=== output_port_arbiter ===
===== src/rtl/output_port_arbiter.sv =====
// Wormhole output-port arbiter: round-robin on head flits, locks the port to the
// winning packet until its tail, and honours per-VC on/off downstream flow control.
module output_port_arbiter #(
  parameter int PORT_NUM    = 5,
  parameter int VC_NUM      = 2,
  parameter int MAX_PKT_LEN = 16,
  localparam int PORT_SIZE  = (PORT_NUM > 1) ? $clog2(PORT_NUM) : 1,
  localparam int VC_SIZE    = (VC_NUM > 1) ? $clog2(VC_NUM) : 1
) (
  input  logic                        clk,
  input  logic                        rst,
  input  logic [PORT_NUM-1:0]         req_i,
  input  logic [PORT_NUM-1:0]         head_i,
  input  logic [PORT_NUM-1:0]         tail_i,
  input  logic [PORT_NUM*VC_SIZE-1:0] vc_i,
  input  logic [VC_NUM-1:0]           on_off_i,
  output logic [PORT_NUM-1:0]         grant_o,
  output logic [PORT_SIZE-1:0]        sel_o,
  output logic                        valid_flit_o,
  output logic [VC_SIZE-1:0]          vc_o,
  output logic                        locked_o,
  output logic                        error_o
);

  localparam int CNT_W = $clog2(MAX_PKT_LEN + 1);
  localparam logic [CNT_W-1:0]     MAX_LEN = CNT_W'(MAX_PKT_LEN);
  localparam logic [PORT_SIZE:0]   PN_EXT  = (PORT_SIZE + 1)'(PORT_NUM);

  typedef enum logic {
    S_IDLE   = 1'b0,
    S_LOCKED = 1'b1
  } state_t;

  state_t                state_q, state_d;
  logic [PORT_SIZE-1:0]  rr_q, rr_d;
  logic [PORT_SIZE-1:0]  owner_q, owner_d;
  logic [VC_SIZE-1:0]    lock_vc_q, lock_vc_d;
  logic [CNT_W-1:0]      cnt_q, cnt_d;
  logic                  valid_q;
  logic [VC_SIZE-1:0]    vc_q;
  logic                  error_q, error_d;

  logic [VC_SIZE-1:0]    vc_arr [PORT_NUM];
  logic [PORT_NUM-1:0]   eligible;
  logic [PORT_NUM-1:0]   cand;
  logic                  rr_found;
  logic [PORT_SIZE-1:0]  rr_win;
  logic [PORT_SIZE-1:0]  rr_next;
  logic                  granted;
  logic [PORT_SIZE-1:0]  win;
  logic [VC_SIZE-1:0]    win_vc;
  logic [CNT_W-1:0]      cnt_inc;

  // Per-port VC and eligibility: a port counts only if its target VC is on.
  always_comb begin
    for (int p = 0; p < PORT_NUM; p++) begin
      vc_arr[p]   = vc_i[p*VC_SIZE +: VC_SIZE];
      eligible[p] = req_i[p] & on_off_i[vc_arr[p]];
    end
    cand = eligible & head_i;
  end

  // Round-robin search starting at rr_q, wrapping at PORT_NUM.
  always_comb begin
    logic [PORT_SIZE:0] idx;
    rr_found = 1'b0;
    rr_win   = '0;
    idx      = '0;
    for (int i = 0; i < PORT_NUM; i++) begin
      idx = {1'b0, rr_q} + (PORT_SIZE + 1)'(i);
      if (idx >= PN_EXT) idx = idx - PN_EXT;
      if (!rr_found && cand[idx[PORT_SIZE-1:0]]) begin
        rr_found = 1'b1;
        rr_win   = idx[PORT_SIZE-1:0];
      end
    end
  end

  always_comb begin
    logic [PORT_SIZE:0] nxt;
    nxt = {1'b0, rr_win} + (PORT_SIZE + 1)'(1);
    if (nxt == PN_EXT) nxt = '0;
    rr_next = nxt[PORT_SIZE-1:0];
  end

  assign cnt_inc = cnt_q + CNT_W'(1);

  always_comb begin
    state_d   = state_q;
    rr_d      = rr_q;
    owner_d   = owner_q;
    lock_vc_d = lock_vc_q;
    cnt_d     = cnt_q;
    error_d   = 1'b0;
    granted   = 1'b0;
    win       = '0;
    case (state_q)
      S_IDLE: begin
        if (rr_found) begin
          granted = 1'b1;
          win     = rr_win;
          rr_d    = rr_next;
          if (!tail_i[rr_win]) begin
            if (CNT_W'(1) == MAX_LEN) begin
              error_d = 1'b1;
            end else begin
              state_d   = S_LOCKED;
              owner_d   = rr_win;
              lock_vc_d = vc_arr[rr_win];
              cnt_d     = CNT_W'(1);
            end
          end
        end
      end
      S_LOCKED: begin
        // A fresh head from the owner mid-packet means the packet was cut short upstream.
        if (req_i[owner_q] && head_i[owner_q]) begin
          error_d = 1'b1;
          state_d = S_IDLE;
          cnt_d   = '0;
        end else if (req_i[owner_q] && on_off_i[lock_vc_q]) begin
          granted = 1'b1;
          win     = owner_q;
          if (tail_i[owner_q]) begin
            state_d = S_IDLE;
            cnt_d   = '0;
          end else if (cnt_inc == MAX_LEN) begin
            error_d = 1'b1;
            state_d = S_IDLE;
            cnt_d   = '0;
          end else begin
            cnt_d = cnt_inc;
          end
        end
      end
      default: begin
        state_d = S_IDLE;
        cnt_d   = '0;
      end
    endcase
  end

  assign win_vc = vc_arr[win];

  always_ff @(posedge clk or negedge rst) begin
    if (!rst) begin
      state_q   <= S_IDLE;
      rr_q      <= '0;
      owner_q   <= '0;
      lock_vc_q <= '0;
      cnt_q     <= '0;
      valid_q   <= 1'b0;
      vc_q      <= '0;
      error_q   <= 1'b0;
    end else begin
      state_q   <= state_d;
      rr_q      <= rr_d;
      owner_q   <= owner_d;
      lock_vc_q <= lock_vc_d;
      cnt_q     <= cnt_d;
      valid_q   <= granted;
      error_q   <= error_d;
      if (granted) vc_q <= win_vc;
    end
  end

  always_comb begin
    grant_o = '0;
    sel_o   = '0;
    if (rst && granted) begin
      grant_o[win] = 1'b1;
      sel_o        = win;
    end
  end

  assign valid_flit_o = valid_q;
  assign vc_o         = vc_q;
  assign locked_o     = (state_q == S_LOCKED);
  assign error_o      = error_q;

endmodule


===== config.mk =====
export PLATFORM = sky130hd
export DESIGN_NAME = output_port_arbiter
export DESIGN_NICKNAME = d
export VERILOG_FILES = /design/src/rtl/output_port_arbiter.sv
export SDC_FILE = /design/constraint.sdc
export NUM_CORES = 1
export LEC_CHECK = 0
export ABC_AREA = 1
export CORE_MARGIN = 2
export CORE_UTILIZATION = 55
export CTS_CLUSTER_SIZE = 30
export DETAILED_ROUTE_END_ITERATION = 16
export PLACE_DENSITY = 0.85
export SLEW_MARGIN = 40
export SYNTH_ARGS = -nofsm -noshare
export SYNTH_HDL_FRONTEND = slang
export SYNTH_SLANG_ARGS = --single-unit

===== constraint.sdc =====
create_clock -name clk -period 4.8 [get_ports clk]
set_clock_uncertainty 0.2 [all_clocks]
set_input_delay 0.72 -clock clk [delete_from_list [all_inputs] [get_ports clk]]
set_output_delay 0.72 -clock clk [all_outputs]
set_load 0.05 [all_outputs]

### Track usage over the die, output_port_arbiter

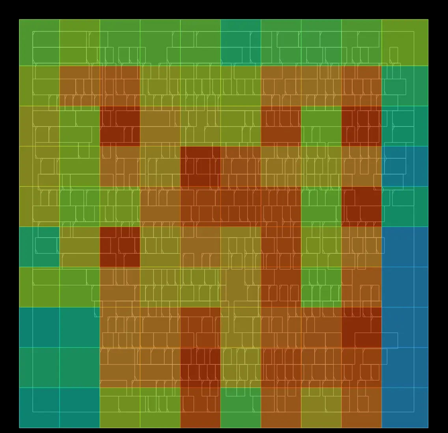
GR peak layer: met2
Wirelength per Cell: 13.5 um
grt met2 use: 0.456
gr usage total: 0.274
post-layout util: 0.701

==> impl_metrics.toml <==
# implementation run metrics
[outcome]
status = "finished, final reports clean"

[finish]
n_antenna_cell = 0
fill_cells = 375

[grt]
grt_start_max_net_pins = 19

[critical_path]
r2r_end = "cnt_q[2]"
crit_arrival_ps = 3580
r2r-start = "rr_q[1]"

[drt]
met1_length_mm = 3.05
vias = 2777
dr.max_layer_used = "met4"

[yosys]
netlist_logic_family_top = "simple AND/OR/NAND/NOR gates"
ys_sh_mux = 0
floorplan.nets = 440
yosysTopAreaCellShare = 0.203

[timing]
period_used_share = 0.938

[place]
post_dp_cell_area_um2 = 2900

[clocking]
cts_resized = 0

[die]
ios = 36
core_area_um2 = 4260
[layout make-up]
| class | instances | share of cell area |
|---|---|---|
| Clock buffer | 3 | 0.0138 |
| Inverter | 61 | 0.0779 |
| Multi-Input combinational cell | 325 | 0.591 |
| Sequential cell | 16 | 0.134 |
| Tap cell | 52 | 0.0218 |
| Timing Repair Buffer | 42 | 0.162 |
[critical path: cells and delay by family, from the launching register on]
family,cells,cell delay [ps]
compound gates,1,230
fa+ha+maj,2,540
simple gates,11,1300
flops,1,430
buf+inv,7,800
[registers in the layout, summed over array words and instances (netlist names)]
signal,count
valid_flit_o,1
lock_vc_q,1
locked_o,1
cnt_q,5
error_o,1
owner_q,3
vc_o,1
rr_q,3
[layout by cell type, fill, tap and decap left out, types with 3 or more instances in the layout]
master / count
nand2_1: 129
buf_4: 7
nand4_1: 9
clkbuf_8: 3
a21oi_1: 9
o21ai_0: 18
nand2_4: 7
o21ai_1: 5
o21ai_2: 4
ha_1: 10
inv_2: 8
o211ai_1: 4
nand3_1: 49
dfrtp_1: 15
nand3_2: 5
nand2_2: 17
inv_1: 52
nor2_2: 6
nor2_1: 33
clkdlybuf4s50_1: 27
buf_12: 8

=== uart_rx_shifter ===
### src/rtl/uart_pkg.sv
// Shared UART definitions: receive state encoding and baud divider arithmetic,
// usable by both the RX and TX paths.
package uart_pkg;

    typedef enum logic [2:0] {
        IDLE,
        START,
        DATA,
        STOP,
        DONE,
        WAIT
    } rx_state_t;

    function automatic int calcDiv(input int clkFreq, input int baud, input int overSample);
        return clkFreq / (baud * overSample);
    endfunction

endpackage

### src/rtl/uart_baud_tick.sv
// Oversample tick generator: one-cycle Tick every DIV clocks, phase restarted
// by Clear so the first tick lands a full DIV period after Clear drops.
module uart_baud_tick #(
    parameter int DIV = 4
) (
    input  logic Clk,
    input  logic Rst,
    input  logic Clear,
    output logic Tick
);

    localparam int CW = (DIV > 1) ? $clog2(DIV) : 1;

    logic [CW-1:0] divCnt;

    always_ff @(posedge Clk or negedge Rst) begin
        if (!Rst) begin
            divCnt <= '0;
            Tick   <= 1'b0;
        end else if (Clear) begin
            divCnt <= '0;
            Tick   <= 1'b0;
        end else begin
            Tick   <= (divCnt == CW'(DIV - 1));
            divCnt <= (divCnt == CW'(DIV - 1)) ? '0 : divCnt + 1'b1;
        end
    end

endmodule

### src/rtl/uart_rx_shifter.sv
// UART receive datapath: synchronizes the line, samples each bit mid-period,
// deserializes LSB first and reports the byte or a framing error to the RX FSM.
module uart_rx_shifter
    import uart_pkg::*;
#(
    parameter int CLK_FREQ   = 50000000,
    parameter int BAUD       = 9600,
    parameter int OVERSAMPLE = 16,
    parameter int DATA_BITS  = 8
) (
    input  logic                 Clk,
    input  logic                 Rst,
    input  logic                 Din,
    input  logic                 EnableP,
    output logic                 Count,
    output logic [DATA_BITS-1:0] Data,
    output logic                 Valid,
    output logic                 FrameErr,
    output logic                 Busy
);

    localparam int DIV = calcDiv(CLK_FREQ, BAUD, OVERSAMPLE);
    localparam int TW  = $clog2(OVERSAMPLE);
    localparam int BW  = (DATA_BITS > 1) ? $clog2(DATA_BITS) : 1;

    rx_state_t            state;
    logic                 rxMeta;
    logic                 rxSync;
    logic                 tick;
    logic [TW-1:0]        tickCnt;
    logic [BW-1:0]        bitIdx;
    logic [DATA_BITS-1:0] shiftReg;

    assign Busy = (state == START) || (state == DATA) || (state == STOP);

    always_ff @(posedge Clk or negedge Rst) begin
        if (!Rst) begin
            rxMeta <= 1'b1;
            rxSync <= 1'b1;
        end else begin
            rxMeta <= Din;
            rxSync <= rxMeta;
        end
    end

    // Divider is held cleared outside an active frame so START entry sets the phase.
    uart_baud_tick #(
        .DIV(DIV)
    ) baudTick (
        .Clk  (Clk),
        .Rst  (Rst),
        .Clear(!Busy),
        .Tick (tick)
    );

    always_ff @(posedge Clk or negedge Rst) begin
        if (!Rst) begin
            state    <= IDLE;
            tickCnt  <= '0;
            bitIdx   <= '0;
            shiftReg <= '0;
            Data     <= '0;
            Valid    <= 1'b0;
            FrameErr <= 1'b0;
            Count    <= 1'b0;
        end else begin
            Valid    <= 1'b0;
            FrameErr <= 1'b0;
            Count    <= 1'b0;
            case (state)
                IDLE: begin
                    tickCnt <= '0;
                    bitIdx  <= '0;
                    if (EnableP) state <= START;
                end
                START: begin
                    if (!EnableP) begin
                        state <= IDLE;
                    end else if (tick) begin
                        if (tickCnt == TW'(OVERSAMPLE / 2 - 1)) begin
                            tickCnt <= '0;
                            bitIdx  <= '0;
                            state   <= rxSync ? DONE : DATA;
                        end else begin
                            tickCnt <= tickCnt + 1'b1;
                        end
                    end
                end
                DATA: begin
                    if (!EnableP) begin
                        state <= IDLE;
                    end else if (tick) begin
                        if (tickCnt == TW'(OVERSAMPLE - 1)) begin
                            tickCnt  <= '0;
                            shiftReg <= {rxSync, shiftReg[DATA_BITS-1:1]};
                            if (bitIdx == BW'(DATA_BITS - 1)) state <= STOP;
                            else bitIdx <= bitIdx + 1'b1;
                        end else begin
                            tickCnt <= tickCnt + 1'b1;
                        end
                    end
                end
                STOP: begin
                    if (!EnableP) begin
                        state <= IDLE;
                    end else if (tick) begin
                        if (tickCnt == TW'(OVERSAMPLE - 1)) begin
                            tickCnt <= '0;
                            state   <= DONE;
                            if (rxSync) begin
                                Data  <= shiftReg;
                                Valid <= 1'b1;
                            end else begin
                                FrameErr <= 1'b1;
                            end
                        end else begin
                            tickCnt <= tickCnt + 1'b1;
                        end
                    end
                end
                DONE: begin
                    Count <= 1'b1;
                    state <= WAIT;
                end
                WAIT: begin
                    if (!EnableP) state <= IDLE;
                end
                default: state <= IDLE;
            endcase
        end
    end

endmodule

### config.mk
export PLATFORM = sky130hd
export DESIGN_NAME = uart_rx_shifter
export DESIGN_NICKNAME = d
export VERILOG_FILES = /design/src/rtl/uart_pkg.sv /design/src/rtl/uart_baud_tick.sv /design/src/rtl/uart_rx_shifter.sv
export SDC_FILE = /design/constraint.sdc
export NUM_CORES = 1
export LEC_CHECK = 0
export ABC_CLOCK_PERIOD_IN_PS = 1800
export CORE_MARGIN = 2
export CORE_UTILIZATION = 35
export DETAILED_ROUTE_END_ITERATION = 16
export GPL_TIMING_DRIVEN = 0
export RECOVER_POWER = 100
export SLEW_MARGIN = 40
export SYNTH_ARGS = -nofsm -noshare
export SYNTH_HDL_FRONTEND = slang
export SYNTH_SLANG_ARGS = --single-unit
### constraint.sdc
create_clock -name Clk -period 1.8 [get_ports Clk]
set_input_delay 0.18 -clock Clk [delete_from_list [all_inputs] [get_ports Clk]]
set_output_delay 0.18 -clock Clk [all_outputs]
set_load 0.02 [all_outputs]
### M1 wires, uart_rx_shifter

The bar under the picture is 20 um long.
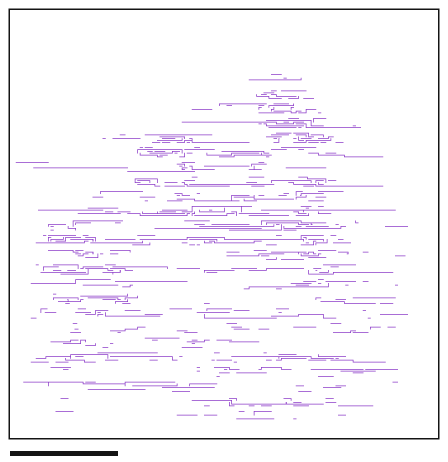
main direction = horizontal
longest straight run = 24.8 um
share of all routed wire = 49%
wire length on this layer = 1740 um
nets with wire on the layer = 184
GR Util met1: 0.172
aggregate routed wire length: 3.56 mm
routed vias: 1369

### Signal wires on met2, uart_rx_shifter

The bar under the picture is 20 um long. Cells faint in the background.
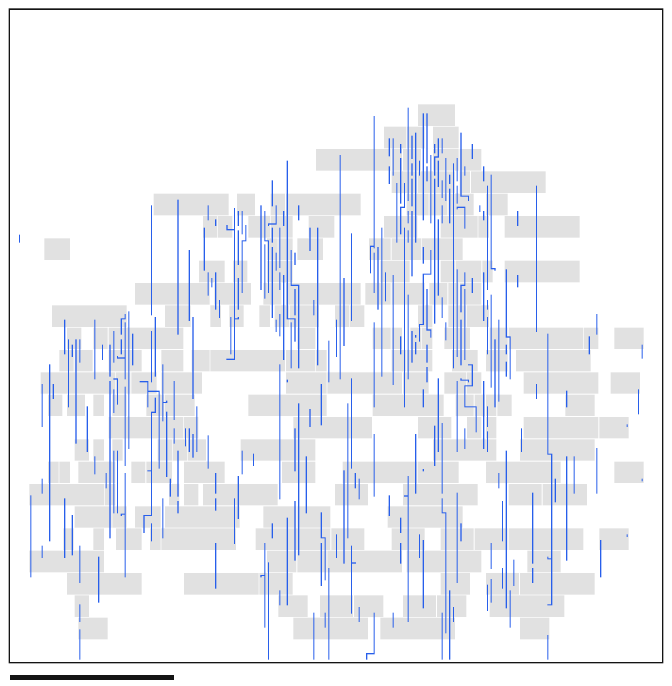
longest straight run = 27.2 um
main direction = vertical
nets with wire on the layer = 168
wire length on this layer = 1620 um

### The metal 3 layer, uart_rx_shifter

The bar under the picture is 20 um long. Cells faint in the background.
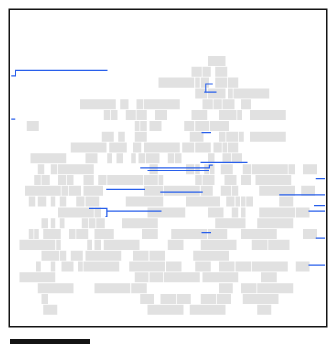
main direction = horizontal
nets with wire on the layer = 13
longest straight run = 23.0 um
share of all routed wire = 4.1%

==> impl_metrics.toml <==
# implementation run metrics
[outcome]
status = "finished, final reports clean"

[timing]
relSlewSlack = 0.347
fin_skew_ps = 6.09
fin_hold_ws_ps = 358
period_used_share = 0.940

[finish]
final_core_util = 0.422
buffer_area_frac = 0.0813
clkbuf_count = 5
top_register = "baudTick.divCnt"
largest_register_ffs = 9

[hold_path]
min-delay-start = "rxMeta"

[grt]
met3_usage = 0.0317
busiest_layer = "met2"

[yosys]
synth_area_leader_cell = "dfrtp_1"
ys_seq_share = 0.516
syn_area_um2 = 1990

[drt]
met3WireLength_um = 147
drc_errors = 0
via_per_inst = 5.11

[critical_path]
crit_arrival_ps = 1510
r2r-start = "tickCnt[0]"
reg2regPathDepth = 5
critPathLaunchType = "flip-flop"
worstPathBufferInverterCount = 2

[power_and_ir_drop]
swShare = 0.265
power_mw = 1.74

[die]
core_util_floorplan = 0.362
die_height_um = 79.5

[clocking]
cts-root-buf = "clkbuf_8"

[place]
place_congestion = 0.758

[flow_run]
tool_warnings = 27
## placed cells by master (no fill, tap or decap), drive strengths merged, types with 2 or more instances in the layout
cell type	netlist	final
clkbuf	3	9
o221ai	3	3
ha	5	5
nor2b	3	3
buf	4	3
dlygate4sd3	0	13
nand3b	2	2
nand3	10	10
nand4b	3	3
a41oi	2	2
and2	3	3
clkinv	0	2
mux2	16	16
o21ai	10	10
nor2	9	9
or3	5	5
inv	7	7
and4	2	2
nand4	4	4
o211ai	5	5
nand2	8	8
xor2	3	3
nor3b	2	2
dfrtp	39	39
dfstp	2	2
a21oi	5	5
## logic make-up (layout without fill, tap and decap cells)
kind of cell / after synthesis / in the layout / share of synthesized area
AND-OR/OR-AND: 34 / 34 / 0.118
XOR/XNOR: 4 / 4 / 0.0176
adder cells (fa/ha/maj): 5 / 5 / 0.0314
buffers and inverters: 14 / 37 / 0.0326
flip-flops: 41 / 41 / 0.516
multiplexers: 17 / 17 / 0.0973
AND/OR/NAND/NOR: 58 / 58 / 0.187
## through the flow
step           cell area, um^2  TNS, ps
2_1_floorplan             1990        0
3_3_place_gp              2230   -20120
4_1_cts                   2320        0
3_5_place_dp              2230        0
6_report                  2320        0
5_1_grt                   2320        0

=== crc32_fcs_ctrl_flat ===
### M1 wires, crc32_fcs_ctrl_flat

The bar under the picture is 20 um long.
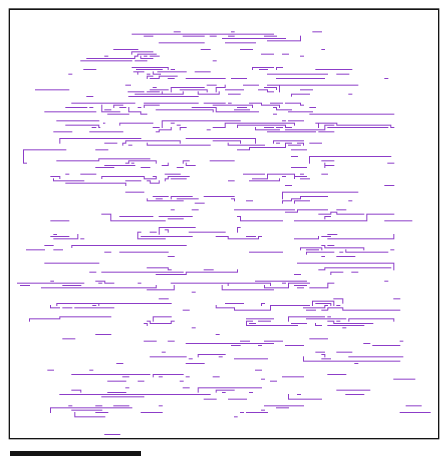
### Signal wires on met2, crc32_fcs_ctrl_flat

The bar under the picture is 20 um long. Cells faint in the background.
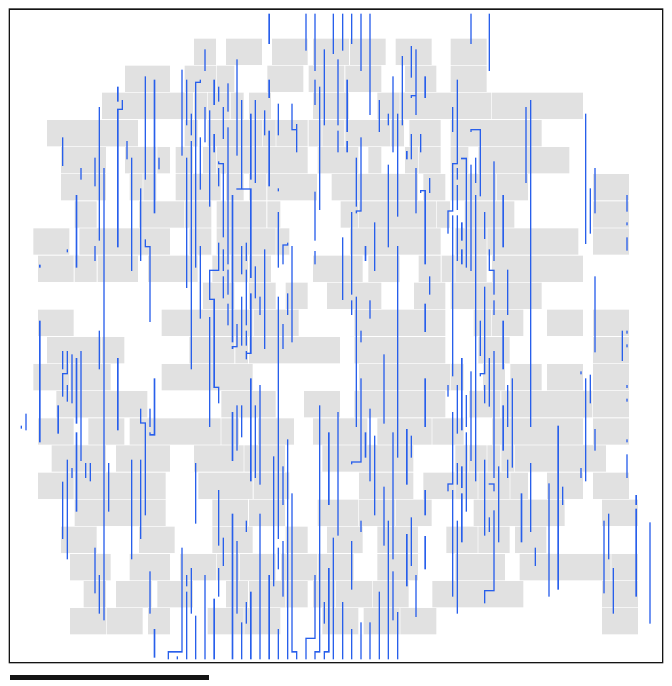
### The metal 3 layer, crc32_fcs_ctrl_flat

The bar under the picture is 20 um long. Cells faint in the background.
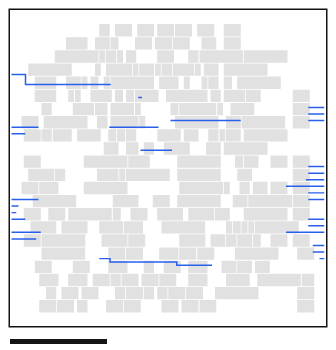
File: config.mk
export PLATFORM = sky130hd
export DESIGN_NAME = crc32_fcs_ctrl_flat
export DESIGN_NICKNAME = d
export VERILOG_FILES = /design/src/rtl/crc32_fcs_ctrl_if.sv /design/src/rtl/crc32_fcs_ctrl.sv /design/src/flat_wrapper.sv
export SDC_FILE = /design/constraint.sdc
export NUM_CORES = 1
export LEC_CHECK = 0
export CAP_MARGIN = 20
export CORE_MARGIN = 2
export CORE_UTILIZATION = 45
export DETAILED_ROUTE_END_ITERATION = 8
export PLACE_DENSITY = 0.89
export SLEW_MARGIN = 30
export SYNTH_ARGS = -nofsm -noshare
export SYNTH_HDL_FRONTEND = slang
export SYNTH_SLANG_ARGS = --single-unit
export TNS_END_PERCENT = 5
File: constraint.sdc
create_clock -name clk -period 3.64 [get_ports clk]
set_clock_uncertainty 0.1 [all_clocks]
set_input_delay 0.546 -clock clk [delete_from_list [all_inputs] [get_ports clk]]
set_output_delay 0.546 -clock clk [all_outputs]
set_load 0.03 [all_outputs]
File: src/rtl/crc32_fcs_ctrl_if.sv
// Byte stream bundle (data/valid/last/ready) used on both sides of the
// CRC-32 FCS sequencer: the payload input and the framed output.
interface crc32_fcs_ctrl_if;
    logic [7:0] data;
    logic       valid;
    logic       last;
    logic       ready;

    modport master (output data, output valid, output last, input ready);
    modport slave  (input data, input valid, input last, output ready);
endinterface

File: src/rtl/crc32_fcs_ctrl.sv
// crc32_fcs_ctrl: frame sequencer for a byte-wide CRC-32 engine.
// Forwards payload bytes with one cycle of latency, steps the engine on every
// accepted byte, then appends the four FCS bytes read back from the engine and
// re-initialises it, so the next frame can follow without a bubble.
// Engine pulses are only issued in cycles where the output register loads, so
// downstream backpressure simply freezes both together.
// Optional build macro CRC32_FCS_PAD_EN: short frames are zero-padded up to
// MIN_LEN payload bytes before the FCS is appended.
module crc32_fcs_ctrl #(
    parameter int CNT_W   = 16,
    parameter int MIN_LEN = 60
) (
    input  logic                 clk,
    input  logic                 reset_n,
    crc32_fcs_ctrl_if.slave      s,
    crc32_fcs_ctrl_if.master     m,
    output logic                 crc_init,
    output logic                 crc_calc,
    output logic                 crc_d_valid,
    output logic [7:0]           crc_d,
    input  logic [7:0]           crc_byte,
    output logic [CNT_W-1:0]     frame_cnt
);

`ifdef CRC32_FCS_PAD_EN
    typedef enum logic [1:0] {ST_INIT, ST_DATA, ST_FCS, ST_PAD} state_t;
    localparam logic [CNT_W-1:0] MIN_LEN_C = CNT_W'(MIN_LEN);
`else
    typedef enum logic [1:0] {ST_INIT, ST_DATA, ST_FCS} state_t;
`endif

    // The byte counter must be able to represent the padding target.
    if (MIN_LEN < 1 || MIN_LEN >= (2 ** CNT_W)) begin : g_min_len_bad
        $error("crc32_fcs_ctrl: MIN_LEN does not fit in CNT_W bits");
    end

    state_t             state_q,     state_d;
    logic [7:0]         m_data_q,    m_data_d;
    logic               m_valid_q,   m_valid_d;
    logic               m_last_q,    m_last_d;
    logic [CNT_W-1:0]   frame_cnt_q, frame_cnt_d;
    logic [CNT_W-1:0]   byte_cnt_q,  byte_cnt_d;
    logic [1:0]         fcs_idx_q,   fcs_idx_d;

    logic               slot_free;
    logic [CNT_W-1:0]   byte_cnt_inc;

    // The output register may load whenever it is empty or being drained.
    assign slot_free    = !m_valid_q || m.ready;
    // Payload length saturates rather than wrapping on oversized frames.
    assign byte_cnt_inc = (&byte_cnt_q) ? byte_cnt_q : byte_cnt_q + 1'b1;

    assign m.data    = m_data_q;
    assign m.valid   = m_valid_q;
    assign m.last    = m_last_q;
    assign frame_cnt = frame_cnt_q;

    // State and output registers; reset drops any partial frame immediately.
    always_ff @(posedge clk or negedge reset_n) begin
        if (!reset_n) begin
            state_q     <= ST_INIT;
            m_data_q    <= 8'h00;
            m_valid_q   <= 1'b0;
            m_last_q    <= 1'b0;
            frame_cnt_q <= '0;
            byte_cnt_q  <= '0;
            fcs_idx_q   <= 2'd0;
        end else begin
            state_q     <= state_d;
            m_data_q    <= m_data_d;
            m_valid_q   <= m_valid_d;
            m_last_q    <= m_last_d;
            frame_cnt_q <= frame_cnt_d;
            byte_cnt_q  <= byte_cnt_d;
            fcs_idx_q   <= fcs_idx_d;
        end
    end

    // Next-state, output-register loads and engine strobes.
    always_comb begin
        state_d     = state_q;
        m_data_d    = m_data_q;
        m_valid_d   = m_valid_q;
        m_last_d    = m_last_q;
        frame_cnt_d = frame_cnt_q;
        byte_cnt_d  = byte_cnt_q;
        fcs_idx_d   = fcs_idx_q;
        s.ready     = 1'b0;
        crc_init    = 1'b0;
        crc_calc    = 1'b0;
        crc_d_valid = 1'b0;
        crc_d       = 8'h00;

        case (state_q)
            ST_INIT: begin
                crc_init = 1'b1;
                state_d  = ST_DATA;
            end

            ST_DATA: begin
                s.ready = slot_free;
                crc_d   = s.data;
                if (s.valid && slot_free) begin
                    crc_calc    = 1'b1;
                    crc_d_valid = 1'b1;
                    m_data_d    = s.data;
                    m_valid_d   = 1'b1;
                    m_last_d    = 1'b0;
                    byte_cnt_d  = byte_cnt_inc;
                    if (s.last) begin
                        fcs_idx_d = 2'd0;
`ifdef CRC32_FCS_PAD_EN
                        state_d   = (byte_cnt_inc < MIN_LEN_C) ? ST_PAD : ST_FCS;
`else
                        state_d   = ST_FCS;
`endif
                    end
                end else if (slot_free) begin
                    m_valid_d = 1'b0;
                end
            end

`ifdef CRC32_FCS_PAD_EN
            ST_PAD: begin
                if (slot_free) begin
                    crc_calc    = 1'b1;
                    crc_d_valid = 1'b1;
                    m_data_d    = 8'h00;
                    m_valid_d   = 1'b1;
                    m_last_d    = 1'b0;
                    byte_cnt_d  = byte_cnt_inc;
                    if (byte_cnt_inc >= MIN_LEN_C) begin
                        fcs_idx_d = 2'd0;
                        state_d   = ST_FCS;
                    end
                end
            end
`endif

            ST_FCS: begin
                if (slot_free) begin
                    m_data_d  = crc_byte;
                    m_valid_d = 1'b1;
                    m_last_d  = (fcs_idx_q == 2'd3);
                    if (fcs_idx_q != 2'd3) begin
                        crc_d_valid = 1'b1;
                        fcs_idx_d   = fcs_idx_q + 2'd1;
                    end else begin
                        crc_init    = 1'b1;
                        frame_cnt_d = frame_cnt_q + 1'b1;
                        byte_cnt_d  = '0;
                        state_d     = ST_DATA;
                    end
                end
            end

            default: begin
                state_d = ST_INIT;
            end
        endcase
    end

endmodule

File: src/flat_wrapper.sv
// flat-port wrapper written by rule: the top's interface ports become plain ports
module crc32_fcs_ctrl_flat 
#(
    parameter int CNT_W   = 16,
    parameter int MIN_LEN = 60
)
  (clk, reset_n, crc_init, crc_calc, crc_d_valid, crc_d, crc_byte, frame_cnt, s_data, s_valid, s_last, s_ready, m_data, m_valid, m_last, m_ready);
  crc32_fcs_ctrl_if s_i ();
  crc32_fcs_ctrl_if m_i ();
  input  logic clk;
  input  logic reset_n;
  output logic crc_init;
  output logic crc_calc;
  output logic crc_d_valid;
  output logic [7:0] crc_d;
  input  logic [7:0] crc_byte;
  output logic [CNT_W-1:0] frame_cnt;
  input wire logic [$bits(s_i.data)-1:0] s_data;
  input wire logic [$bits(s_i.valid)-1:0] s_valid;
  input wire logic [$bits(s_i.last)-1:0] s_last;
  output wire logic [$bits(s_i.ready)-1:0] s_ready;
  output wire logic [$bits(m_i.data)-1:0] m_data;
  output wire logic [$bits(m_i.valid)-1:0] m_valid;
  output wire logic [$bits(m_i.last)-1:0] m_last;
  input wire logic [$bits(m_i.ready)-1:0] m_ready;
  assign s_i.data = s_data;
  assign s_i.valid = s_valid;
  assign s_i.last = s_last;
  assign s_ready = s_i.ready;
  assign m_data = m_i.data;
  assign m_valid = m_i.valid;
  assign m_last = m_i.last;
  assign m_i.ready = m_ready;
  crc32_fcs_ctrl #(.CNT_W(CNT_W), .MIN_LEN(MIN_LEN)) u_core (.clk(clk), .reset_n(reset_n), .s(s_i), .m(m_i), .crc_init(crc_init), .crc_calc(crc_calc), .crc_d_valid(crc_d_valid), .crc_d(crc_d), .crc_byte(crc_byte), .frame_cnt(frame_cnt));
endmodule
==> impl_metrics.toml <==
# implementation run metrics
[drt]
via_per_inst = 5.04
drt_iter0_drc = 88
met3WireLength_um = 155
drtPass1Iterations = 3
wl_per_cell_um = 13.5

[critical_path]
worstPathBufferInverterCount = 2
max_stage_delay_ps = 650
r2r_end = "u_core.m.data[0]"
crit_start = "m_ready"
critPathTopFamily = "buffers and inverters"
path_max_fanout = 5

[yosys]
async_flop_share = 1.00
floorplan.nets = 171
ys.flop_type = "dfrtp_1"
ys_ff = 30
syn_avg_cell_area_um2 = 11.9

[finish]
fill_cells = 307
lay_top_cells = "clkdlybuf4s50_1 (58), dfrtp_1 (30), xnor2_1 (12), nand2_1 (11), and2_1 (10)"
drive_gt1_frac = 0.168

[clocking]
clk_latency_ps = 280
clock_path_buffers = 2
cts-root-buf = "clkbuf_8"
cts_inserted_buffers = 5

[place]
post_dp_cell_area_um2 = 2330
place_congestion = 0.751

[timing]
finalSetupTns_ps = 0

[grt]
grt_pass1_vias = 1354
grt_start_max_net_pins = 31

[die]
die_w_um = 65.4
ios = 59
core_util_floorplan = 0.467

[flow_run]
cap_violations = 0

[outcome]
status = "finished, final reports clean"

[hold_path]
min_to = "u_core.frame_cnt[15]"
## Picture notes: 'M1 wires' of crc32_fcs_ctrl_flat
share of all routed wire = 44%
nets with wire on the layer = 200
wire length on this layer = 1520 um
GR Util met1: 0.218
aggregate routed wire length: 3.46 mm
routed vias: 1291

## Picture notes: 'Signal wires on met2' of crc32_fcs_ctrl_flat
share of all routed wire = 50%
main direction = vertical
nets with wire on the layer = 207
wire length on this layer = 1740 um

## Picture notes: 'The metal 3 layer' of crc32_fcs_ctrl_flat
nets with wire on the layer = 25
share of all routed wire = 4.5%
wire length on this layer = 156 um

[stage by stage]
step / power, mW / hold slack, ps
6_report: 1.76 / 371
5_1_grt: 1.88 / 393
4_1_cts: 1.78 / 377
3_5_place_dp: 1.50 / 369
3_3_place_gp: 1.49 / 361
2_1_floorplan: 1.19 / 150
[cell usage after synthesis, drive strengths merged (2+ instances only)]
cell and instances:
a2bb2oi 2, xor2 3, o21ai 4, and2 10, or2 2, clkbuf 2, nand2b 3, and3 2
nand2 11, ha 7, and4 2, o311ai 2, nor2 4, inv 5, a21oi 2, mux2 19
nand3 5, nand4 4, xnor2 12, dfrtp 30, nor4 2
[layout make-up]
class	count	area, um^2	share of cell area
inverters	5	18.8	0.00774
repair buffers	60	596	0.246
multi-input cells	105	907	0.374
clock buffers	7	86.3	0.0356
clock inverters	1	5.00	0.00207
well taps	48	60.1	0.0248
flip-flops and latches	30	751	0.310
[power breakdown]
part	switching [mW]	internal (mW)	total, mW
sequential	0.0579	0.416	0.474
clock	0.121	0.152	0.273
combinational	0.520	0.496	1.02
total	0.699	1.06	1.76

=== rvx_core_store_sequencer_flat ===
### M1 wires, rvx_core_store_sequencer_flat

The bar under the picture is 50 um long.
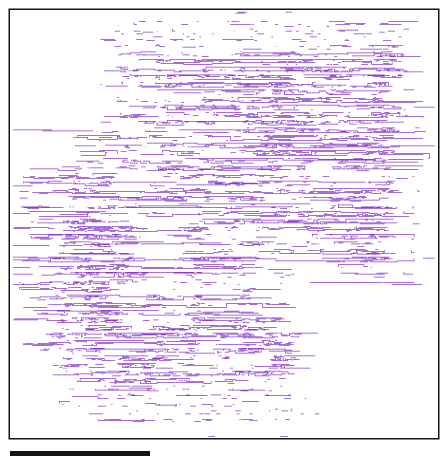
<file path="config.mk">
export PLATFORM = sky130hd
export DESIGN_NAME = rvx_core_store_sequencer_flat
export DESIGN_NICKNAME = d
export VERILOG_FILES = /design/src/rtl/rvx_core_store_sequencer_if.sv /design/src/rtl/rvx_core_store_sequencer.sv /design/src/flat_wrapper.sv
export SDC_FILE = /design/constraint.sdc
export NUM_CORES = 1
export LEC_CHECK = 0
export CAP_MARGIN = 0
export CORE_MARGIN = 3
export CORE_UTILIZATION = 35
export CTS_BUF_LIST = sky130_fd_sc_hd__clkbuf_2
export DETAILED_ROUTE_END_ITERATION = 8
export SYNTH_ARGS = -nofsm -noshare
export SYNTH_HDL_FRONTEND = slang
export SYNTH_SLANG_ARGS = --single-unit
</file>
<file path="constraint.sdc">
create_clock -name clock -period 6.3 [get_ports clock]
set_input_delay 1.26 -clock clock [delete_from_list [all_inputs] [get_ports clock]]
set_output_delay 1.26 -clock clock [all_outputs]
set_load 0.05 [all_outputs]
</file>
<file path="src/rtl/rvx_core_store_sequencer_if.sv">
// Store-side request/status and data-bus write channel of the store sequencer.
// The master modport is the sequencer's view; slave is the pipeline/bus side.
interface rvx_core_store_sequencer_if;
  logic        store_request;
  logic [31:0] store_address;
  logic [31:0] store_data;
  logic [2:0]  store_funct3;
  logic        store_busy;
  logic        store_done;
  logic        store_misaligned;
  logic [31:0] dbus_address;
  logic [31:0] dbus_wdata;
  logic [3:0]  dbus_wstrobe;
  logic        dbus_wrequest;
  logic        dbus_ready;

  modport master (
    input  store_request, store_address, store_data, store_funct3, dbus_ready,
    output store_busy, store_done, store_misaligned,
    output dbus_address, dbus_wdata, dbus_wstrobe, dbus_wrequest
  );

  modport slave (
    output store_request, store_address, store_data, store_funct3, dbus_ready,
    input  store_busy, store_done, store_misaligned,
    input  dbus_address, dbus_wdata, dbus_wstrobe, dbus_wrequest
  );
endinterface

</file>
<file path="src/rtl/rvx_core_store_sequencer.sv">
// Store bus sequencer: turns one store into one or two word-aligned write beats,
// splitting stores that straddle a word boundary. All outputs are registered.
module rvx_core_store_sequencer #(
  parameter bit SPLIT_ENABLE = 1'b1
) (
  input  logic                        clock,
  input  logic                        reset,
  rvx_core_store_sequencer_if.master  bus
);

  typedef enum logic [1:0] {IDLE, BEAT1, BEAT2} state_e;

  state_e      state_q, state_d;
  logic [29:0] word_q, word_d;
  logic [7:0]  mask_q, mask_d;
  logic [63:0] data_q, data_d;

  logic [31:0] addr_q, addr_d;
  logic [31:0] wdata_q, wdata_d;
  logic [3:0]  strb_q, strb_d;
  logic        wreq_q, wreq_d;
  logic        busy_q, busy_d;
  logic        done_q, done_d;
  logic        mis_q, mis_d;

  logic [1:0]  off;
  logic [3:0]  size_mask;
  logic [7:0]  req_mask;
  logic [63:0] req_data;
  logic        req_split;
  logic        req_take;
  logic        unused_funct3;

  assign unused_funct3 = bus.store_funct3[2];

  // Lane math on the incoming request: an 8-lane window covering two words.
  always_comb begin
    off = bus.store_address[1:0];
    case (bus.store_funct3[1:0])
      2'b00:   size_mask = 4'h1;
      2'b01:   size_mask = 4'h3;
      default: size_mask = 4'hF;
    endcase
    req_mask  = {4'b0000, size_mask} << off;
    req_data  = {32'b0, bus.store_data} << {off, 3'b000};
    req_split = |req_mask[7:4];
    req_take  = (state_q == IDLE) && bus.store_request && (SPLIT_ENABLE || !req_split);
  end

  always_ff @(posedge clock) begin
    if (reset) begin
      state_q <= IDLE;
      word_q  <= '0;
      mask_q  <= '0;
      data_q  <= '0;
      addr_q  <= '0;
      wdata_q <= '0;
      strb_q  <= '0;
      wreq_q  <= 1'b0;
      busy_q  <= 1'b0;
      done_q  <= 1'b0;
      mis_q   <= 1'b0;
    end else begin
      state_q <= state_d;
      word_q  <= word_d;
      mask_q  <= mask_d;
      data_q  <= data_d;
      addr_q  <= addr_d;
      wdata_q <= wdata_d;
      strb_q  <= strb_d;
      wreq_q  <= wreq_d;
      busy_q  <= busy_d;
      done_q  <= done_d;
      mis_q   <= mis_d;
    end
  end

  always_comb begin
    state_d = state_q;
    word_d  = word_q;
    mask_d  = mask_q;
    data_d  = data_q;
    case (state_q)
      IDLE: begin
        if (req_take) begin
          state_d = BEAT1;
          word_d  = bus.store_address[31:2];
          mask_d  = req_mask;
          data_d  = req_data;
        end
      end
      BEAT1: begin
        if (bus.dbus_ready) state_d = (|mask_q[7:4]) ? BEAT2 : IDLE;
      end
      BEAT2: begin
        if (bus.dbus_ready) state_d = IDLE;
      end
      default: state_d = IDLE;
    endcase
  end

  // Outputs are computed from the next state so they register in step with it.
  always_comb begin
    addr_d  = '0;
    wdata_d = '0;
    strb_d  = '0;
    wreq_d  = 1'b0;
    busy_d  = (state_d != IDLE);
    done_d  = (state_q != IDLE) && (state_d == IDLE);
    mis_d   = (state_q == IDLE) && bus.store_request && req_split && !SPLIT_ENABLE;
    case (state_d)
      BEAT1: begin
        wreq_d  = 1'b1;
        addr_d  = {word_d, 2'b00};
        strb_d  = mask_d[3:0];
        wdata_d = data_d[31:0];
      end
      BEAT2: begin
        wreq_d  = 1'b1;
        addr_d  = {word_d + 30'd1, 2'b00};
        strb_d  = mask_d[7:4];
        wdata_d = data_d[63:32];
      end
      default: ;
    endcase
  end

  assign bus.dbus_address     = addr_q;
  assign bus.dbus_wdata       = wdata_q;
  assign bus.dbus_wstrobe     = strb_q;
  assign bus.dbus_wrequest    = wreq_q;
  assign bus.store_busy       = busy_q;
  assign bus.store_done       = done_q;
  assign bus.store_misaligned = mis_q;

endmodule

</file>
<file path="src/flat_wrapper.sv">
// flat-port wrapper written by rule: the top's interface ports become plain ports
module rvx_core_store_sequencer_flat 
#(
  parameter bit SPLIT_ENABLE = 1'b1
)
  (clock, reset, bus_store_request, bus_store_address, bus_store_data, bus_store_funct3, bus_dbus_ready, bus_store_busy, bus_store_done, bus_store_misaligned, bus_dbus_address, bus_dbus_wdata, bus_dbus_wstrobe, bus_dbus_wrequest);
  rvx_core_store_sequencer_if bus_i ();
  input  logic clock;
  input  logic reset;
  input wire logic [$bits(bus_i.store_request)-1:0] bus_store_request;
  input wire logic [$bits(bus_i.store_address)-1:0] bus_store_address;
  input wire logic [$bits(bus_i.store_data)-1:0] bus_store_data;
  input wire logic [$bits(bus_i.store_funct3)-1:0] bus_store_funct3;
  input wire logic [$bits(bus_i.dbus_ready)-1:0] bus_dbus_ready;
  output wire logic [$bits(bus_i.store_busy)-1:0] bus_store_busy;
  output wire logic [$bits(bus_i.store_done)-1:0] bus_store_done;
  output wire logic [$bits(bus_i.store_misaligned)-1:0] bus_store_misaligned;
  output wire logic [$bits(bus_i.dbus_address)-1:0] bus_dbus_address;
  output wire logic [$bits(bus_i.dbus_wdata)-1:0] bus_dbus_wdata;
  output wire logic [$bits(bus_i.dbus_wstrobe)-1:0] bus_dbus_wstrobe;
  output wire logic [$bits(bus_i.dbus_wrequest)-1:0] bus_dbus_wrequest;
  assign bus_i.store_request = bus_store_request;
  assign bus_i.store_address = bus_store_address;
  assign bus_i.store_data = bus_store_data;
  assign bus_i.store_funct3 = bus_store_funct3;
  assign bus_i.dbus_ready = bus_dbus_ready;
  assign bus_store_busy = bus_i.store_busy;
  assign bus_store_done = bus_i.store_done;
  assign bus_store_misaligned = bus_i.store_misaligned;
  assign bus_dbus_address = bus_i.dbus_address;
  assign bus_dbus_wdata = bus_i.dbus_wdata;
  assign bus_dbus_wstrobe = bus_i.dbus_wstrobe;
  assign bus_dbus_wrequest = bus_i.dbus_wrequest;
  rvx_core_store_sequencer #(.SPLIT_ENABLE(SPLIT_ENABLE)) u_core (.clock(clock), .reset(reset), .bus(bus_i));
endmodule
</file>
==> impl_metrics.toml <==
# implementation run metrics
[finish]
area_growth_pct = 23.1
final_core_util = 0.442
comb_share = 0.411
largest_register_ffs = 64
area.combinational_um2 = 3840
drive_gt1_frac = 0.0785
buffer_area_frac = 0.156
lay_top_cells = "dfxtp_1 (173), nor2_1 (139), clkdlybuf4s50_1 (137), nand2_1 (93), a21oi_1 (51)"
inverters = 9

[flow_run]
tool_warnings = 30

[clocking]
clk_pin_slew_worst_paths_ps = 270
cts_resized = 0
cts_inserted_buffers = 17
cts_sinks = 173
cts_htree_levels = 4

[timing]
fin_skew_ps = 42.2
rsz0062_at_grt = "false"
maxSlewViolCount = 0
setup_ws_ps = 2460

[drt]
wl_per_cell_um = 16.8
drc_errors = 0
drt_iter0_drc = 447

[power_and_ir_drop]
static-leakage-power_nw = 3.56

[hold_path]
hold_class = "reg2reg"

[place]
portBuffers = 138
post_dp_cell_area_um2 = 9140

[die]
die_w_um = 153
core_util_floorplan = 0.359
dieArea_um2 = 23500

[critical_path]
path_max_fanout = 64
max_stage_delay_ps = 870
crit_slowest_cell = "a222oi_1"

[yosys]
yosysTopAreaCellShare = 0.456
yosysWarningCount = 0
ys_cells = 889
edf_count = 0
syn_avg_cell_area_um2 = 8.53
synthCells = 889
syn_area_um2 = 7590
async_flop_share = 0
ys_sh_adder = 0.00660

[grt]
met3_usage = 0.0413
grt_start_max_net_pins = 86
grt_pass1_vias = 6427
antenna_found_initial = 2

[outcome]
status = "finished, final reports clean"
## Picture notes: 'M1 wires' of rvx_core_store_sequencer_flat
share of all routed wire = 47%
longest straight run = 57.5 um
GR Util met1: 0.259
routed vias: 6726

==> final timing paths <==
path,end,slack [ps],cells past startpoint
hold / removal,u_core.data_q[48],480,2
setup reg to reg,u_core.bus.dbus_address[27],3070,7
setup / recovery,u_core.bus.dbus_address[27],2460,8
hold reg to reg,u_core.data_q[48],480,2
==> worst max-delay path: cells and delay by family <==
family | cells | cell delay, ps
buffers and inverters | 3 | 1110
AND/OR/NAND/NOR | 2 | 740
AND-OR/OR-AND | 3 | 1330
==> cells in the mapped netlist, drive strengths merged, types with 5 or more instances <==
cell and n:
nand4 10, o21ai 14, a21o 7, buf 16
inv 8, a221oi 15, clkbuf 49, mux2 25
a21oi 51, and3 5, a22oi 38, nor2b 34
or3 5, nand2 93, o22ai 12, mux2i 48
dfxtp 173, o211ai 6, nand3 37, nor2 139
o21a 5, nor3 18, a31oi 10, and2 20
==> routing by layer <==
layer  wire length [um]  vias up
met5                 13        -
met4                303        2
met3               1280       22
met2               9770      203
met1              10200     3160
li1                   -     3339
==> power by group <==
| group | leakage [nW] | internal (mW) | switching, mW |
|---|---|---|---|
| clock network | 0.117 | 0.112 | 0.411 |
| registers | 1.41 | 1.16 | 0.0228 |
| logic | 2.03 | 0.178 | 0.302 |

=== seq_tx_fsm ===
--- config.mk ---
export PLATFORM = sky130hd
export DESIGN_NAME = seq_tx_fsm
export DESIGN_NICKNAME = d
export VERILOG_FILES = /design/src/rtl/seq_tx_fsm.sv
export SDC_FILE = /design/constraint.sdc
export NUM_CORES = 1
export LEC_CHECK = 0
export ABC_AREA = 1
export CAP_MARGIN = 20
export CORE_UTILIZATION = 53
export DETAILED_ROUTE_END_ITERATION = 10
export PLACE_DENSITY = 0.75
export SKIP_LAST_GASP = 1
export SYNTH_ARGS = -nofsm -noshare
export SYNTH_HDL_FRONTEND = slang
export SYNTH_SLANG_ARGS = --single-unit
export TNS_END_PERCENT = 50
--- constraint.sdc ---
create_clock -name clk -period 1.3 [get_ports clk]
set_input_delay 0.26 -clock clk [delete_from_list [all_inputs] [get_ports clk]]
set_output_delay 0.26 -clock clk [all_outputs]
set_load 0.02 [all_outputs]
--- src/rtl/seq_tx_fsm.sv ---
// Serial frame transmitter: preamble, MSB-first data byte, optional even parity, stop.
// All outputs are registered and show the bit for the state being entered.
module seq_tx_fsm #(
  parameter int         PRE_LEN   = 3,
  parameter logic [7:0] PRE_PAT   = 8'b0000_0110,
  parameter bit         PARITY_EN = 1'b1
) (
  input  logic       clk,
  input  logic       reset,
  input  logic       start,
  input  logic [7:0] data_in,
  output logic       x_out,
  output logic       busy,
  output logic       done
);

  localparam int CNT_MAX = (PRE_LEN > 8) ? PRE_LEN : 8;
  localparam int CW      = $clog2(CNT_MAX);

  localparam logic [CW-1:0] PRE_LAST  = CW'(PRE_LEN - 1);
  localparam logic [CW-1:0] DATA_LAST = CW'(7);

  // preamble left-aligned so its first bit sits in bit 7
  localparam logic [7:0] PRE_ALIGN = PRE_PAT << (8 - PRE_LEN);

  typedef enum logic [2:0] {
    S_IDLE = 3'd0,
    S_PRE  = 3'd1,
    S_DATA = 3'd2,
    S_PAR  = 3'd3,
    S_STOP = 3'd4
  } state_t;

  state_t        state_q, state_n;
  logic [CW-1:0] cnt_q, cnt_n;
  logic [7:0]    sh_q, sh_n;
  logic [7:0]    pre_q, pre_n;
  logic          par_q, par_n;
  logic          x_q, x_n;
  logic          busy_q, busy_n;
  logic          done_q, done_n;

  always_ff @(posedge clk) begin
    if (reset) begin
      state_q <= S_IDLE;
      cnt_q   <= '0;
      sh_q    <= '0;
      pre_q   <= '0;
      par_q   <= 1'b0;
      x_q     <= 1'b0;
      busy_q  <= 1'b0;
      done_q  <= 1'b0;
    end else begin
      state_q <= state_n;
      cnt_q   <= cnt_n;
      sh_q    <= sh_n;
      pre_q   <= pre_n;
      par_q   <= par_n;
      x_q     <= x_n;
      busy_q  <= busy_n;
      done_q  <= done_n;
    end
  end

  always_comb begin
    state_n = state_q;
    cnt_n   = cnt_q;
    sh_n    = sh_q;
    pre_n   = pre_q;
    par_n   = par_q;
    case (state_q)
      S_IDLE: begin
        if (start) begin
          state_n = S_PRE;
          cnt_n   = '0;
          sh_n    = data_in;
          par_n   = ^data_in;
          pre_n   = PRE_ALIGN;
        end
      end
      S_PRE: begin
        pre_n = pre_q << 1;
        if (cnt_q == PRE_LAST) begin
          state_n = S_DATA;
          cnt_n   = '0;
        end else begin
          cnt_n = cnt_q + 1'b1;
        end
      end
      S_DATA: begin
        sh_n = sh_q << 1;
        if (cnt_q == DATA_LAST) begin
          state_n = PARITY_EN ? S_PAR : S_STOP;
          cnt_n   = '0;
        end else begin
          cnt_n = cnt_q + 1'b1;
        end
      end
      S_PAR: begin
        state_n = S_STOP;
        cnt_n   = '0;
      end
      S_STOP: begin
        state_n = S_IDLE;
        cnt_n   = '0;
      end
      default: begin
        state_n = S_IDLE;
        cnt_n   = '0;
        sh_n    = '0;
        pre_n   = '0;
        par_n   = 1'b0;
      end
    endcase
  end

  // outputs follow the state being entered, giving one-cycle latency
  always_comb begin
    x_n    = 1'b0;
    busy_n = 1'b0;
    done_n = 1'b0;
    case (state_n)
      S_PRE: begin
        x_n    = pre_n[7];
        busy_n = 1'b1;
      end
      S_DATA: begin
        x_n    = sh_n[7];
        busy_n = 1'b1;
      end
      S_PAR: begin
        x_n    = par_n;
        busy_n = 1'b1;
      end
      S_STOP: begin
        busy_n = 1'b1;
        done_n = 1'b1;
      end
      default: begin
        x_n    = 1'b0;
        busy_n = 1'b0;
        done_n = 1'b0;
      end
    endcase
  end

  assign x_out = x_q;
  assign busy  = busy_q;
  assign done  = done_q;

endmodule

### M1 wires, seq_tx_fsm

The bar under the picture is 10 um long.
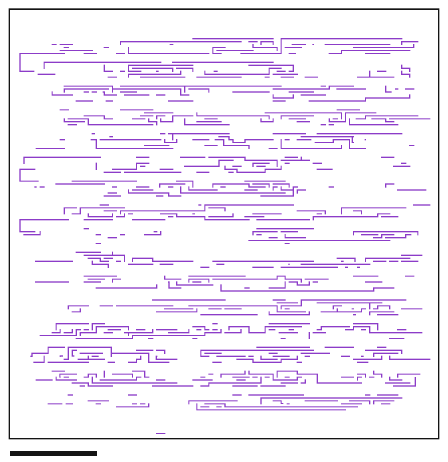
share of all routed wire = 45%
wire length on this layer = 1500 um
main direction = horizontal
routed vias: 1295
aggregate routed wire length: 3.33 mm
GR Util met1: 0.306

==> impl_metrics.toml <==
# implementation run metrics
[timing]
fin_skew_ps = 0.677
setup_viol = 1
setup_ws_ps = -10.9

[critical_path]
critPathTopFamily = "simple AND/OR/NAND/NOR gates"
max_stage_delay_ps = 380

[finish]
sh_seq_area = 0.237
final_nets = 245
comb_share = 0.421
inverters = 32

[outcome]
failed_checks = "negative setup slack"
status = "complete, but fails checks"

[drt]
wl_per_cell_um = 13.0
final_antenna_net_count = 0

[clocking]
ctsHoldBuffers = 0
cts_htree_levels = 1
cts_tree = "built"

[yosys]
synthCells = 186
edf_count = 0
ys_seq_share = 0.342

[grt]
grt_start_max_net_pins = 12
### Signal wires on met2, seq_tx_fsm

The bar under the picture is 10 um long. Cells faint in the background.
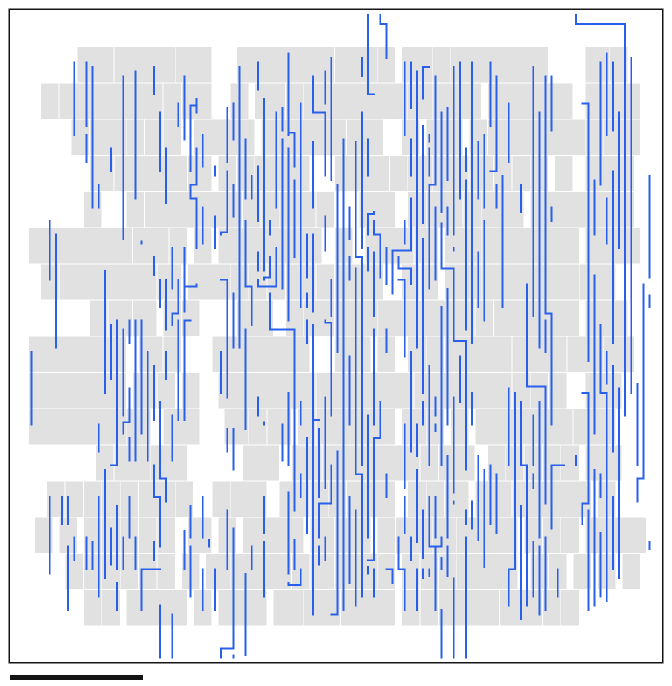
wire length on this layer = 1690 um
nets with wire on the layer = 199
longest straight run = 35.4 um
share of all routed wire = 51%
grt met2 use: 0.398

[how the worst min path moves through the flow]
stage,startpoint,end,slack (ps),depth (start not counted)
3_5_place_dp,pre_q[6],pre_q[6],450,2
5_1_grt,data_in[0],sh_q[0],470,4
6_report,data_in[0],sh_q[0],440,4
2_1_floorplan,reset,busy,330,1
3_3_place_gp,pre_q[6],pre_q[6],450,2
4_1_cts,pre_q[6],pre_q[6],470,2
[per-layer routing]
metal  track usage  part of all wire  wire (um)
met1         0.306              0.45       1500
met5             0                 0          0
met4        0.0147                 0          0
met3        0.0561             0.042        139
met2         0.398              0.51       1690
[registers in the layout, summed over array words and instances, names as in the netlist]
signal   cells
par_q        1
x_out        1
sh_q         8
done         1
pre_q        2
state_q      3
busy         1
cnt_q        3
[metrics by stage]
stage                     instance area [um^2]  setup TNS [ps]
after floorplan                           1170               0
after global placement                    1500           -2100
after detailed placement                  1500           -2560
after CTS                                 1530            -203
after global routing                      1710            -377
final                                     1710           -10.9
[report_power, final]
part           switching, mW  leakage [nW]  internal [mW]
sequential            0.0184         0.166          0.652
combinational          0.240         0.770          0.205
clock                  0.189        0.0210          0.171
total                  0.447         0.957           1.03

=== huffman_dc_decoder ===
$ cat config.mk
export PLATFORM = sky130hd
export DESIGN_NAME = huffman_dc_decoder
export DESIGN_NICKNAME = d
export VERILOG_FILES = /design/src/rtl/huffman_dc_decoder.sv
export SDC_FILE = /design/constraint.sdc
export NUM_CORES = 1
export LEC_CHECK = 0
export CAP_MARGIN = 30
export CORE_UTILIZATION = 45
export CTS_CLUSTER_DIAMETER = 200
export DETAILED_ROUTE_END_ITERATION = 7
export GPL_TIMING_DRIVEN = 0
export SYNTH_ARGS = -nofsm -noshare
export SYNTH_HDL_FRONTEND = slang
export SYNTH_SLANG_ARGS = --single-unit
$ cat constraint.sdc
create_clock -name clk -period 5.4 [get_ports clk]
set_input_delay 1.08 -clock clk [delete_from_list [all_inputs] [get_ports clk]]
set_output_delay 1.08 -clock clk [all_outputs]
set_load 0.1 [all_outputs]
$ cat src/rtl/huffman_dc_decoder.sv
// Bit-serial decoder for the static DC Huffman code (MSB-first, one bit per accepted cycle).
// Latency: symbol appears on the outputs one cycle after its last bit is consumed.
// Backpressure: in_ready = !out_valid || out_ready; a held symbol stalls the bit input.
//
// Ports:
//   clk, rst (async, active-high), clr (sync abort of partial symbol and pending output)
//   in_valid/in_ready/in_bit       : serial code bits, MSB of the codeword first
//   out_valid/out_ready            : decoded symbol handshake
//   dc_value (signed 11b), dc_cat (0..11, 15 = illegal prefix), code_len (5b), err
module huffman_dc_decoder #(
    parameter int MAX_PFX = 9
) (
    input  logic               clk,
    input  logic               rst,
    input  logic               clr,
    input  logic               in_valid,
    input  logic               in_bit,
    output logic               in_ready,
    output logic               out_valid,
    input  logic               out_ready,
    output logic signed [10:0] dc_value,
    output logic [3:0]         dc_cat,
    output logic [4:0]         code_len,
    output logic               err
);

    typedef enum logic {S_PFX = 1'b0, S_MAG = 1'b1} state_t;

    state_t      r_state, w_state_nxt;
    logic [1:0]  r_pfx;        // last two prefix bits
    logic [3:0]  r_pfx_cnt;    // prefix bits consumed so far
    logic [3:0]  r_cat;
    logic [3:0]  r_plen;       // prefix length of the symbol being decoded
    logic [3:0]  r_mbits;      // magnitude bits of the symbol (1 pad bit for cat0)
    logic [3:0]  r_mag_cnt;    // magnitude bits still to come
    logic [9:0]  r_mag;        // magnitude bits already received

    logic        r_out_valid;
    logic [10:0] r_dc_value;
    logic [3:0]  r_dc_cat;
    logic [4:0]  r_code_len;
    logic        r_err;

    logic        w_take;
    logic        w_pfx_res;    // prefix resolved to a category this cycle
    logic        w_pfx_err;    // MAX_PFX consecutive ones this cycle
    logic        w_mag_done;   // last magnitude bit consumed this cycle
    logic [3:0]  w_res_cat;
    logic [3:0]  w_res_plen;
    logic [10:0] w_m;
    logic [10:0] w_mask;
    logic [10:0] w_half;
    logic        w_msb;
    logic [10:0] w_val;

    assign in_ready  = !r_out_valid || out_ready;
    assign w_take    = in_valid && in_ready;
    assign out_valid = r_out_valid;
    assign dc_value  = r_dc_value;
    assign dc_cat    = r_dc_cat;
    assign code_len  = r_code_len;
    assign err       = r_err;

    // Magnitude arithmetic. mask = 2^cat-1; subtracting it modulo 2^11 gives the
    // same 11 bits as a 12-bit subtract followed by truncation.
    assign w_m    = {r_mag, in_bit};
    assign w_mask = ~(11'h7FF << r_cat);
    assign w_half = (w_mask >> 1) ^ w_mask;
    assign w_msb  = |(w_m & w_half);
    assign w_val  = w_msb ? w_m : (w_m - w_mask);

    always_ff @(posedge clk or posedge rst) begin
        if (rst) begin
            r_state <= S_PFX;
        end else begin
            r_state <= w_state_nxt;
        end
    end

    always_comb begin
        w_state_nxt = r_state;
        w_pfx_res   = 1'b0;
        w_pfx_err   = 1'b0;
        w_mag_done  = 1'b0;
        w_res_cat   = 4'd0;
        w_res_plen  = 4'd0;
        if (w_take) begin
            case (r_state)
                S_PFX: begin
                    if (r_pfx_cnt == 4'd1) begin
                        if (!r_pfx[0] && !in_bit) begin
                            w_pfx_res  = 1'b1;
                            w_res_cat  = 4'd0;
                            w_res_plen = 4'd2;
                        end
                    end else if (r_pfx_cnt == 4'd2) begin
                        w_res_plen = 4'd3;
                        w_pfx_res  = 1'b1;
                        case ({r_pfx, in_bit})
                            3'b010:  w_res_cat = 4'd1;
                            3'b011:  w_res_cat = 4'd2;
                            3'b100:  w_res_cat = 4'd3;
                            3'b101:  w_res_cat = 4'd4;
                            3'b110:  w_res_cat = 4'd5;
                            default: w_pfx_res = 1'b0;  // 111: keep counting ones
                        endcase
                    end else if (r_pfx_cnt >= 4'd3) begin
                        // All bits so far are ones, so r_pfx_cnt is the ones count.
                        if (!in_bit) begin
                            w_pfx_res  = 1'b1;
                            w_res_cat  = r_pfx_cnt + 4'd3;
                            w_res_plen = r_pfx_cnt + 4'd1;
                        end else if ((r_pfx_cnt + 4'd1) == 4'(MAX_PFX)) begin
                            w_pfx_err = 1'b1;
                        end
                    end
                    if (w_pfx_res) begin
                        w_state_nxt = S_MAG;
                    end
                end
                S_MAG: begin
                    if (r_mag_cnt == 4'd1) begin
                        w_mag_done  = 1'b1;
                        w_state_nxt = S_PFX;
                    end
                end
                default: w_state_nxt = S_PFX;
            endcase
        end
        if (clr) begin
            w_state_nxt = S_PFX;
        end
    end

    always_ff @(posedge clk or posedge rst) begin
        if (rst) begin
            r_pfx       <= '0;
            r_pfx_cnt   <= '0;
            r_cat       <= '0;
            r_plen      <= '0;
            r_mbits     <= '0;
            r_mag_cnt   <= '0;
            r_mag       <= '0;
            r_out_valid <= 1'b0;
            r_dc_value  <= '0;
            r_dc_cat    <= '0;
            r_code_len  <= '0;
            r_err       <= 1'b0;
        end else if (clr) begin
            r_pfx       <= '0;
            r_pfx_cnt   <= '0;
            r_mag_cnt   <= '0;
            r_mag       <= '0;
            r_out_valid <= 1'b0;
        end else begin
            if (w_take) begin
                if (r_state == S_PFX) begin
                    if (w_pfx_res) begin
                        r_pfx     <= '0;
                        r_pfx_cnt <= '0;
                        r_cat     <= w_res_cat;
                        r_plen    <= w_res_plen;
                        r_mbits   <= (w_res_cat == 4'd0) ? 4'd1 : w_res_cat;
                        r_mag_cnt <= (w_res_cat == 4'd0) ? 4'd1 : w_res_cat;
                        r_mag     <= '0;
                    end else if (w_pfx_err) begin
                        r_pfx     <= '0;
                        r_pfx_cnt <= '0;
                    end else begin
                        r_pfx     <= {r_pfx[0], in_bit};
                        r_pfx_cnt <= r_pfx_cnt + 4'd1;
                    end
                end else begin
                    r_mag     <= {r_mag[8:0], in_bit};
                    r_mag_cnt <= r_mag_cnt - 4'd1;
                end
            end

            if (w_pfx_err) begin
                r_out_valid <= 1'b1;
                r_dc_value  <= '0;
                r_dc_cat    <= 4'd15;
                r_code_len  <= 5'(MAX_PFX);
                r_err       <= 1'b1;
            end else if (w_mag_done) begin
                r_out_valid <= 1'b1;
                r_dc_cat    <= r_cat;
                r_code_len  <= {1'b0, r_plen} + {1'b0, r_mbits};
                if (r_cat == 4'd0) begin
                    r_dc_value <= '0;       // pad bit carries no value
                    r_err      <= 1'b0;
                end else if (r_cat == 4'd11 && w_msb) begin
                    r_dc_value <= '0;       // +1024..+2047 not representable
                    r_err      <= 1'b1;
                end else begin
                    r_dc_value <= w_val;
                    r_err      <= 1'b0;
                end
            end else if (out_ready) begin
                r_out_valid <= 1'b0;
            end
        end
    end

endmodule

### M1 wires, huffman_dc_decoder

The bar under the picture is 20 um long.
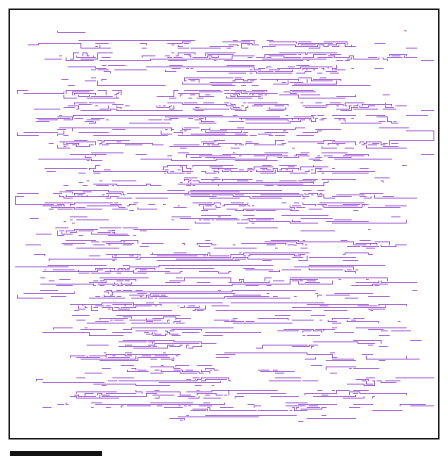
nets with wire on the layer = 442
longest straight run = 32.4 um
wire length on this layer = 4940 um
aggregate routed wire length: 9.88 mm
GR Util met1: 0.354

### Signal wires on met2, huffman_dc_decoder

The bar under the picture is 20 um long. Cells faint in the background.
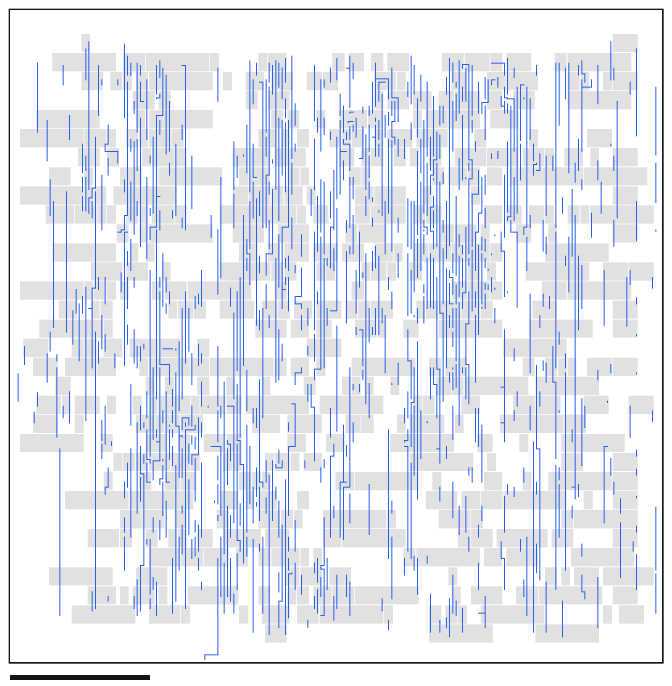
nets with wire on the layer = 399
wire length on this layer = 4290 um
longest straight run = 40.5 um

==> impl_metrics.toml <==
# implementation run metrics
[timing]
worst-slew-pin-transition_ps = 976
hold_violations = 0
setup_viol = 0
fin_hold_ws_ps = 490

[finish]
inverters = 23
final_area_um2 = 4280
area_growth_pct = 14.6
clkbuf_count = 5
final_nets = 493
drive_gt1_frac = 0.0964
fill_cells = 776
seq_area_um2 = 1350

[power_and_ir_drop]
internal_power_mw = 0.728
p_comb_frac = 0.372
pg_seq_mw = 0.463
p_sw_mw = 0.474
swShare = 0.394
ir_worst_vdd_mv = 0.137
power-top-group = "sequential cells"

[yosys]
syn_area_um2 = 3740
syn_avg_cell_area_um2 = 8.69
edf_count = 0

[clocking]
ctsHoldBuffers = 0
cts-root-buf = "clkbuf_8"

[place]
post_dp_cell_area_um2 = 4160

[outcome]
status = "finished, final reports clean"

[critical_path]
crit_top_cell = "clkdlybuf4s50_1"
end_kind = "output pin"
crit_arrival_ps = 2880
r2r_end = "dc_value[8]"
required_ps = 4320
crit_slowest_cell = "clkdlybuf4s50_1"
critical_path.cell_chain = "clkdlybuf4s50_1 > nor2b_1 > inv_1 > clkdlybuf4s50_1"
path_max_fanout = 4

[die]
rows = 32
dieArea_um2 = 8670
ios = 29

[drt]
drc_errors = 0
met3WireLength_um = 546

[grt]
grt_overflow_total = 0
grt_util_all_layers = 0.245
-- critical path, delay by kind of cell --
| kind | cells | cell delay (ps) |
|---|---|---|
| and+or+nand+nor | 1 | 280 |
| buffers and inverters | 3 | 1510 |
-- cell usage in the layout (no fill, tap or decap), drive strengths merged, types with 9 or more instances in the layout --
cell type / n
dfrtp: 54
nand2: 46
o21ai: 43
nor2: 31
clkdlybuf4s50: 28
inv: 24
a21oi: 19
ha: 19
nand3: 19
clkbuf: 19
buf: 15
nor3: 10
a211oi: 9
-- state kept, by name, indices dropped and copies added (netlist names) --
name       flops
dc_value      11
err            1
out_valid      1
r_mag_cnt      4
r_state        1
r_cat          3
r_pfx_cnt      4
r_mag         10
r_plen         4
r_pfx          2
r_mbits        4
code_len       5
dc_cat         4
-- cells by family after synthesis --
| family | after synthesis | share of synthesized area |
|---|---|---|
| adder cells (fa/ha/maj) | 22 | 0.0770 |
| buffers and inverters | 51 | 0.0566 |
| AND-OR/OR-AND | 132 | 0.252 |
| AND/OR/NAND/NOR | 155 | 0.214 |
| XOR/XNOR | 13 | 0.0305 |
| flip-flops | 54 | 0.362 |
| multiplexers | 3 | 0.00871 |

=== branch_resolve_unit_flat ===
--- src/rtl/branch_resolve_unit_pkg.sv ---
// Shared types for the branch resolve unit: the in-flight entry record and
// the 2-bit PHT counter state encodings.
package branch_resolve_unit_pkg;

  localparam int BRU_PC_WIDTH  = 16;
  localparam int BRU_BHR_WIDTH = 4;

  // 2-bit saturating counter states
  localparam logic [1:0] SNT = 2'd0;
  localparam logic [1:0] WNT = 2'd1;
  localparam logic [1:0] WT  = 2'd2;
  localparam logic [1:0] ST  = 2'd3;

  // One predicted branch waiting for its outcome.
  // The bhr field width is fixed here; the top's BHR_WIDTH must match it.
  typedef struct packed {
    logic [BRU_PC_WIDTH-1:0]  pc;
    logic                     taken;
    logic [BRU_BHR_WIDTH-1:0] bhr;
    logic [1:0]               ctr;
  } lc3b_bru_entry;

endpackage

--- src/rtl/branch_resolve_unit_if.sv ---
// Bus between the fetch/writeback stages and the branch resolve unit.
// Optional statistics outputs are present only when BRU_STATS_EN is defined.
interface branch_resolve_unit_if #(
  parameter int BHR_WIDTH    = 4,
  parameter int PC_IDX_WIDTH = 4
);
  logic                              push;
  logic [15:0]                       push_pc;
  logic                              push_taken;
  logic [BHR_WIDTH-1:0]              push_bhr;
  logic [1:0]                        push_ctr;
  logic                              full;
  logic                              empty;
  logic                              resolve_valid;
  logic                              resolve_taken;
  logic [15:0]                       resolve_target;
  logic                              mispredict;
  logic [15:0]                       redirect_pc;
  logic                              train_valid;
  logic [PC_IDX_WIDTH+BHR_WIDTH-1:0] train_index;
  logic [1:0]                        train_ctr;
  logic                              bhr_restore_valid;
  logic [BHR_WIDTH-1:0]              bhr_restore;
`ifdef BRU_STATS_EN
  logic [15:0]                       stat_branches;
  logic [15:0]                       stat_mispredicts;

  modport master (
    output push, push_pc, push_taken, push_bhr, push_ctr,
    output resolve_valid, resolve_taken, resolve_target,
    input  full, empty, mispredict, redirect_pc, train_valid, train_index,
    input  train_ctr, bhr_restore_valid, bhr_restore,
    input  stat_branches, stat_mispredicts
  );
  modport slave (
    input  push, push_pc, push_taken, push_bhr, push_ctr,
    input  resolve_valid, resolve_taken, resolve_target,
    output full, empty, mispredict, redirect_pc, train_valid, train_index,
    output train_ctr, bhr_restore_valid, bhr_restore,
    output stat_branches, stat_mispredicts
  );
`else
  modport master (
    output push, push_pc, push_taken, push_bhr, push_ctr,
    output resolve_valid, resolve_taken, resolve_target,
    input  full, empty, mispredict, redirect_pc, train_valid, train_index,
    input  train_ctr, bhr_restore_valid, bhr_restore
  );
  modport slave (
    input  push, push_pc, push_taken, push_bhr, push_ctr,
    input  resolve_valid, resolve_taken, resolve_target,
    output full, empty, mispredict, redirect_pc, train_valid, train_index,
    output train_ctr, bhr_restore_valid, bhr_restore
  );
`endif
endinterface

--- src/rtl/branch_resolve_unit_bru_ctr_update.sv ---
// Saturating 2-bit PHT counter next-state. Purely combinational so the
// predictor-side update logic can be compared against it.
module bru_ctr_update
  import branch_resolve_unit_pkg::*;
(
  input  logic [1:0] i_state,
  input  logic       i_taken,
  output logic [1:0] o_next
);

  // Step toward strongly-taken or strongly-not-taken, holding at the ends
  always_comb begin
    o_next = i_state;
    case (i_state)
      SNT:     o_next = i_taken ? WNT : SNT;
      WNT:     o_next = i_taken ? WT  : SNT;
      WT:      o_next = i_taken ? ST  : WNT;
      ST:      o_next = i_taken ? ST  : WT;
      default: o_next = i_state;
    endcase
  end

endmodule

--- src/rtl/branch_resolve_unit.sv ---
// Branch resolve unit: in-order queue of in-flight predictions, compared
// against WB outcomes to produce flush/redirect, PHT training and BHR repair.
// Optional macro BRU_STATS_EN adds saturating resolve/mispredict counters.
module branch_resolve_unit
  import branch_resolve_unit_pkg::*;
#(
  parameter int DEPTH        = 4,
  parameter int BHR_WIDTH    = BRU_BHR_WIDTH,
  parameter int PC_IDX_WIDTH = 4
) (
  input  logic                  clk,
  input  logic                  reset_n,
  branch_resolve_unit_if.slave  bus
);

  localparam int PTR_W = $clog2(DEPTH);
  localparam int CNT_W = PTR_W + 1;

  lc3b_bru_entry     r_queue [DEPTH];
  logic [PTR_W-1:0]  r_head;
  logic [PTR_W-1:0]  r_tail;
  logic [CNT_W-1:0]  r_count;

  lc3b_bru_entry     w_head_entry;
  logic              w_full;
  logic              w_empty;
  logic              w_do_resolve;
  logic              w_mispredict;
  logic              w_do_push;
  logic [1:0]        w_next_ctr;

  assign w_head_entry = r_queue[r_head];
  assign w_full       = (r_count == CNT_W'(DEPTH));
  assign w_empty      = (r_count == {CNT_W{1'b0}});
  assign bus.full     = w_full;
  assign bus.empty    = w_empty;

  // A resolve against an empty queue is ignored; a mispredict kills any
  // same-cycle push since it came from the wrong path. A correct pop frees
  // a slot, so a push is accepted even when full.
  assign w_do_resolve = bus.resolve_valid & ~w_empty;
  assign w_mispredict = w_do_resolve & (w_head_entry.taken != bus.resolve_taken);
  assign w_do_push    = bus.push & ~w_mispredict & (~w_full | w_do_resolve);

  bru_ctr_update u_ctr_update (
    .i_state (w_head_entry.ctr),
    .i_taken (bus.resolve_taken),
    .o_next  (w_next_ctr)
  );

  // Entry storage: write the accepted push at the tail
  always_ff @(posedge clk) begin
    if (!reset_n) begin
      for (int i = 0; i < DEPTH; i++) r_queue[i] <= '0;
    end else if (w_do_push) begin
      r_queue[r_tail] <= '{pc: bus.push_pc, taken: bus.push_taken,
                           bhr: bus.push_bhr, ctr: bus.push_ctr};
    end
  end

  // Pointer and occupancy bookkeeping; a mispredict empties the queue
  always_ff @(posedge clk) begin
    if (!reset_n) begin
      r_head  <= {PTR_W{1'b0}};
      r_tail  <= {PTR_W{1'b0}};
      r_count <= {CNT_W{1'b0}};
    end else if (w_mispredict) begin
      r_head  <= r_head + PTR_W'(1);
      r_tail  <= r_head + PTR_W'(1);
      r_count <= {CNT_W{1'b0}};
    end else begin
      if (w_do_resolve) r_head <= r_head + PTR_W'(1);
      if (w_do_push)    r_tail <= r_tail + PTR_W'(1);
      case ({w_do_push, w_do_resolve})
        2'b10:   r_count <= r_count + CNT_W'(1);
        2'b01:   r_count <= r_count - CNT_W'(1);
        default: r_count <= r_count;
      endcase
    end
  end

  // Registered resolve outputs: pulses for one cycle, data held otherwise
  always_ff @(posedge clk) begin
    if (!reset_n) begin
      bus.mispredict        <= 1'b0;
      bus.redirect_pc       <= 16'h0000;
      bus.train_valid       <= 1'b0;
      bus.train_index       <= '0;
      bus.train_ctr         <= 2'b00;
      bus.bhr_restore_valid <= 1'b0;
      bus.bhr_restore       <= '0;
    end else begin
      bus.train_valid       <= w_do_resolve;
      bus.mispredict        <= w_mispredict;
      bus.bhr_restore_valid <= w_mispredict;
      if (w_do_resolve) begin
        bus.train_index <= {w_head_entry.pc[PC_IDX_WIDTH-1:0], w_head_entry.bhr};
        bus.train_ctr   <= w_next_ctr;
      end
      if (w_mispredict) begin
        bus.redirect_pc <= bus.resolve_taken ? bus.resolve_target
                                             : (w_head_entry.pc + 16'd2);
        bus.bhr_restore <= {w_head_entry.bhr[BHR_WIDTH-2:0], bus.resolve_taken};
      end
    end
  end

`ifdef BRU_STATS_EN
  logic [15:0] r_stat_branches;
  logic [15:0] r_stat_mispredicts;

  // Saturating counts of resolved branches and mispredicts
  always_ff @(posedge clk) begin
    if (!reset_n) begin
      r_stat_branches    <= 16'h0000;
      r_stat_mispredicts <= 16'h0000;
    end else begin
      if (w_do_resolve && (r_stat_branches != 16'hFFFF))
        r_stat_branches <= r_stat_branches + 16'd1;
      if (w_mispredict && (r_stat_mispredicts != 16'hFFFF))
        r_stat_mispredicts <= r_stat_mispredicts + 16'd1;
    end
  end

  assign bus.stat_branches    = r_stat_branches;
  assign bus.stat_mispredicts = r_stat_mispredicts;
`endif

endmodule

--- src/flat_wrapper.sv ---
// flat-port wrapper written by rule: the top's interface ports become plain ports
module branch_resolve_unit_flat import branch_resolve_unit_pkg::*;
#(
  parameter int DEPTH        = 4,
  parameter int BHR_WIDTH    = BRU_BHR_WIDTH,
  parameter int PC_IDX_WIDTH = 4
)
  (clk, reset_n, bus_push, bus_push_pc, bus_push_taken, bus_push_bhr, bus_push_ctr, bus_resolve_valid, bus_resolve_taken, bus_resolve_target, bus_full, bus_empty, bus_mispredict, bus_redirect_pc, bus_train_valid, bus_train_index, bus_train_ctr, bus_bhr_restore_valid, bus_bhr_restore);
  branch_resolve_unit_if #(.BHR_WIDTH(BHR_WIDTH), .PC_IDX_WIDTH(PC_IDX_WIDTH)) bus_i ();
  input  logic clk;
  input  logic reset_n;
  input wire logic [$bits(bus_i.push)-1:0] bus_push;
  input wire logic [$bits(bus_i.push_pc)-1:0] bus_push_pc;
  input wire logic [$bits(bus_i.push_taken)-1:0] bus_push_taken;
  input wire logic [$bits(bus_i.push_bhr)-1:0] bus_push_bhr;
  input wire logic [$bits(bus_i.push_ctr)-1:0] bus_push_ctr;
  input wire logic [$bits(bus_i.resolve_valid)-1:0] bus_resolve_valid;
  input wire logic [$bits(bus_i.resolve_taken)-1:0] bus_resolve_taken;
  input wire logic [$bits(bus_i.resolve_target)-1:0] bus_resolve_target;
  output wire logic [$bits(bus_i.full)-1:0] bus_full;
  output wire logic [$bits(bus_i.empty)-1:0] bus_empty;
  output wire logic [$bits(bus_i.mispredict)-1:0] bus_mispredict;
  output wire logic [$bits(bus_i.redirect_pc)-1:0] bus_redirect_pc;
  output wire logic [$bits(bus_i.train_valid)-1:0] bus_train_valid;
  output wire logic [$bits(bus_i.train_index)-1:0] bus_train_index;
  output wire logic [$bits(bus_i.train_ctr)-1:0] bus_train_ctr;
  output wire logic [$bits(bus_i.bhr_restore_valid)-1:0] bus_bhr_restore_valid;
  output wire logic [$bits(bus_i.bhr_restore)-1:0] bus_bhr_restore;
  assign bus_i.push = bus_push;
  assign bus_i.push_pc = bus_push_pc;
  assign bus_i.push_taken = bus_push_taken;
  assign bus_i.push_bhr = bus_push_bhr;
  assign bus_i.push_ctr = bus_push_ctr;
  assign bus_i.resolve_valid = bus_resolve_valid;
  assign bus_i.resolve_taken = bus_resolve_taken;
  assign bus_i.resolve_target = bus_resolve_target;
  assign bus_full = bus_i.full;
  assign bus_empty = bus_i.empty;
  assign bus_mispredict = bus_i.mispredict;
  assign bus_redirect_pc = bus_i.redirect_pc;
  assign bus_train_valid = bus_i.train_valid;
  assign bus_train_index = bus_i.train_index;
  assign bus_train_ctr = bus_i.train_ctr;
  assign bus_bhr_restore_valid = bus_i.bhr_restore_valid;
  assign bus_bhr_restore = bus_i.bhr_restore;
  branch_resolve_unit #(.DEPTH(DEPTH), .BHR_WIDTH(BHR_WIDTH), .PC_IDX_WIDTH(PC_IDX_WIDTH)) u_core (.clk(clk), .reset_n(reset_n), .bus(bus_i));
endmodule
--- config.mk ---
export PLATFORM = sky130hd
export DESIGN_NAME = branch_resolve_unit_flat
export DESIGN_NICKNAME = d
export VERILOG_FILES = /design/src/rtl/branch_resolve_unit_pkg.sv /design/src/rtl/branch_resolve_unit_if.sv /design/src/rtl/branch_resolve_unit_bru_ctr_update.sv /design/src/rtl/branch_resolve_unit.sv /design/src/flat_wrapper.sv
export SDC_FILE = /design/constraint.sdc
export NUM_CORES = 1
export LEC_CHECK = 0
export CAP_MARGIN = 20
export CORE_UTILIZATION = 50
export DETAILED_ROUTE_END_ITERATION = 10
export PLACE_DENSITY = 0.73
export SYNTH_ARGS = -nofsm -noshare
export SYNTH_HDL_FRONTEND = slang
export SYNTH_HIERARCHICAL = 1
export SYNTH_SLANG_ARGS = --single-unit
--- constraint.sdc ---
create_clock -name clk -period 3.4 [get_ports clk]
set_input_delay 0.51 -clock clk [delete_from_list [all_inputs] [get_ports clk]]
set_output_delay 0.51 -clock clk [all_outputs]
set_load 0.05 [all_outputs]
### Signal wires on met2, branch_resolve_unit_flat

The bar under the picture is 20 um long. Cells faint in the background.
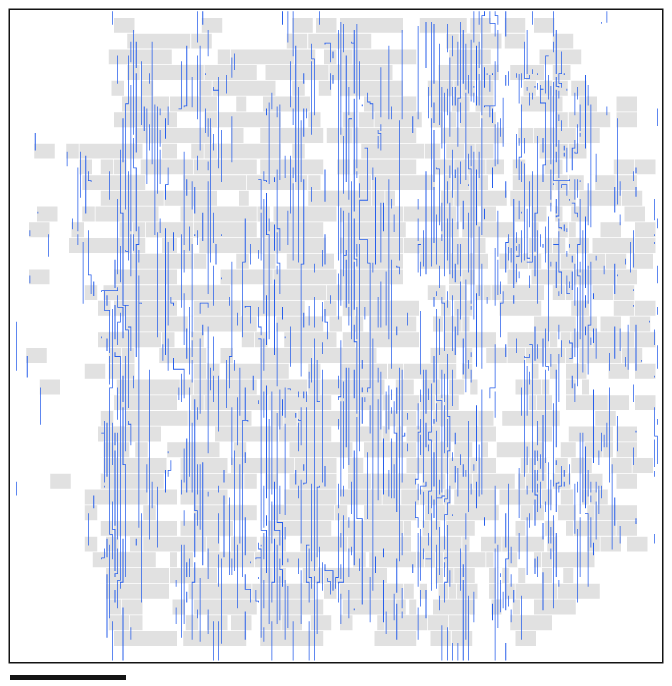
share of all routed wire = 49%
longest straight run = 43.5 um
wire length on this layer = 6420 um
main direction = vertical
nets with wire on the layer = 521

### M1 wires, branch_resolve_unit_flat

The bar under the picture is 20 um long.
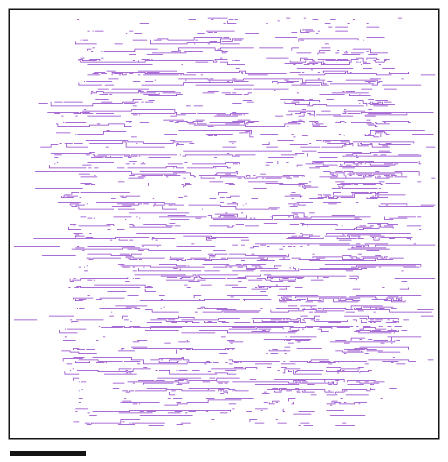
longest straight run = 41.9 um
nets with wire on the layer = 547
main direction = horizontal
wire length on this layer = 5740 um
aggregate routed wire length: 13.1 mm
GR Util met1: 0.291

### The metal 3 layer, branch_resolve_unit_flat

The bar under the picture is 20 um long. Cells faint in the background.
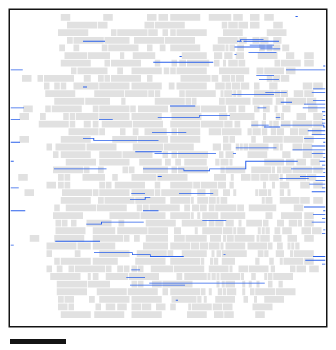
main direction = horizontal
wire length on this layer = 728 um
nets with wire on the layer = 74
longest straight run = 40.9 um
share of all routed wire = 5.6%
routed vias: 4040
GR met3 Demand/Resource: 0.0520

==> synth_stat cells (3+ instances only) <==
master	instances
and2_1	94
edfxtp_1	92
dfxtp_1	41
nand2_1	41
mux4_2	23
a21oi_1	15
a22o_1	13
o22ai_1	13
xnor2_1	13
a22oi_1	12
clkbuf_1	12
o21ai_0	12
nor2_1	10
buf_6	9
xor2_1	7
inv_1	5
nor3_1	5
buf_2	4
nand2b_1	4
nand3_1	3
==> routing by layer <==
layer | global-route usage | part of all wire
met2 | 0.366 | 0.49
met3 | 0.0520 | 0.056
met1 | 0.291 | 0.44
met4 | 0.0836 | 0.016
met5 | 0 | 0
==> critical path, cell delays in order, from the launching register on <==
cell,delay (ps)
dfxtp_1,350
mux4_2,770
xnor2_4,350
o21ai_4,190
nor3_4,820
and2_1,240
==> metrics by stage <==
step	instance area, um^2	util	worst slack [ps]	hold slack [ps]	instances
6_report	7630	0.635	539	456	708
5_1_grt	7630	0.635	351	481	708
4_1_cts	7620	0.634	448	458	707
3_5_place_dp	7020	0.585	433	449	675
3_3_place_gp	7020	0.585	524	446	675
2_1_floorplan	6150	-	-140	499	467
==> where the power goes <==
group	internal (mW)	switching [mW]
logic	0.747	1.13
clock network	1.15	0.642
registers	2.07	0.161
==> impl_metrics.toml <==
# implementation run metrics
[outcome]
status = "finished, final reports clean"

[finish]
sh_seq_area = 0.470
top_register = "u_core/r_queue"
logic_gates = 301
seq_area_um2 = 3580
clk_share = 0.0779
reg_top3 = "u_core/r_queue (92), u_core/bus.redirect_pc (16), u_core/bus.train_index (8)"
n_antenna_cell = 0
drive_gt1_frac = 0.148
area.combinational_um2 = 2380
fill_cells = 913
buffer_area_frac = 0.114
comb_share = 0.312
dominant_cells = "flip-flops and latches"
area_growth_pct = 24.2

[timing]
finalSetupTns_ps = 0
hold_violations = 0
relSlewSlack = 0.382
maxSlewViolCount = 0
fin_skew_ps = 8.57

[yosys]
synthCells = 467
ys_ff = 133
yosysWarningCount = 6
floorplan.nets = 513
synthDistinctLibCells = 51
xor_share = 0.0330
netlist_logic_family_top = "simple AND/OR/NAND/NOR gates"
yosys.area_share.aoi = 0.0894
yosys-top-cells-area = "edfxtp_1 (45%), dfxtp_1 (13%), and2_1 (9.6%), mux4_2 (8.4%), nand2_1 (2.5%)"
synth_area_leader_cell = "edfxtp_1"

[power_and_ir_drop]
ir_worst_vdd_mv = 0.325
static-leakage-power_nw = 2.71

[die]
die_w_um = 113
rows = 40
ios = 79
dieArea_um2 = 12700
die_height_um = 113

[drt]
drt_iter0_drc = 273
drc_errors = 0
drtPass1Iterations = 5

[clocking]
cts_htree_levels = 4
cts_tree = "built"
cts_setup_buffers = 0

[hold_path]
min_to = "u_core/bus.train_index[6]"
holdPathStages = 2
min-delay-start = "u_core/bus.train_index[6]"
hold_class = "reg2reg"

[critical_path]
crit_type = "reg2reg"
reg2regPathDepth = 5
end_kind = "flip-flop"
crit_arrival_ps = 3130
cp-endpoint = "u_core/r_queue[1][1]"
r2r_end = "u_core/r_queue[1][1]"
path_max_fanout = 23

[place]
dpl.hpwl_mm = 8.19

[grt]
grt_start_max_net_pins = 33
antenna_found_initial = 0
grt_pass1_vias = 4087

[flow_run]
tool_warnings = 27

=== ram_multiport_flat ===
### Signal wires on met2, ram_multiport_flat

The bar under the picture is 20 um long. Cells faint in the background.
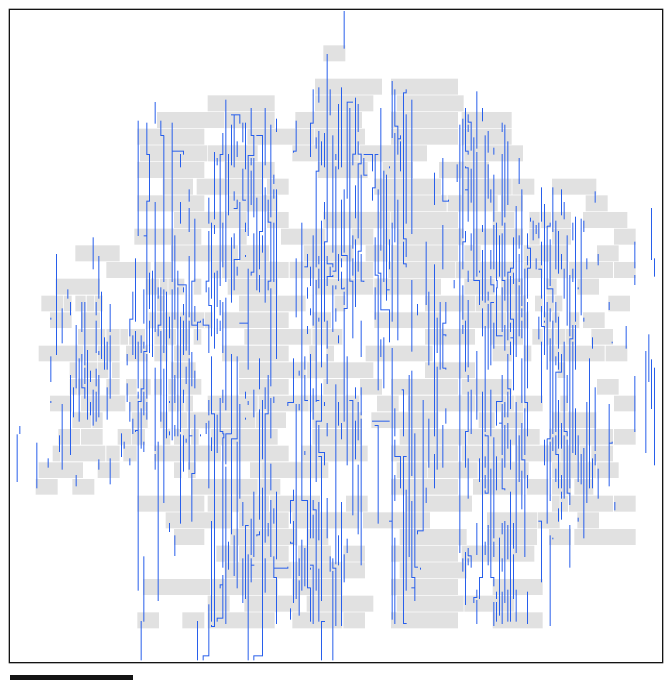
`config.mk`:
```
export PLATFORM = sky130hd
export DESIGN_NAME = ram_multiport_flat
export DESIGN_NICKNAME = d
export VERILOG_FILES = /design/src/rtl/ram_multiport_if.sv /design/src/rtl/ram_multiport.sv /design/src/flat_wrapper.sv
export SDC_FILE = /design/constraint.sdc
export NUM_CORES = 1
export LEC_CHECK = 0
export CAP_MARGIN = 30
export CORE_MARGIN = 4
export CORE_UTILIZATION = 45
export CTS_CLUSTER_SIZE = 30
export DETAILED_ROUTE_END_ITERATION = 12
export GPL_TIMING_DRIVEN = 0
export HOLD_SLACK_MARGIN = 0.08
export PLACE_DENSITY = 0.67
export RECOVER_POWER = 100
export REMOVE_ABC_BUFFERS = 1
export SLEW_MARGIN = 0
export SYNTH_ARGS = -nofsm -noshare
export SYNTH_HDL_FRONTEND = slang
export SYNTH_SLANG_ARGS = --single-unit
```
`constraint.sdc`:
```
create_clock -name clock -period 2.8 [get_ports clock]
set_input_delay 0.56 -clock clock [delete_from_list [all_inputs] [get_ports clock]]
set_output_delay 0.56 -clock clock [all_outputs]
set_load 0.005 [all_outputs]
```
`src/rtl/ram_multiport_if.sv`:
```
// Bus bundle for ram_multiport: control-side write/read request plus operand read ports.
// The control unit / ALU side uses the master modport; the RAM uses the slave modport.
interface ram_multiport_if #(
    parameter int unsigned DATA_W = 4,
    parameter int unsigned ADDR_W = 4,
    parameter int unsigned NRD    = 2
);
    logic                    we;
    logic                    re;
    logic [ADDR_W-1:0]       addr;
    logic [DATA_W-1:0]       data;
    logic [NRD*ADDR_W-1:0]   addrop;
    logic [DATA_W-1:0]       rdata;
    logic [NRD*DATA_W-1:0]   rdataop;
    logic                    rvalid;
    logic                    busy;

    modport master (
        output we, re, addr, data, addrop,
        input  rdata, rdataop, rvalid, busy
    );

    modport slave (
        input  we, re, addr, data, addrop,
        output rdata, rdataop, rvalid, busy
    );
endinterface

```
`src/rtl/ram_multiport.sv`:
```
// Register-file RAM: one write/read port plus NRD operand read ports, 1-cycle registered reads,
// zeroed by a post-reset clear sequence. Optional macro RAM_MP_BYPASS_EN enables write-to-read forwarding.
module ram_multiport #(
    parameter int unsigned DATA_W = 4,
    parameter int unsigned ADDR_W = 4,
    parameter int unsigned NRD    = 2
) (
    input logic             clock,
    input logic             reset,
    ram_multiport_if.slave  bus
);
    localparam int unsigned DEPTH = 2 ** ADDR_W;

    typedef enum logic {ST_CLEAR, ST_IDLE} state_e;

    state_e                  state_q, state_d;
    logic [ADDR_W-1:0]       clr_cnt_q, clr_cnt_d;
    logic [DATA_W-1:0]       rdata_q, rdata_d;
    logic [NRD*DATA_W-1:0]   rdataop_q, rdataop_d;
    logic                    rvalid_q, rvalid_d;
    logic                    busy_q, busy_d;

    logic [DATA_W-1:0]       mem_q [DEPTH];
    logic                    mem_we_c;
    logic [ADDR_W-1:0]       mem_waddr_c;
    logic [DATA_W-1:0]       mem_wdata_c;
    logic [ADDR_W-1:0]       op_addr_c;
    logic [DATA_W-1:0]       op_word_c;

    // Next-state, memory write selection and read-data capture.
    always_comb begin
        state_d     = state_q;
        clr_cnt_d   = clr_cnt_q;
        rdata_d     = rdata_q;
        rdataop_d   = rdataop_q;
        rvalid_d    = 1'b0;
        mem_we_c    = 1'b0;
        mem_waddr_c = clr_cnt_q;
        mem_wdata_c = '0;
        op_addr_c   = '0;
        op_word_c   = '0;

        case (state_q)
            ST_CLEAR: begin
                mem_we_c  = 1'b1;
                rdata_d   = '0;
                rdataop_d = '0;
                // Hold the counter on the last word so it never starts a second pass.
                if (clr_cnt_q == ADDR_W'(DEPTH - 1)) begin
                    state_d = ST_IDLE;
                end else begin
                    clr_cnt_d = clr_cnt_q + ADDR_W'(1);
                end
            end
            ST_IDLE: begin
                if (bus.we) begin
                    mem_we_c    = 1'b1;
                    mem_waddr_c = bus.addr;
                    mem_wdata_c = bus.data;
                end
                if (bus.re) begin
                    rvalid_d = 1'b1;
                    rdata_d  = mem_q[bus.addr];
`ifdef RAM_MP_BYPASS_EN
                    if (bus.we) begin
                        rdata_d = bus.data;
                    end
`endif
                    for (int unsigned k = 0; k < NRD; k++) begin
                        op_addr_c = bus.addrop[k*ADDR_W +: ADDR_W];
                        op_word_c = mem_q[op_addr_c];
`ifdef RAM_MP_BYPASS_EN
                        if (bus.we && (op_addr_c == bus.addr)) begin
                            op_word_c = bus.data;
                        end
`endif
                        rdataop_d[k*DATA_W +: DATA_W] = op_word_c;
                    end
                end
            end
            default: begin
                state_d = ST_CLEAR;
            end
        endcase

        busy_d = (state_d == ST_CLEAR);
    end

    // Control and output registers.
    always_ff @(posedge clock) begin
        if (reset) begin
            state_q   <= ST_CLEAR;
            clr_cnt_q <= '0;
            rdata_q   <= '0;
            rdataop_q <= '0;
            rvalid_q  <= 1'b0;
            busy_q    <= 1'b1;
        end else begin
            state_q   <= state_d;
            clr_cnt_q <= clr_cnt_d;
            rdata_q   <= rdata_d;
            rdataop_q <= rdataop_d;
            rvalid_q  <= rvalid_d;
            busy_q    <= busy_d;
        end
    end

    // Storage array; contents are established by the clear sequence, not by reset.
    always_ff @(posedge clock) begin
        if (!reset && mem_we_c) begin
            mem_q[mem_waddr_c] <= mem_wdata_c;
        end
    end

    assign bus.rdata   = rdata_q;
    assign bus.rdataop = rdataop_q;
    assign bus.rvalid  = rvalid_q;
    assign bus.busy    = busy_q;

endmodule

```
`src/flat_wrapper.sv`:
```
// flat-port wrapper written by rule: the top's interface ports become plain ports
module ram_multiport_flat 
#(
    parameter int unsigned DATA_W = 4,
    parameter int unsigned ADDR_W = 4,
    parameter int unsigned NRD    = 2
)
  (clock, reset, bus_we, bus_re, bus_addr, bus_data, bus_addrop, bus_rdata, bus_rdataop, bus_rvalid, bus_busy);
  ram_multiport_if #(.DATA_W(DATA_W), .ADDR_W(ADDR_W), .NRD(NRD)) bus_i ();
  input logic clock;
  input logic reset;
  input wire logic [$bits(bus_i.we)-1:0] bus_we;
  input wire logic [$bits(bus_i.re)-1:0] bus_re;
  input wire logic [$bits(bus_i.addr)-1:0] bus_addr;
  input wire logic [$bits(bus_i.data)-1:0] bus_data;
  input wire logic [$bits(bus_i.addrop)-1:0] bus_addrop;
  output wire logic [$bits(bus_i.rdata)-1:0] bus_rdata;
  output wire logic [$bits(bus_i.rdataop)-1:0] bus_rdataop;
  output wire logic [$bits(bus_i.rvalid)-1:0] bus_rvalid;
  output wire logic [$bits(bus_i.busy)-1:0] bus_busy;
  assign bus_i.we = bus_we;
  assign bus_i.re = bus_re;
  assign bus_i.addr = bus_addr;
  assign bus_i.data = bus_data;
  assign bus_i.addrop = bus_addrop;
  assign bus_rdata = bus_i.rdata;
  assign bus_rdataop = bus_i.rdataop;
  assign bus_rvalid = bus_i.rvalid;
  assign bus_busy = bus_i.busy;
  ram_multiport #(.DATA_W(DATA_W), .ADDR_W(ADDR_W), .NRD(NRD)) u_core (.clock(clock), .reset(reset), .bus(bus_i));
endmodule
```
==> impl_metrics.toml <==
# implementation run metrics
[power_and_ir_drop]
power-top-group = "sequential cells"
p_clk_frac = 0.345
pwr-share-seq = 0.558
p_comb_frac = 0.097
internal_power_mw = 1.85
p_sw_mw = 0.540
comb_cell_power_mw = 0.232
pg_seq_mw = 1.33
swShare = 0.226
p_per_area_nw_per_um2 = 482
static-leakage-power_nw = 1.87

[drt]
drc_errors = 0
via_per_inst = 6.05
drt_iter0_drc = 238
met1_length_mm = 3.89

[outcome]
status = "finished, final reports clean"

[grt]
met3_usage = 0.0504
grt_start_max_net_pins = 17
grt_pass1_vias = 2780
grt_overflow_total = 0

[yosys]
ys_ff = 83
synthDistinctLibCells = 30
async_flop_share = 0
ys.flop_type = "edfxtp_1"
edf_count = 64
ys_cells = 277

[place]
placed_cells = 421
portBuffers = 33
dpl.hpwl_mm = 7.06

[hold_path]
min-delay-start = "u_core.bus.rdataop[1]"
holdPathStages = 1

[critical_path]
crit_slowest_cell = "dlygate4sd3_1"
crit_arrival_ps = 2960
end_kind = "flip-flop"
critical_path.cell_chain = "dlygate4sd3_1 > mux4_1 > mux2i_1 > nor3_1 > a211o_1"
worstPathBufferInverterCount = 1
path_max_fanout = 16
r2r-start = "u_core.state_q"
crit_cells = 5

[clocking]
cts_htree_levels = 3
cts_sinks = 83

[timing]
relSlewSlack = 0.316
setup_ws_ps = 95.4
fin_hold_ws_ps = 467
period_minus_slack_ps = 2700
period_used_share = 0.966
finalSetupTns_ps = 0

[finish]
seq_area_um2 = 2300
final_core_util = 0.533
n_antenna_cell = 0
lay_top_cells = "edfxtp_1 (64), mux4_2 (44), nor2_1 (34), mux2i_1 (25), dlygate4sd3_1 (20)"

[die]
rows = 35
dieArea_um2 = 11300
core_util_floorplan = 0.467
die_w_um = 106
Notes on 'Signal wires on met2' of ram_multiport_flat above:
wire length on this layer = 5150 um
share of all routed wire = 52%
nets with wire on the layer = 292
main direction = vertical
longest straight run = 69.7 um
aggregate routed wire length: 9.99 mm
routed vias: 2654
grt met2 use: 0.324

[final timing paths]
path                                               to  slack, ps
worst max-delay path            u_core.bus.rdataop[2]        100
worst min-delay path            u_core.bus.rdataop[1]        470
worst max register to register    u_core.mem_q[12][3]        760
worst min register to register  u_core.bus.rdataop[1]        470
[cell families (layout without fill, tap and decap cells)]
kind of cell / Yosys count / after routing / share of synthesized area
AND/OR/NAND/NOR: 71 / 71 / 0.0748
multiplexers: 74 / 74 / 0.312
flip-flops: 83 / 83 / 0.529
buffers and inverters: 25 / 58 / 0.0414
adder cells (fa/ha/maj): 1 / 1 / 0.00287
XOR/XNOR: 2 / 2 / 0.00403
AND-OR/OR-AND: 21 / 21 / 0.0359
[flip-flops by register name (all words and copies together), names as in the netlist]
register	cells
u_core.bus.rvalid	1
u_core.bus.busy	1
u_core.mem_q	64
u_core.bus.rdata	4
u_core.clr_cnt_q	4
u_core.bus.rdataop	8
u_core.state_q	1
[area by class of cell]
cell class	instances	share of cell area
Clock buffer	11	0.0264
Clock inverter	5	0.0108
Inverter	5	0.00378
Multi-Input combinational cell	169	0.377
Sequential cell	83	0.463
Tap cell	129	0.0325
Timing Repair Buffer	37	0.0856

=== motor_pwm_ctrl ===
### M1 wires, motor_pwm_ctrl

The bar under the picture is 20 um long.
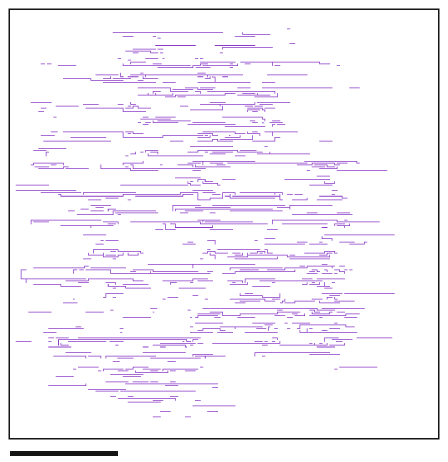
### Signal wires on met2, motor_pwm_ctrl

The bar under the picture is 20 um long. Cells faint in the background.
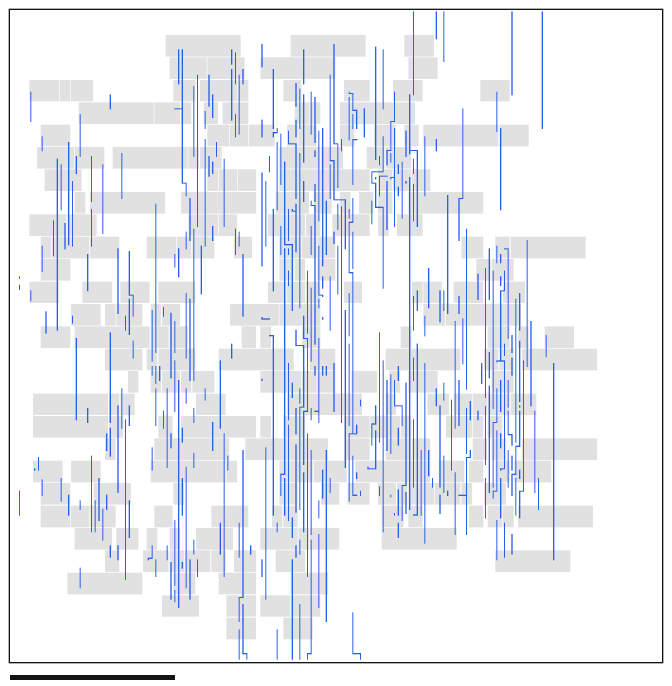
### The metal 3 layer, motor_pwm_ctrl

The bar under the picture is 20 um long. Cells faint in the background.
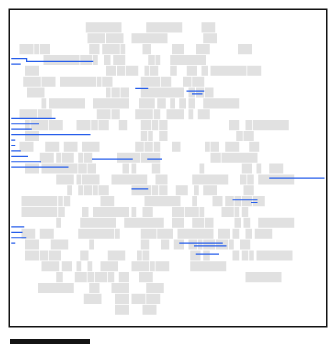
## src/rtl/motor_pwm_pkg.sv

```systemverilog
// motor_pwm_pkg
// Shared types and constants for the motor PWM speed/auto-off controller:
// speed state encoding, default duty/timing values, the timer-setting to
// seconds table and the speed-advance helper.
package motor_pwm_pkg;

    typedef enum logic [1:0] {
        ST_STOP = 2'd0,
        ST_LOW  = 2'd1,
        ST_MID  = 2'd2,
        ST_HIGH = 2'd3
    } speed_state_e;

    localparam int CNT_W = 10;
    localparam int SEC_W = 6;

    localparam int DEF_PERIOD_MAX      = 999;
    localparam int DEF_DUTY_LOW        = 250;
    localparam int DEF_DUTY_MID        = 500;
    localparam int DEF_DUTY_HIGH       = 750;
    localparam int DEF_PERIODS_PER_SEC = 1000;
    localparam int DEF_DUTY_STEP       = 50;

    // Timer setting index -> seconds (index 0 means "timer off").
    function automatic logic [SEC_W-1:0] timer_setting_sec(input logic [1:0] idx);
        logic [SEC_W-1:0] sec;
        case (idx)
            2'd0:    sec = 6'd0;
            2'd1:    sec = 6'd10;
            2'd2:    sec = 6'd30;
            default: sec = 6'd60;
        endcase
        return sec;
    endfunction

    function automatic speed_state_e next_speed(input speed_state_e s);
        speed_state_e n;
        case (s)
            ST_STOP: n = ST_LOW;
            ST_LOW:  n = ST_MID;
            ST_MID:  n = ST_HIGH;
            default: n = ST_STOP;
        endcase
        return n;
    endfunction

endpackage

```

## src/rtl/pwm_sec_timer.sv

```systemverilog
// pwm_sec_timer
// Auto-off countdown. A prescaler counts PWM period boundaries; every
// PERIODS_PER_SEC boundaries the seconds counter decrements. The step from
// 1 to 0 raises o_expire for that cycle and drops o_active on the same edge.
//
// Ports:
//   i_clk, i_reset   clock, asynchronous active-high reset
//   i_p_end          period boundary pulse
//   i_run            speed state is not STOP (countdown allowed)
//   i_load           load i_load_sec and clear the prescaler
//   i_load_sec       seconds for the new setting
//   i_clear          release the timer (overrides load)
//   o_sec            remaining seconds, 0 when inactive
//   o_active         countdown running
//   o_expire         combinational, high in the cycle whose edge reaches 0
module pwm_sec_timer
    import motor_pwm_pkg::*;
#(
    parameter int PERIODS_PER_SEC = DEF_PERIODS_PER_SEC
) (
    input  logic             i_clk,
    input  logic             i_reset,
    input  logic             i_p_end,
    input  logic             i_run,
    input  logic             i_load,
    input  logic [SEC_W-1:0] i_load_sec,
    input  logic             i_clear,
    output logic [SEC_W-1:0] o_sec,
    output logic             o_active,
    output logic             o_expire
);

    localparam int PRESC_W = (PERIODS_PER_SEC > 1) ? $clog2(PERIODS_PER_SEC) : 1;
    localparam logic [PRESC_W-1:0] PRESC_LAST = PRESC_W'(PERIODS_PER_SEC - 1);

    logic [PRESC_W-1:0] presc_q, presc_d;
    logic [SEC_W-1:0]   sec_q, sec_d;
    logic               active_q, active_d;
    logic               sec_tick;

    // Kept independent of i_clear/i_load: the controller derives i_clear
    // from o_expire, so this path must not loop back through them.
    assign sec_tick = active_q && i_run && i_p_end && (presc_q == PRESC_LAST);
    assign o_expire = sec_tick && (sec_q == 6'd1);

    always_comb begin
        presc_d  = presc_q;
        sec_d    = sec_q;
        active_d = active_q;
        if (i_clear) begin
            presc_d  = '0;
            sec_d    = '0;
            active_d = 1'b0;
        end else if (i_load) begin
            presc_d  = '0;
            sec_d    = i_load_sec;
            active_d = (i_load_sec != '0);
        end else if (active_q && i_run && i_p_end) begin
            if (presc_q == PRESC_LAST) begin
                presc_d = '0;
                sec_d   = sec_q - 6'd1;
                if (sec_q == 6'd1) begin
                    active_d = 1'b0;
                end
            end else begin
                presc_d = presc_q + 1'b1;
            end
        end
    end

    always_ff @(posedge i_clk or posedge i_reset) begin
        if (i_reset) begin
            presc_q  <= '0;
            sec_q    <= '0;
            active_q <= 1'b0;
        end else begin
            presc_q  <= presc_d;
            sec_q    <= sec_d;
            active_q <= active_d;
        end
    end

    assign o_sec    = sec_q;
    assign o_active = active_q;

endmodule

```

## src/rtl/motor_pwm_ctrl.sv

```systemverilog
// motor_pwm_ctrl
// Speed/auto-off controller for the motor PWM path. Compares the external
// free-running period counter against the active duty to drive o_pwm; duty
// only changes at the period boundary so no runt pulses are produced.
// Build option: define SOFT_START_EN to ramp the duty by DUTY_STEP per
// period instead of jumping to the target.
//
// Ports:
//   i_clk, i_reset    clock, asynchronous active-high reset
//   i_counter         period counter, 0..PERIOD_MAX
//   i_btn_speed       pulse: advance STOP->LOW->MID->HIGH->STOP
//   i_btn_timer       pulse: advance timer setting 0/10/30/60 s
//   i_btn_stop        pulse: force STOP
//   o_pwm             registered motor drive
//   o_state           speed state
//   o_led             one-hot of o_state
//   o_timer_sec       remaining seconds
//   o_timer_active    countdown running
//
// state   | meaning
// --------+------------------------------------------
// ST_STOP | motor off, duty target 0, timer released
// ST_LOW  | duty target DUTY_LOW
// ST_MID  | duty target DUTY_MID
// ST_HIGH | duty target DUTY_HIGH
module motor_pwm_ctrl
    import motor_pwm_pkg::*;
#(
    parameter int PERIOD_MAX      = DEF_PERIOD_MAX,
    parameter int DUTY_LOW        = DEF_DUTY_LOW,
    parameter int DUTY_MID        = DEF_DUTY_MID,
    parameter int DUTY_HIGH       = DEF_DUTY_HIGH,
    parameter int PERIODS_PER_SEC = DEF_PERIODS_PER_SEC,
    parameter int DUTY_STEP       = DEF_DUTY_STEP
) (
    input  logic             i_clk,
    input  logic             i_reset,
    input  logic [CNT_W-1:0] i_counter,
    input  logic             i_btn_speed,
    input  logic             i_btn_timer,
    input  logic             i_btn_stop,
    output logic             o_pwm,
    output logic [1:0]       o_state,
    output logic [3:0]       o_led,
    output logic [SEC_W-1:0] o_timer_sec,
    output logic             o_timer_active
);

    speed_state_e     state_q, state_d;
    logic [CNT_W-1:0] duty_q, duty_d;
    logic [1:0]       tidx_q, tidx_d;
    logic             pwm_q, pwm_d;

    logic             p_end;
    logic             timer_load;
    logic             timer_clear;
    logic             timer_expire;
    logic [SEC_W-1:0] load_sec;
    logic [CNT_W-1:0] target;

    assign p_end = (i_counter == CNT_W'(PERIOD_MAX));

    always_comb begin
        state_d = state_q;
        if (i_btn_stop) begin
            state_d = ST_STOP;
        end else if (timer_expire) begin
            state_d = ST_STOP;
        end else if (i_btn_speed) begin
            state_d = next_speed(state_q);
        end
    end

    // Timer presses are judged against the current state, so a press in
    // STOP is ignored even when a speed press leaves STOP in the same cycle.
    assign timer_load  = i_btn_timer && (state_q != ST_STOP);
    assign timer_clear = (state_d == ST_STOP);
    assign load_sec    = timer_setting_sec(tidx_q + 2'd1);

    always_comb begin
        tidx_d = tidx_q;
        if (timer_clear) begin
            tidx_d = 2'd0;
        end else if (timer_load) begin
            tidx_d = tidx_q + 2'd1;
        end
    end

    // Target follows the state that holds for the coming period, so a stop
    // or expiry on the boundary edge already silences the next period.
    always_comb begin
        case (state_d)
            ST_LOW:  target = CNT_W'(DUTY_LOW);
            ST_MID:  target = CNT_W'(DUTY_MID);
            ST_HIGH: target = CNT_W'(DUTY_HIGH);
            default: target = '0;
        endcase
    end

`ifdef SOFT_START_EN
    logic [CNT_W:0] duty_up;
    logic [CNT_W:0] target_plus_step;

    assign duty_up          = {1'b0, duty_q} + (CNT_W+1)'(DUTY_STEP);
    assign target_plus_step = {1'b0, target} + (CNT_W+1)'(DUTY_STEP);

    always_comb begin
        duty_d = duty_q;
        if (p_end) begin
            if (target == '0) begin
                duty_d = '0;
            end else if (duty_q < target) begin
                duty_d = (duty_up >= {1'b0, target}) ? target : duty_up[CNT_W-1:0];
            end else if (duty_q > target) begin
                duty_d = ({1'b0, duty_q} <= target_plus_step) ? target
                                                              : duty_q - CNT_W'(DUTY_STEP);
            end
        end
    end
`else
    always_comb begin
        duty_d = duty_q;
        if (p_end) begin
            duty_d = target;
        end
    end
`endif

    assign pwm_d = (i_counter < duty_q);

    always_ff @(posedge i_clk or posedge i_reset) begin
        if (i_reset) begin
            state_q <= ST_STOP;
            duty_q  <= '0;
            tidx_q  <= 2'd0;
            pwm_q   <= 1'b0;
        end else begin
            state_q <= state_d;
            duty_q  <= duty_d;
            tidx_q  <= tidx_d;
            pwm_q   <= pwm_d;
        end
    end

    pwm_sec_timer #(
        .PERIODS_PER_SEC(PERIODS_PER_SEC)
    ) u_timer (
        .i_clk      (i_clk),
        .i_reset    (i_reset),
        .i_p_end    (p_end),
        .i_run      (state_q != ST_STOP),
        .i_load     (timer_load),
        .i_load_sec (load_sec),
        .i_clear    (timer_clear),
        .o_sec      (o_timer_sec),
        .o_active   (o_timer_active),
        .o_expire   (timer_expire)
    );

    assign o_pwm   = pwm_q;
    assign o_state = state_q;
    assign o_led   = 4'(4'b0001 << state_q);

endmodule

```

## config.mk

```make
export PLATFORM = sky130hd
export DESIGN_NAME = motor_pwm_ctrl
export DESIGN_NICKNAME = d
export VERILOG_FILES = /design/src/rtl/motor_pwm_pkg.sv /design/src/rtl/pwm_sec_timer.sv /design/src/rtl/motor_pwm_ctrl.sv
export SDC_FILE = /design/constraint.sdc
export NUM_CORES = 1
export LEC_CHECK = 0
export CORE_MARGIN = 2
export CORE_UTILIZATION = 35
export DETAILED_ROUTE_END_ITERATION = 6
export PLACE_DENSITY = 0.56
export SKIP_CTS_REPAIR_TIMING = 1
export SKIP_LAST_GASP = 1
export SLEW_MARGIN = 5
export SYNTH_ARGS = -nofsm -noshare
export SYNTH_HDL_FRONTEND = slang
export SYNTH_SLANG_ARGS = --single-unit
```

## constraint.sdc

```tcl
create_clock -name i_clk -period 7.8 [get_ports i_clk]
set_input_delay 1.56 -clock i_clk [delete_from_list [all_inputs] [get_ports i_clk]]
set_output_delay 1.56 -clock i_clk [all_outputs]
set_load 0.01 [all_outputs]
```

==> impl_metrics.toml <==
# implementation run metrics
[yosys]
ys.flop_type = "dfrtp_1"
syn_avg_cell_area_um2 = 9.37
ys_seq_share = 0.354
ys_cells = 211
edf_count = 0
xor_share = 0.0133
yosys.area_share.simple = 0.244
netlist_logic_family_top = "simple AND/OR/NAND/NOR gates"
ys_sh_mux = 0.0253
ys_area_um2 = 1980

[grt]
antenna_found_initial = 0
grt_start_max_net_pins = 29
grt_pass1_vias = 1730
grt_util_all_layers = 0.165
grt_pass1_wl_mm = 8.24
grt_overflow_total = 0

[die]
rows = 27
die_w_um = 79.2
core_area_um2 = 5470
ios = 29
die_height_um = 79.2

[finish]
seq_area_um2 = 701
comb_share = 0.491
buffers = 30
n_antenna_cell = 0
lay_top_cells = "dfrtp_1 (28), clkdlybuf4s50_1 (28), ha_1 (21), inv_1 (17), nand2_1 (13)"
design.seq.count = 28
stdcell_count = 310
fill_cells = 555
final_core_util = 0.438

[critical_path]
worstPathBufferInverterCount = 1
critical_path.cell_chain = "clkdlybuf4s50_1 > nand4bb_4 > or4_4 > o41ai_2 > nand2b_1 > ha_1 > nor2_1 > a211oi_1 > mux2i_1"
crit_cells = 9
crit_start = "i_counter[4]"
reg2regPathDepth = 10
critPathLaunchType = "input port"
max_stage_delay_ps = 650

[hold_path]
hold_class = "reg2reg"

[timing]
setup_ws_ps = 2940
period_used_share = 0.623
hold_violations = 0
fin_hold_ws_ps = 554
period_minus_slack_ps = 4860
rsz0062_at_grt = "false"
worst-slew-pin-transition_ps = 890
timing.fmax_ghz = 0.206
setup_viol = 0

[drt]
via_per_inst = 5.41
wl_per_cell_um = 15.0
final_antenna_net_count = 0

[clocking]
clk_pin_slew_worst_paths_ps = 100
cts-root-buf = "clkbuf_8"
clock_path_buffers = 2

[outcome]
status = "finished, final reports clean"

[flow_run]
tool_warnings = 34

[place]
placed_cells = 306
portBuffers = 28

[power_and_ir_drop]
power_mw = 0.357
p_per_area_nw_per_um2 = 149
Notes on 'M1 wires' of motor_pwm_ctrl above:
main direction = horizontal
longest straight run = 23.7 um
wire length on this layer = 2220 um
routed vias: 1676
GR Util met1: 0.220

Notes on 'Signal wires on met2' of motor_pwm_ctrl above:
wire length on this layer = 2220 um
share of all routed wire = 48%

Notes on 'The metal 3 layer' of motor_pwm_ctrl above:
wire length on this layer = 175 um
longest straight run = 19.6 um
main direction = horizontal
share of all routed wire = 3.7%
nets with wire on the layer = 25
aggregate routed wire length: 4.66 mm
GR met3 Demand/Resource: 0.0307

[sequential cells by signal, summed over array words and instances (netlist names)]
| signal | cells |
|---|---|
| u_timer.presc_q | 10 |
| duty_q | 6 |
| u_timer.o_sec | 6 |
| o_state | 2 |
| tidx_q | 2 |
| o_pwm | 1 |
| u_timer.o_active | 1 |
[where the power goes]
| group | total, mW | internal [mW] | switching, mW |
|---|---|---|---|
| clock network | 0.119 | 0.0689 | 0.0498 |
| registers | 0.158 | 0.152 | 0.00683 |
| logic | 0.0796 | 0.0377 | 0.0420 |
[logic make-up (layout without fill, tap and decap cells)]
family	count (synthesis)	after routing
AOI/OAI and AO/OA	51	51
xor gates and xnor gates	3	3
adders and majority gates	21	21
buffers and inverters	24	51
DFF	28	28
muxes	5	5
and+or+nand+nor	79	79
[per-layer routing]
layer  track usage  part of all wire  vias to the layer above
li1              -                 -                      842
met1         0.220              0.48                      794
met2         0.271              0.48                       35
met3        0.0307             0.037                        5
met4        0.0500             0.011                        0
met5             0                 0                        -

=== majority_stream_sampler ===
--- config.mk ---
export PLATFORM = sky130hd
export DESIGN_NAME = majority_stream_sampler
export DESIGN_NICKNAME = d
export VERILOG_FILES = /design/src/rtl/majority_stream_sampler.sv
export SDC_FILE = /design/constraint.sdc
export NUM_CORES = 1
export LEC_CHECK = 0
export ABC_AREA = 1
export ABC_CLOCK_PERIOD_IN_PS = 2100
export CAP_MARGIN = 20
export CORE_MARGIN = 2
export CORE_UTILIZATION = 46
export CTS_BUF_LIST = sky130_fd_sc_hd__clkbuf_4 sky130_fd_sc_hd__clkbuf_8
export DETAILED_ROUTE_END_ITERATION = 8
export GPL_TIMING_DRIVEN = 0
export PLACE_DENSITY = 0.85
export SYNTH_ARGS = -nofsm -noshare
export SYNTH_HDL_FRONTEND = slang
export SYNTH_SLANG_ARGS = --single-unit
--- constraint.sdc ---
create_clock -name clk -period 2.1 [get_ports clk]
set_clock_uncertainty 0.1 [all_clocks]
set_input_delay 0.42 -clock clk [delete_from_list [all_inputs] [get_ports clk]]
set_output_delay 0.42 -clock clk [all_outputs]
set_load 0.1 [all_outputs]
--- src/rtl/majority_stream_sampler.sv ---
// Serial-to-window front end for the majority voter: shifts a handshaked bit stream
// into a WIN-bit window, tracks the ones count and issues registered majority decisions.
module majority_stream_sampler #(
   parameter int WIN = 5,
   parameter int CW  = $clog2(WIN + 1)
) (
   input  logic          clk,
   input  logic          rst_n,
   input  logic          clear,
   input  logic          mode_slide,
   input  logic          in_valid,
   input  logic          in_bit,
   output logic          in_ready,
   output logic [WIN:1]  win_vec,
   output logic [CW-1:0] fill_cnt,
   output logic          out_valid,
   input  logic          out_ready,
   output logic          out_maj,
   output logic [CW-1:0] out_ones
);

   localparam logic [CW-1:0] FULL_CNT = CW'(WIN);
   localparam logic [CW-1:0] LAST_CNT = CW'(WIN - 1);
   localparam logic [CW-1:0] MAJ_TH   = CW'((WIN + 1) / 2);

   logic [CW-1:0] ones;
   logic [CW-1:0] ones_next;
   logic          mode_q;
   logic          accept;
   logic          is_full;
   logic          slide_eff;
   logic          decide;
   logic          block_done;

   assign in_ready = !out_valid || out_ready;
   assign accept   = in_valid && in_ready;
   assign is_full  = (fill_cnt == FULL_CNT);

   // An empty window has no latched mode yet, so the live input governs the first accept.
   assign slide_eff = (fill_cnt == '0) ? mode_slide : mode_q;

   // The oldest bit only falls out once the window is full; the count stays within 0..WIN.
   assign ones_next  = ones + CW'(in_bit) - CW'(is_full && win_vec[WIN]);
   assign decide     = accept && ((fill_cnt == LAST_CNT) || (is_full && slide_eff));
   assign block_done = decide && !slide_eff;

   always_ff @(posedge clk or negedge rst_n) begin
      if (!rst_n) begin
         win_vec   <= '0;
         fill_cnt  <= '0;
         ones      <= '0;
         mode_q    <= 1'b0;
         out_valid <= 1'b0;
         out_maj   <= 1'b0;
         out_ones  <= '0;
      end else if (clear) begin
         win_vec   <= '0;
         fill_cnt  <= '0;
         ones      <= '0;
         out_valid <= 1'b0;
      end else begin
         if (accept) begin
            if (fill_cnt == '0) begin
               mode_q <= mode_slide;
            end
            // Block mode restarts from empty; the finished window survives only in the decision.
            if (block_done) begin
               win_vec  <= '0;
               fill_cnt <= '0;
               ones     <= '0;
            end else begin
               win_vec <= {win_vec[WIN-1:1], in_bit};
               ones    <= ones_next;
               if (!is_full) begin
                  fill_cnt <= fill_cnt + CW'(1);
               end
            end
         end
         if (decide) begin
            out_valid <= 1'b1;
            out_ones  <= ones_next;
            out_maj   <= (ones_next >= MAJ_TH);
         end else if (out_ready) begin
            out_valid <= 1'b0;
         end
      end
   end

endmodule

### Placement density heat map, majority_stream_sampler

The die is cut into 10 by 10 equal tiles; white is low, dark blue is high, 0 to 100% covered.
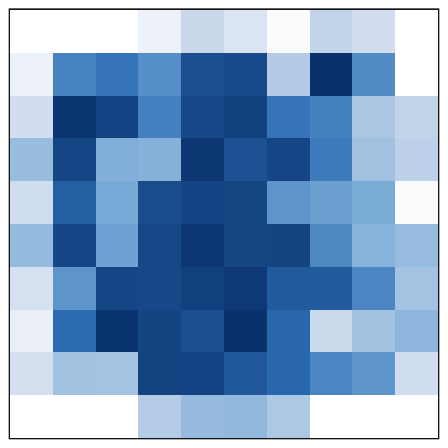
densest ninth of the die = centre
fullest tile = 100%
mean over tiles = 54%

==> impl_metrics.toml <==
# implementation run metrics
[power_and_ir_drop]
p_per_area_nw_per_um2 = 794
ir_worst_vdd_mv = 0.418

[clocking]
clk_pin_slew_worst_paths_ps = 100

[outcome]
failed_checks = "negative setup slack"
status = "complete, but fails checks"

[place]
placed_cells = 168

[die]
die_height_um = 49.9
core_area_um2 = 1980

[critical_path]
crit_arrival_ps = 2440
critPathTopFamily = "adder cells"
worstPathBufferInverterCount = 5

[timing]
setup_ws_ps = -242
setup_viol = 6

[finish]
area.combinational_um2 = 536
buffer_area_frac = 0.194
final_core_util = 0.690
dominant_cells = "multi-input combinational cells"
area_growth_pct = 41.2

[yosys]
ys.flop_type = "dfrtp_1"
yosysTopAreaCellShare = 0.439

[drt]
wl_mm = 2.31
### M1 wires, majority_stream_sampler

The bar under the picture is 10 um long.
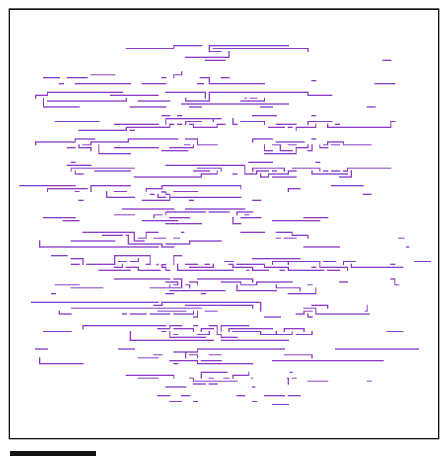
main direction = horizontal
longest straight run = 15.2 um

[routing by layer]
metal	global-route usage	vias to the layer above	share of wire
met4	0.0556	0	0.0082
met1	0.241	414	0.42
met3	0.0333	3	0.049
li1	-	437	-
met5	0	-	0
met2	0.364	27	0.52
[sequential cells by signal, indices dropped and copies added, names as in the netlist]
register and flops:
fill_cnt 3, win_vec 5, ones 3, out_valid 1, out_ones 3, mode_q 1
out_maj 1
[cells in the final DEF (no fill, tap or decap), types with 4 or more instances in the layout]
master	netlist	routed
nand3_1	13	11
nand2_1	43	41
nand2_2	3	4
clkdlybuf4s50_1	0	6
o21ai_0	5	4
clkbuf_4	0	4
dlygate4sd2_1	0	8
inv_1	16	12
inv_2	1	4
dfrtp_1	17	12
nor2_1	5	4
buf_4	1	8
[timing repair]
| action | 4_1_cts | 5_1_grt |
|---|---|---|
| setup buffers | 4 | 3 |
| resized | 27 | 7 |
| hold buffers | 0 | 0 |
| pin swaps | 8 | 5 |
| setup endpoints to repair | 19 | 9 |
[kinds of logic after synthesis]
family          synth area share
xor+xnor                  0.0362
simple gates               0.302
buf+inv                   0.0853
flops                      0.439
compound gates            0.0517
fa+ha+maj                 0.0853


## Gallery

The metal 3 layer.
(a)
The bar under the picture is 10 um long. Cells faint in the background.
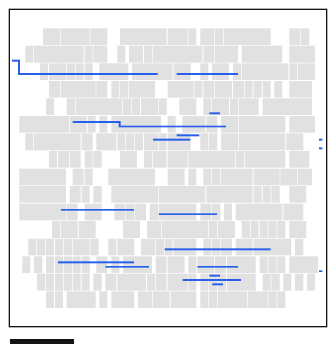
(b)
The bar under the picture is 20 um long. Cells faint in the background.
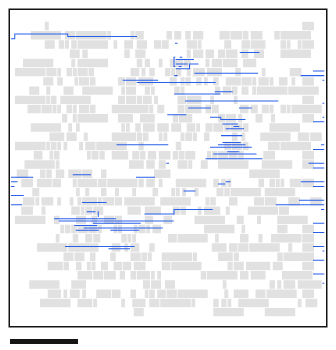
(c)
The bar under the picture is 20 um long. Cells faint in the background.
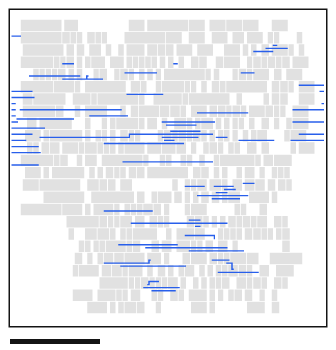
(d)
The bar under the picture is 50 um long. Cells faint in the background.
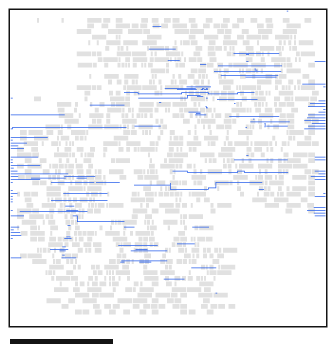
(e)
The bar under the picture is 10 um long. Cells faint in the background.
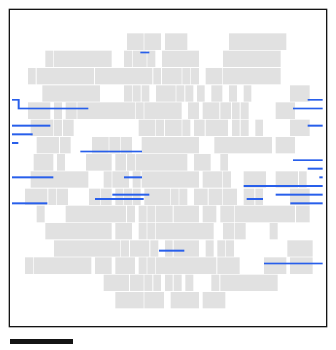
(f)
The bar under the picture is 20 um long. Cells faint in the background.
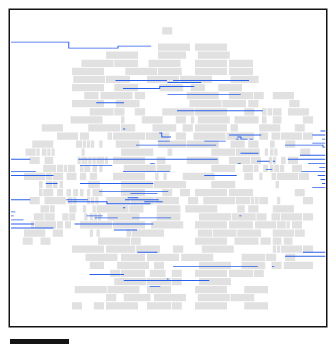
seq_tx_fsm -> (a)
ram_multiport_flat -> (f)
huffman_dc_decoder -> (b)
output_port_arbiter -> (c)
rvx_core_store_sequencer_flat -> (d)
majority_stream_sampler -> (e)
Of these, largest die: (d)

Key to (d):
nets with wire on the layer = 108
longest straight run = 55.2 um
wire length on this layer = 1280 um
main direction = horizontal


==> screenshots <==
Track usage over the die.
image #1
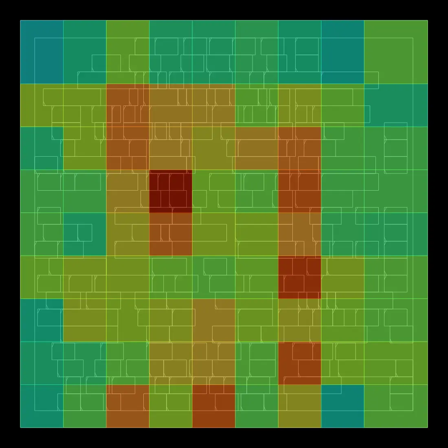
image #2
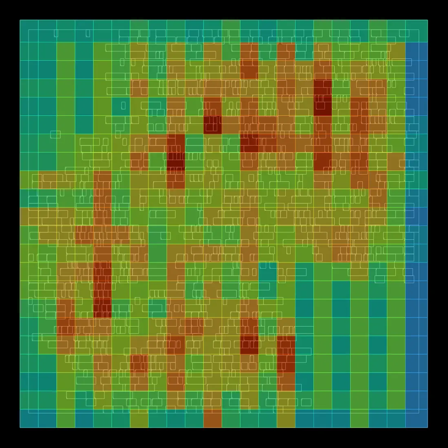
image #3
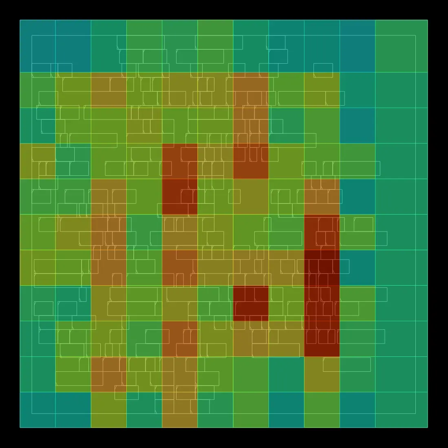
image #4
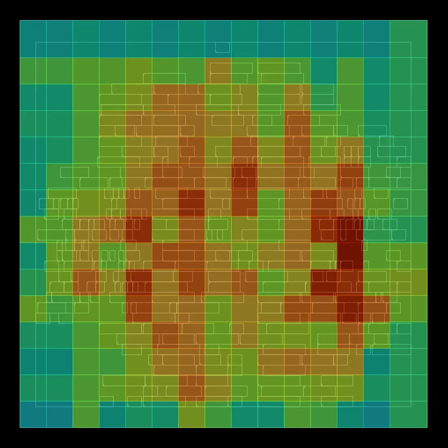
image #5
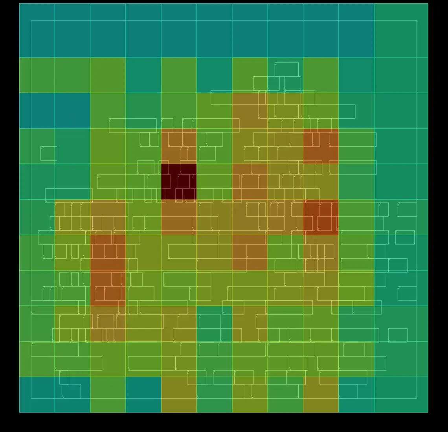
image #6
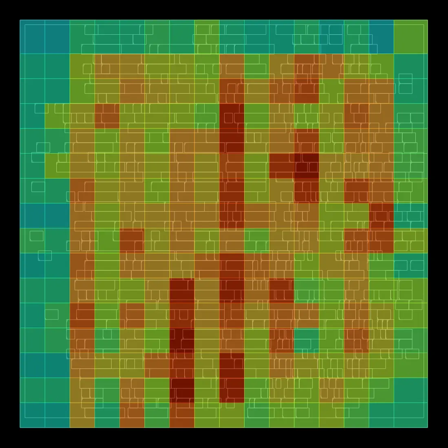
ram_multiport_flat is image #4.
branch_resolve_unit_flat is image #6.
motor_pwm_ctrl is image #3.
rvx_core_store_sequencer_flat is image #2.
uart_rx_shifter is image #5.
crc32_fcs_ctrl_flat is image #1.

Power figures rest on the tool's default switching activity, not on a simulated workload.
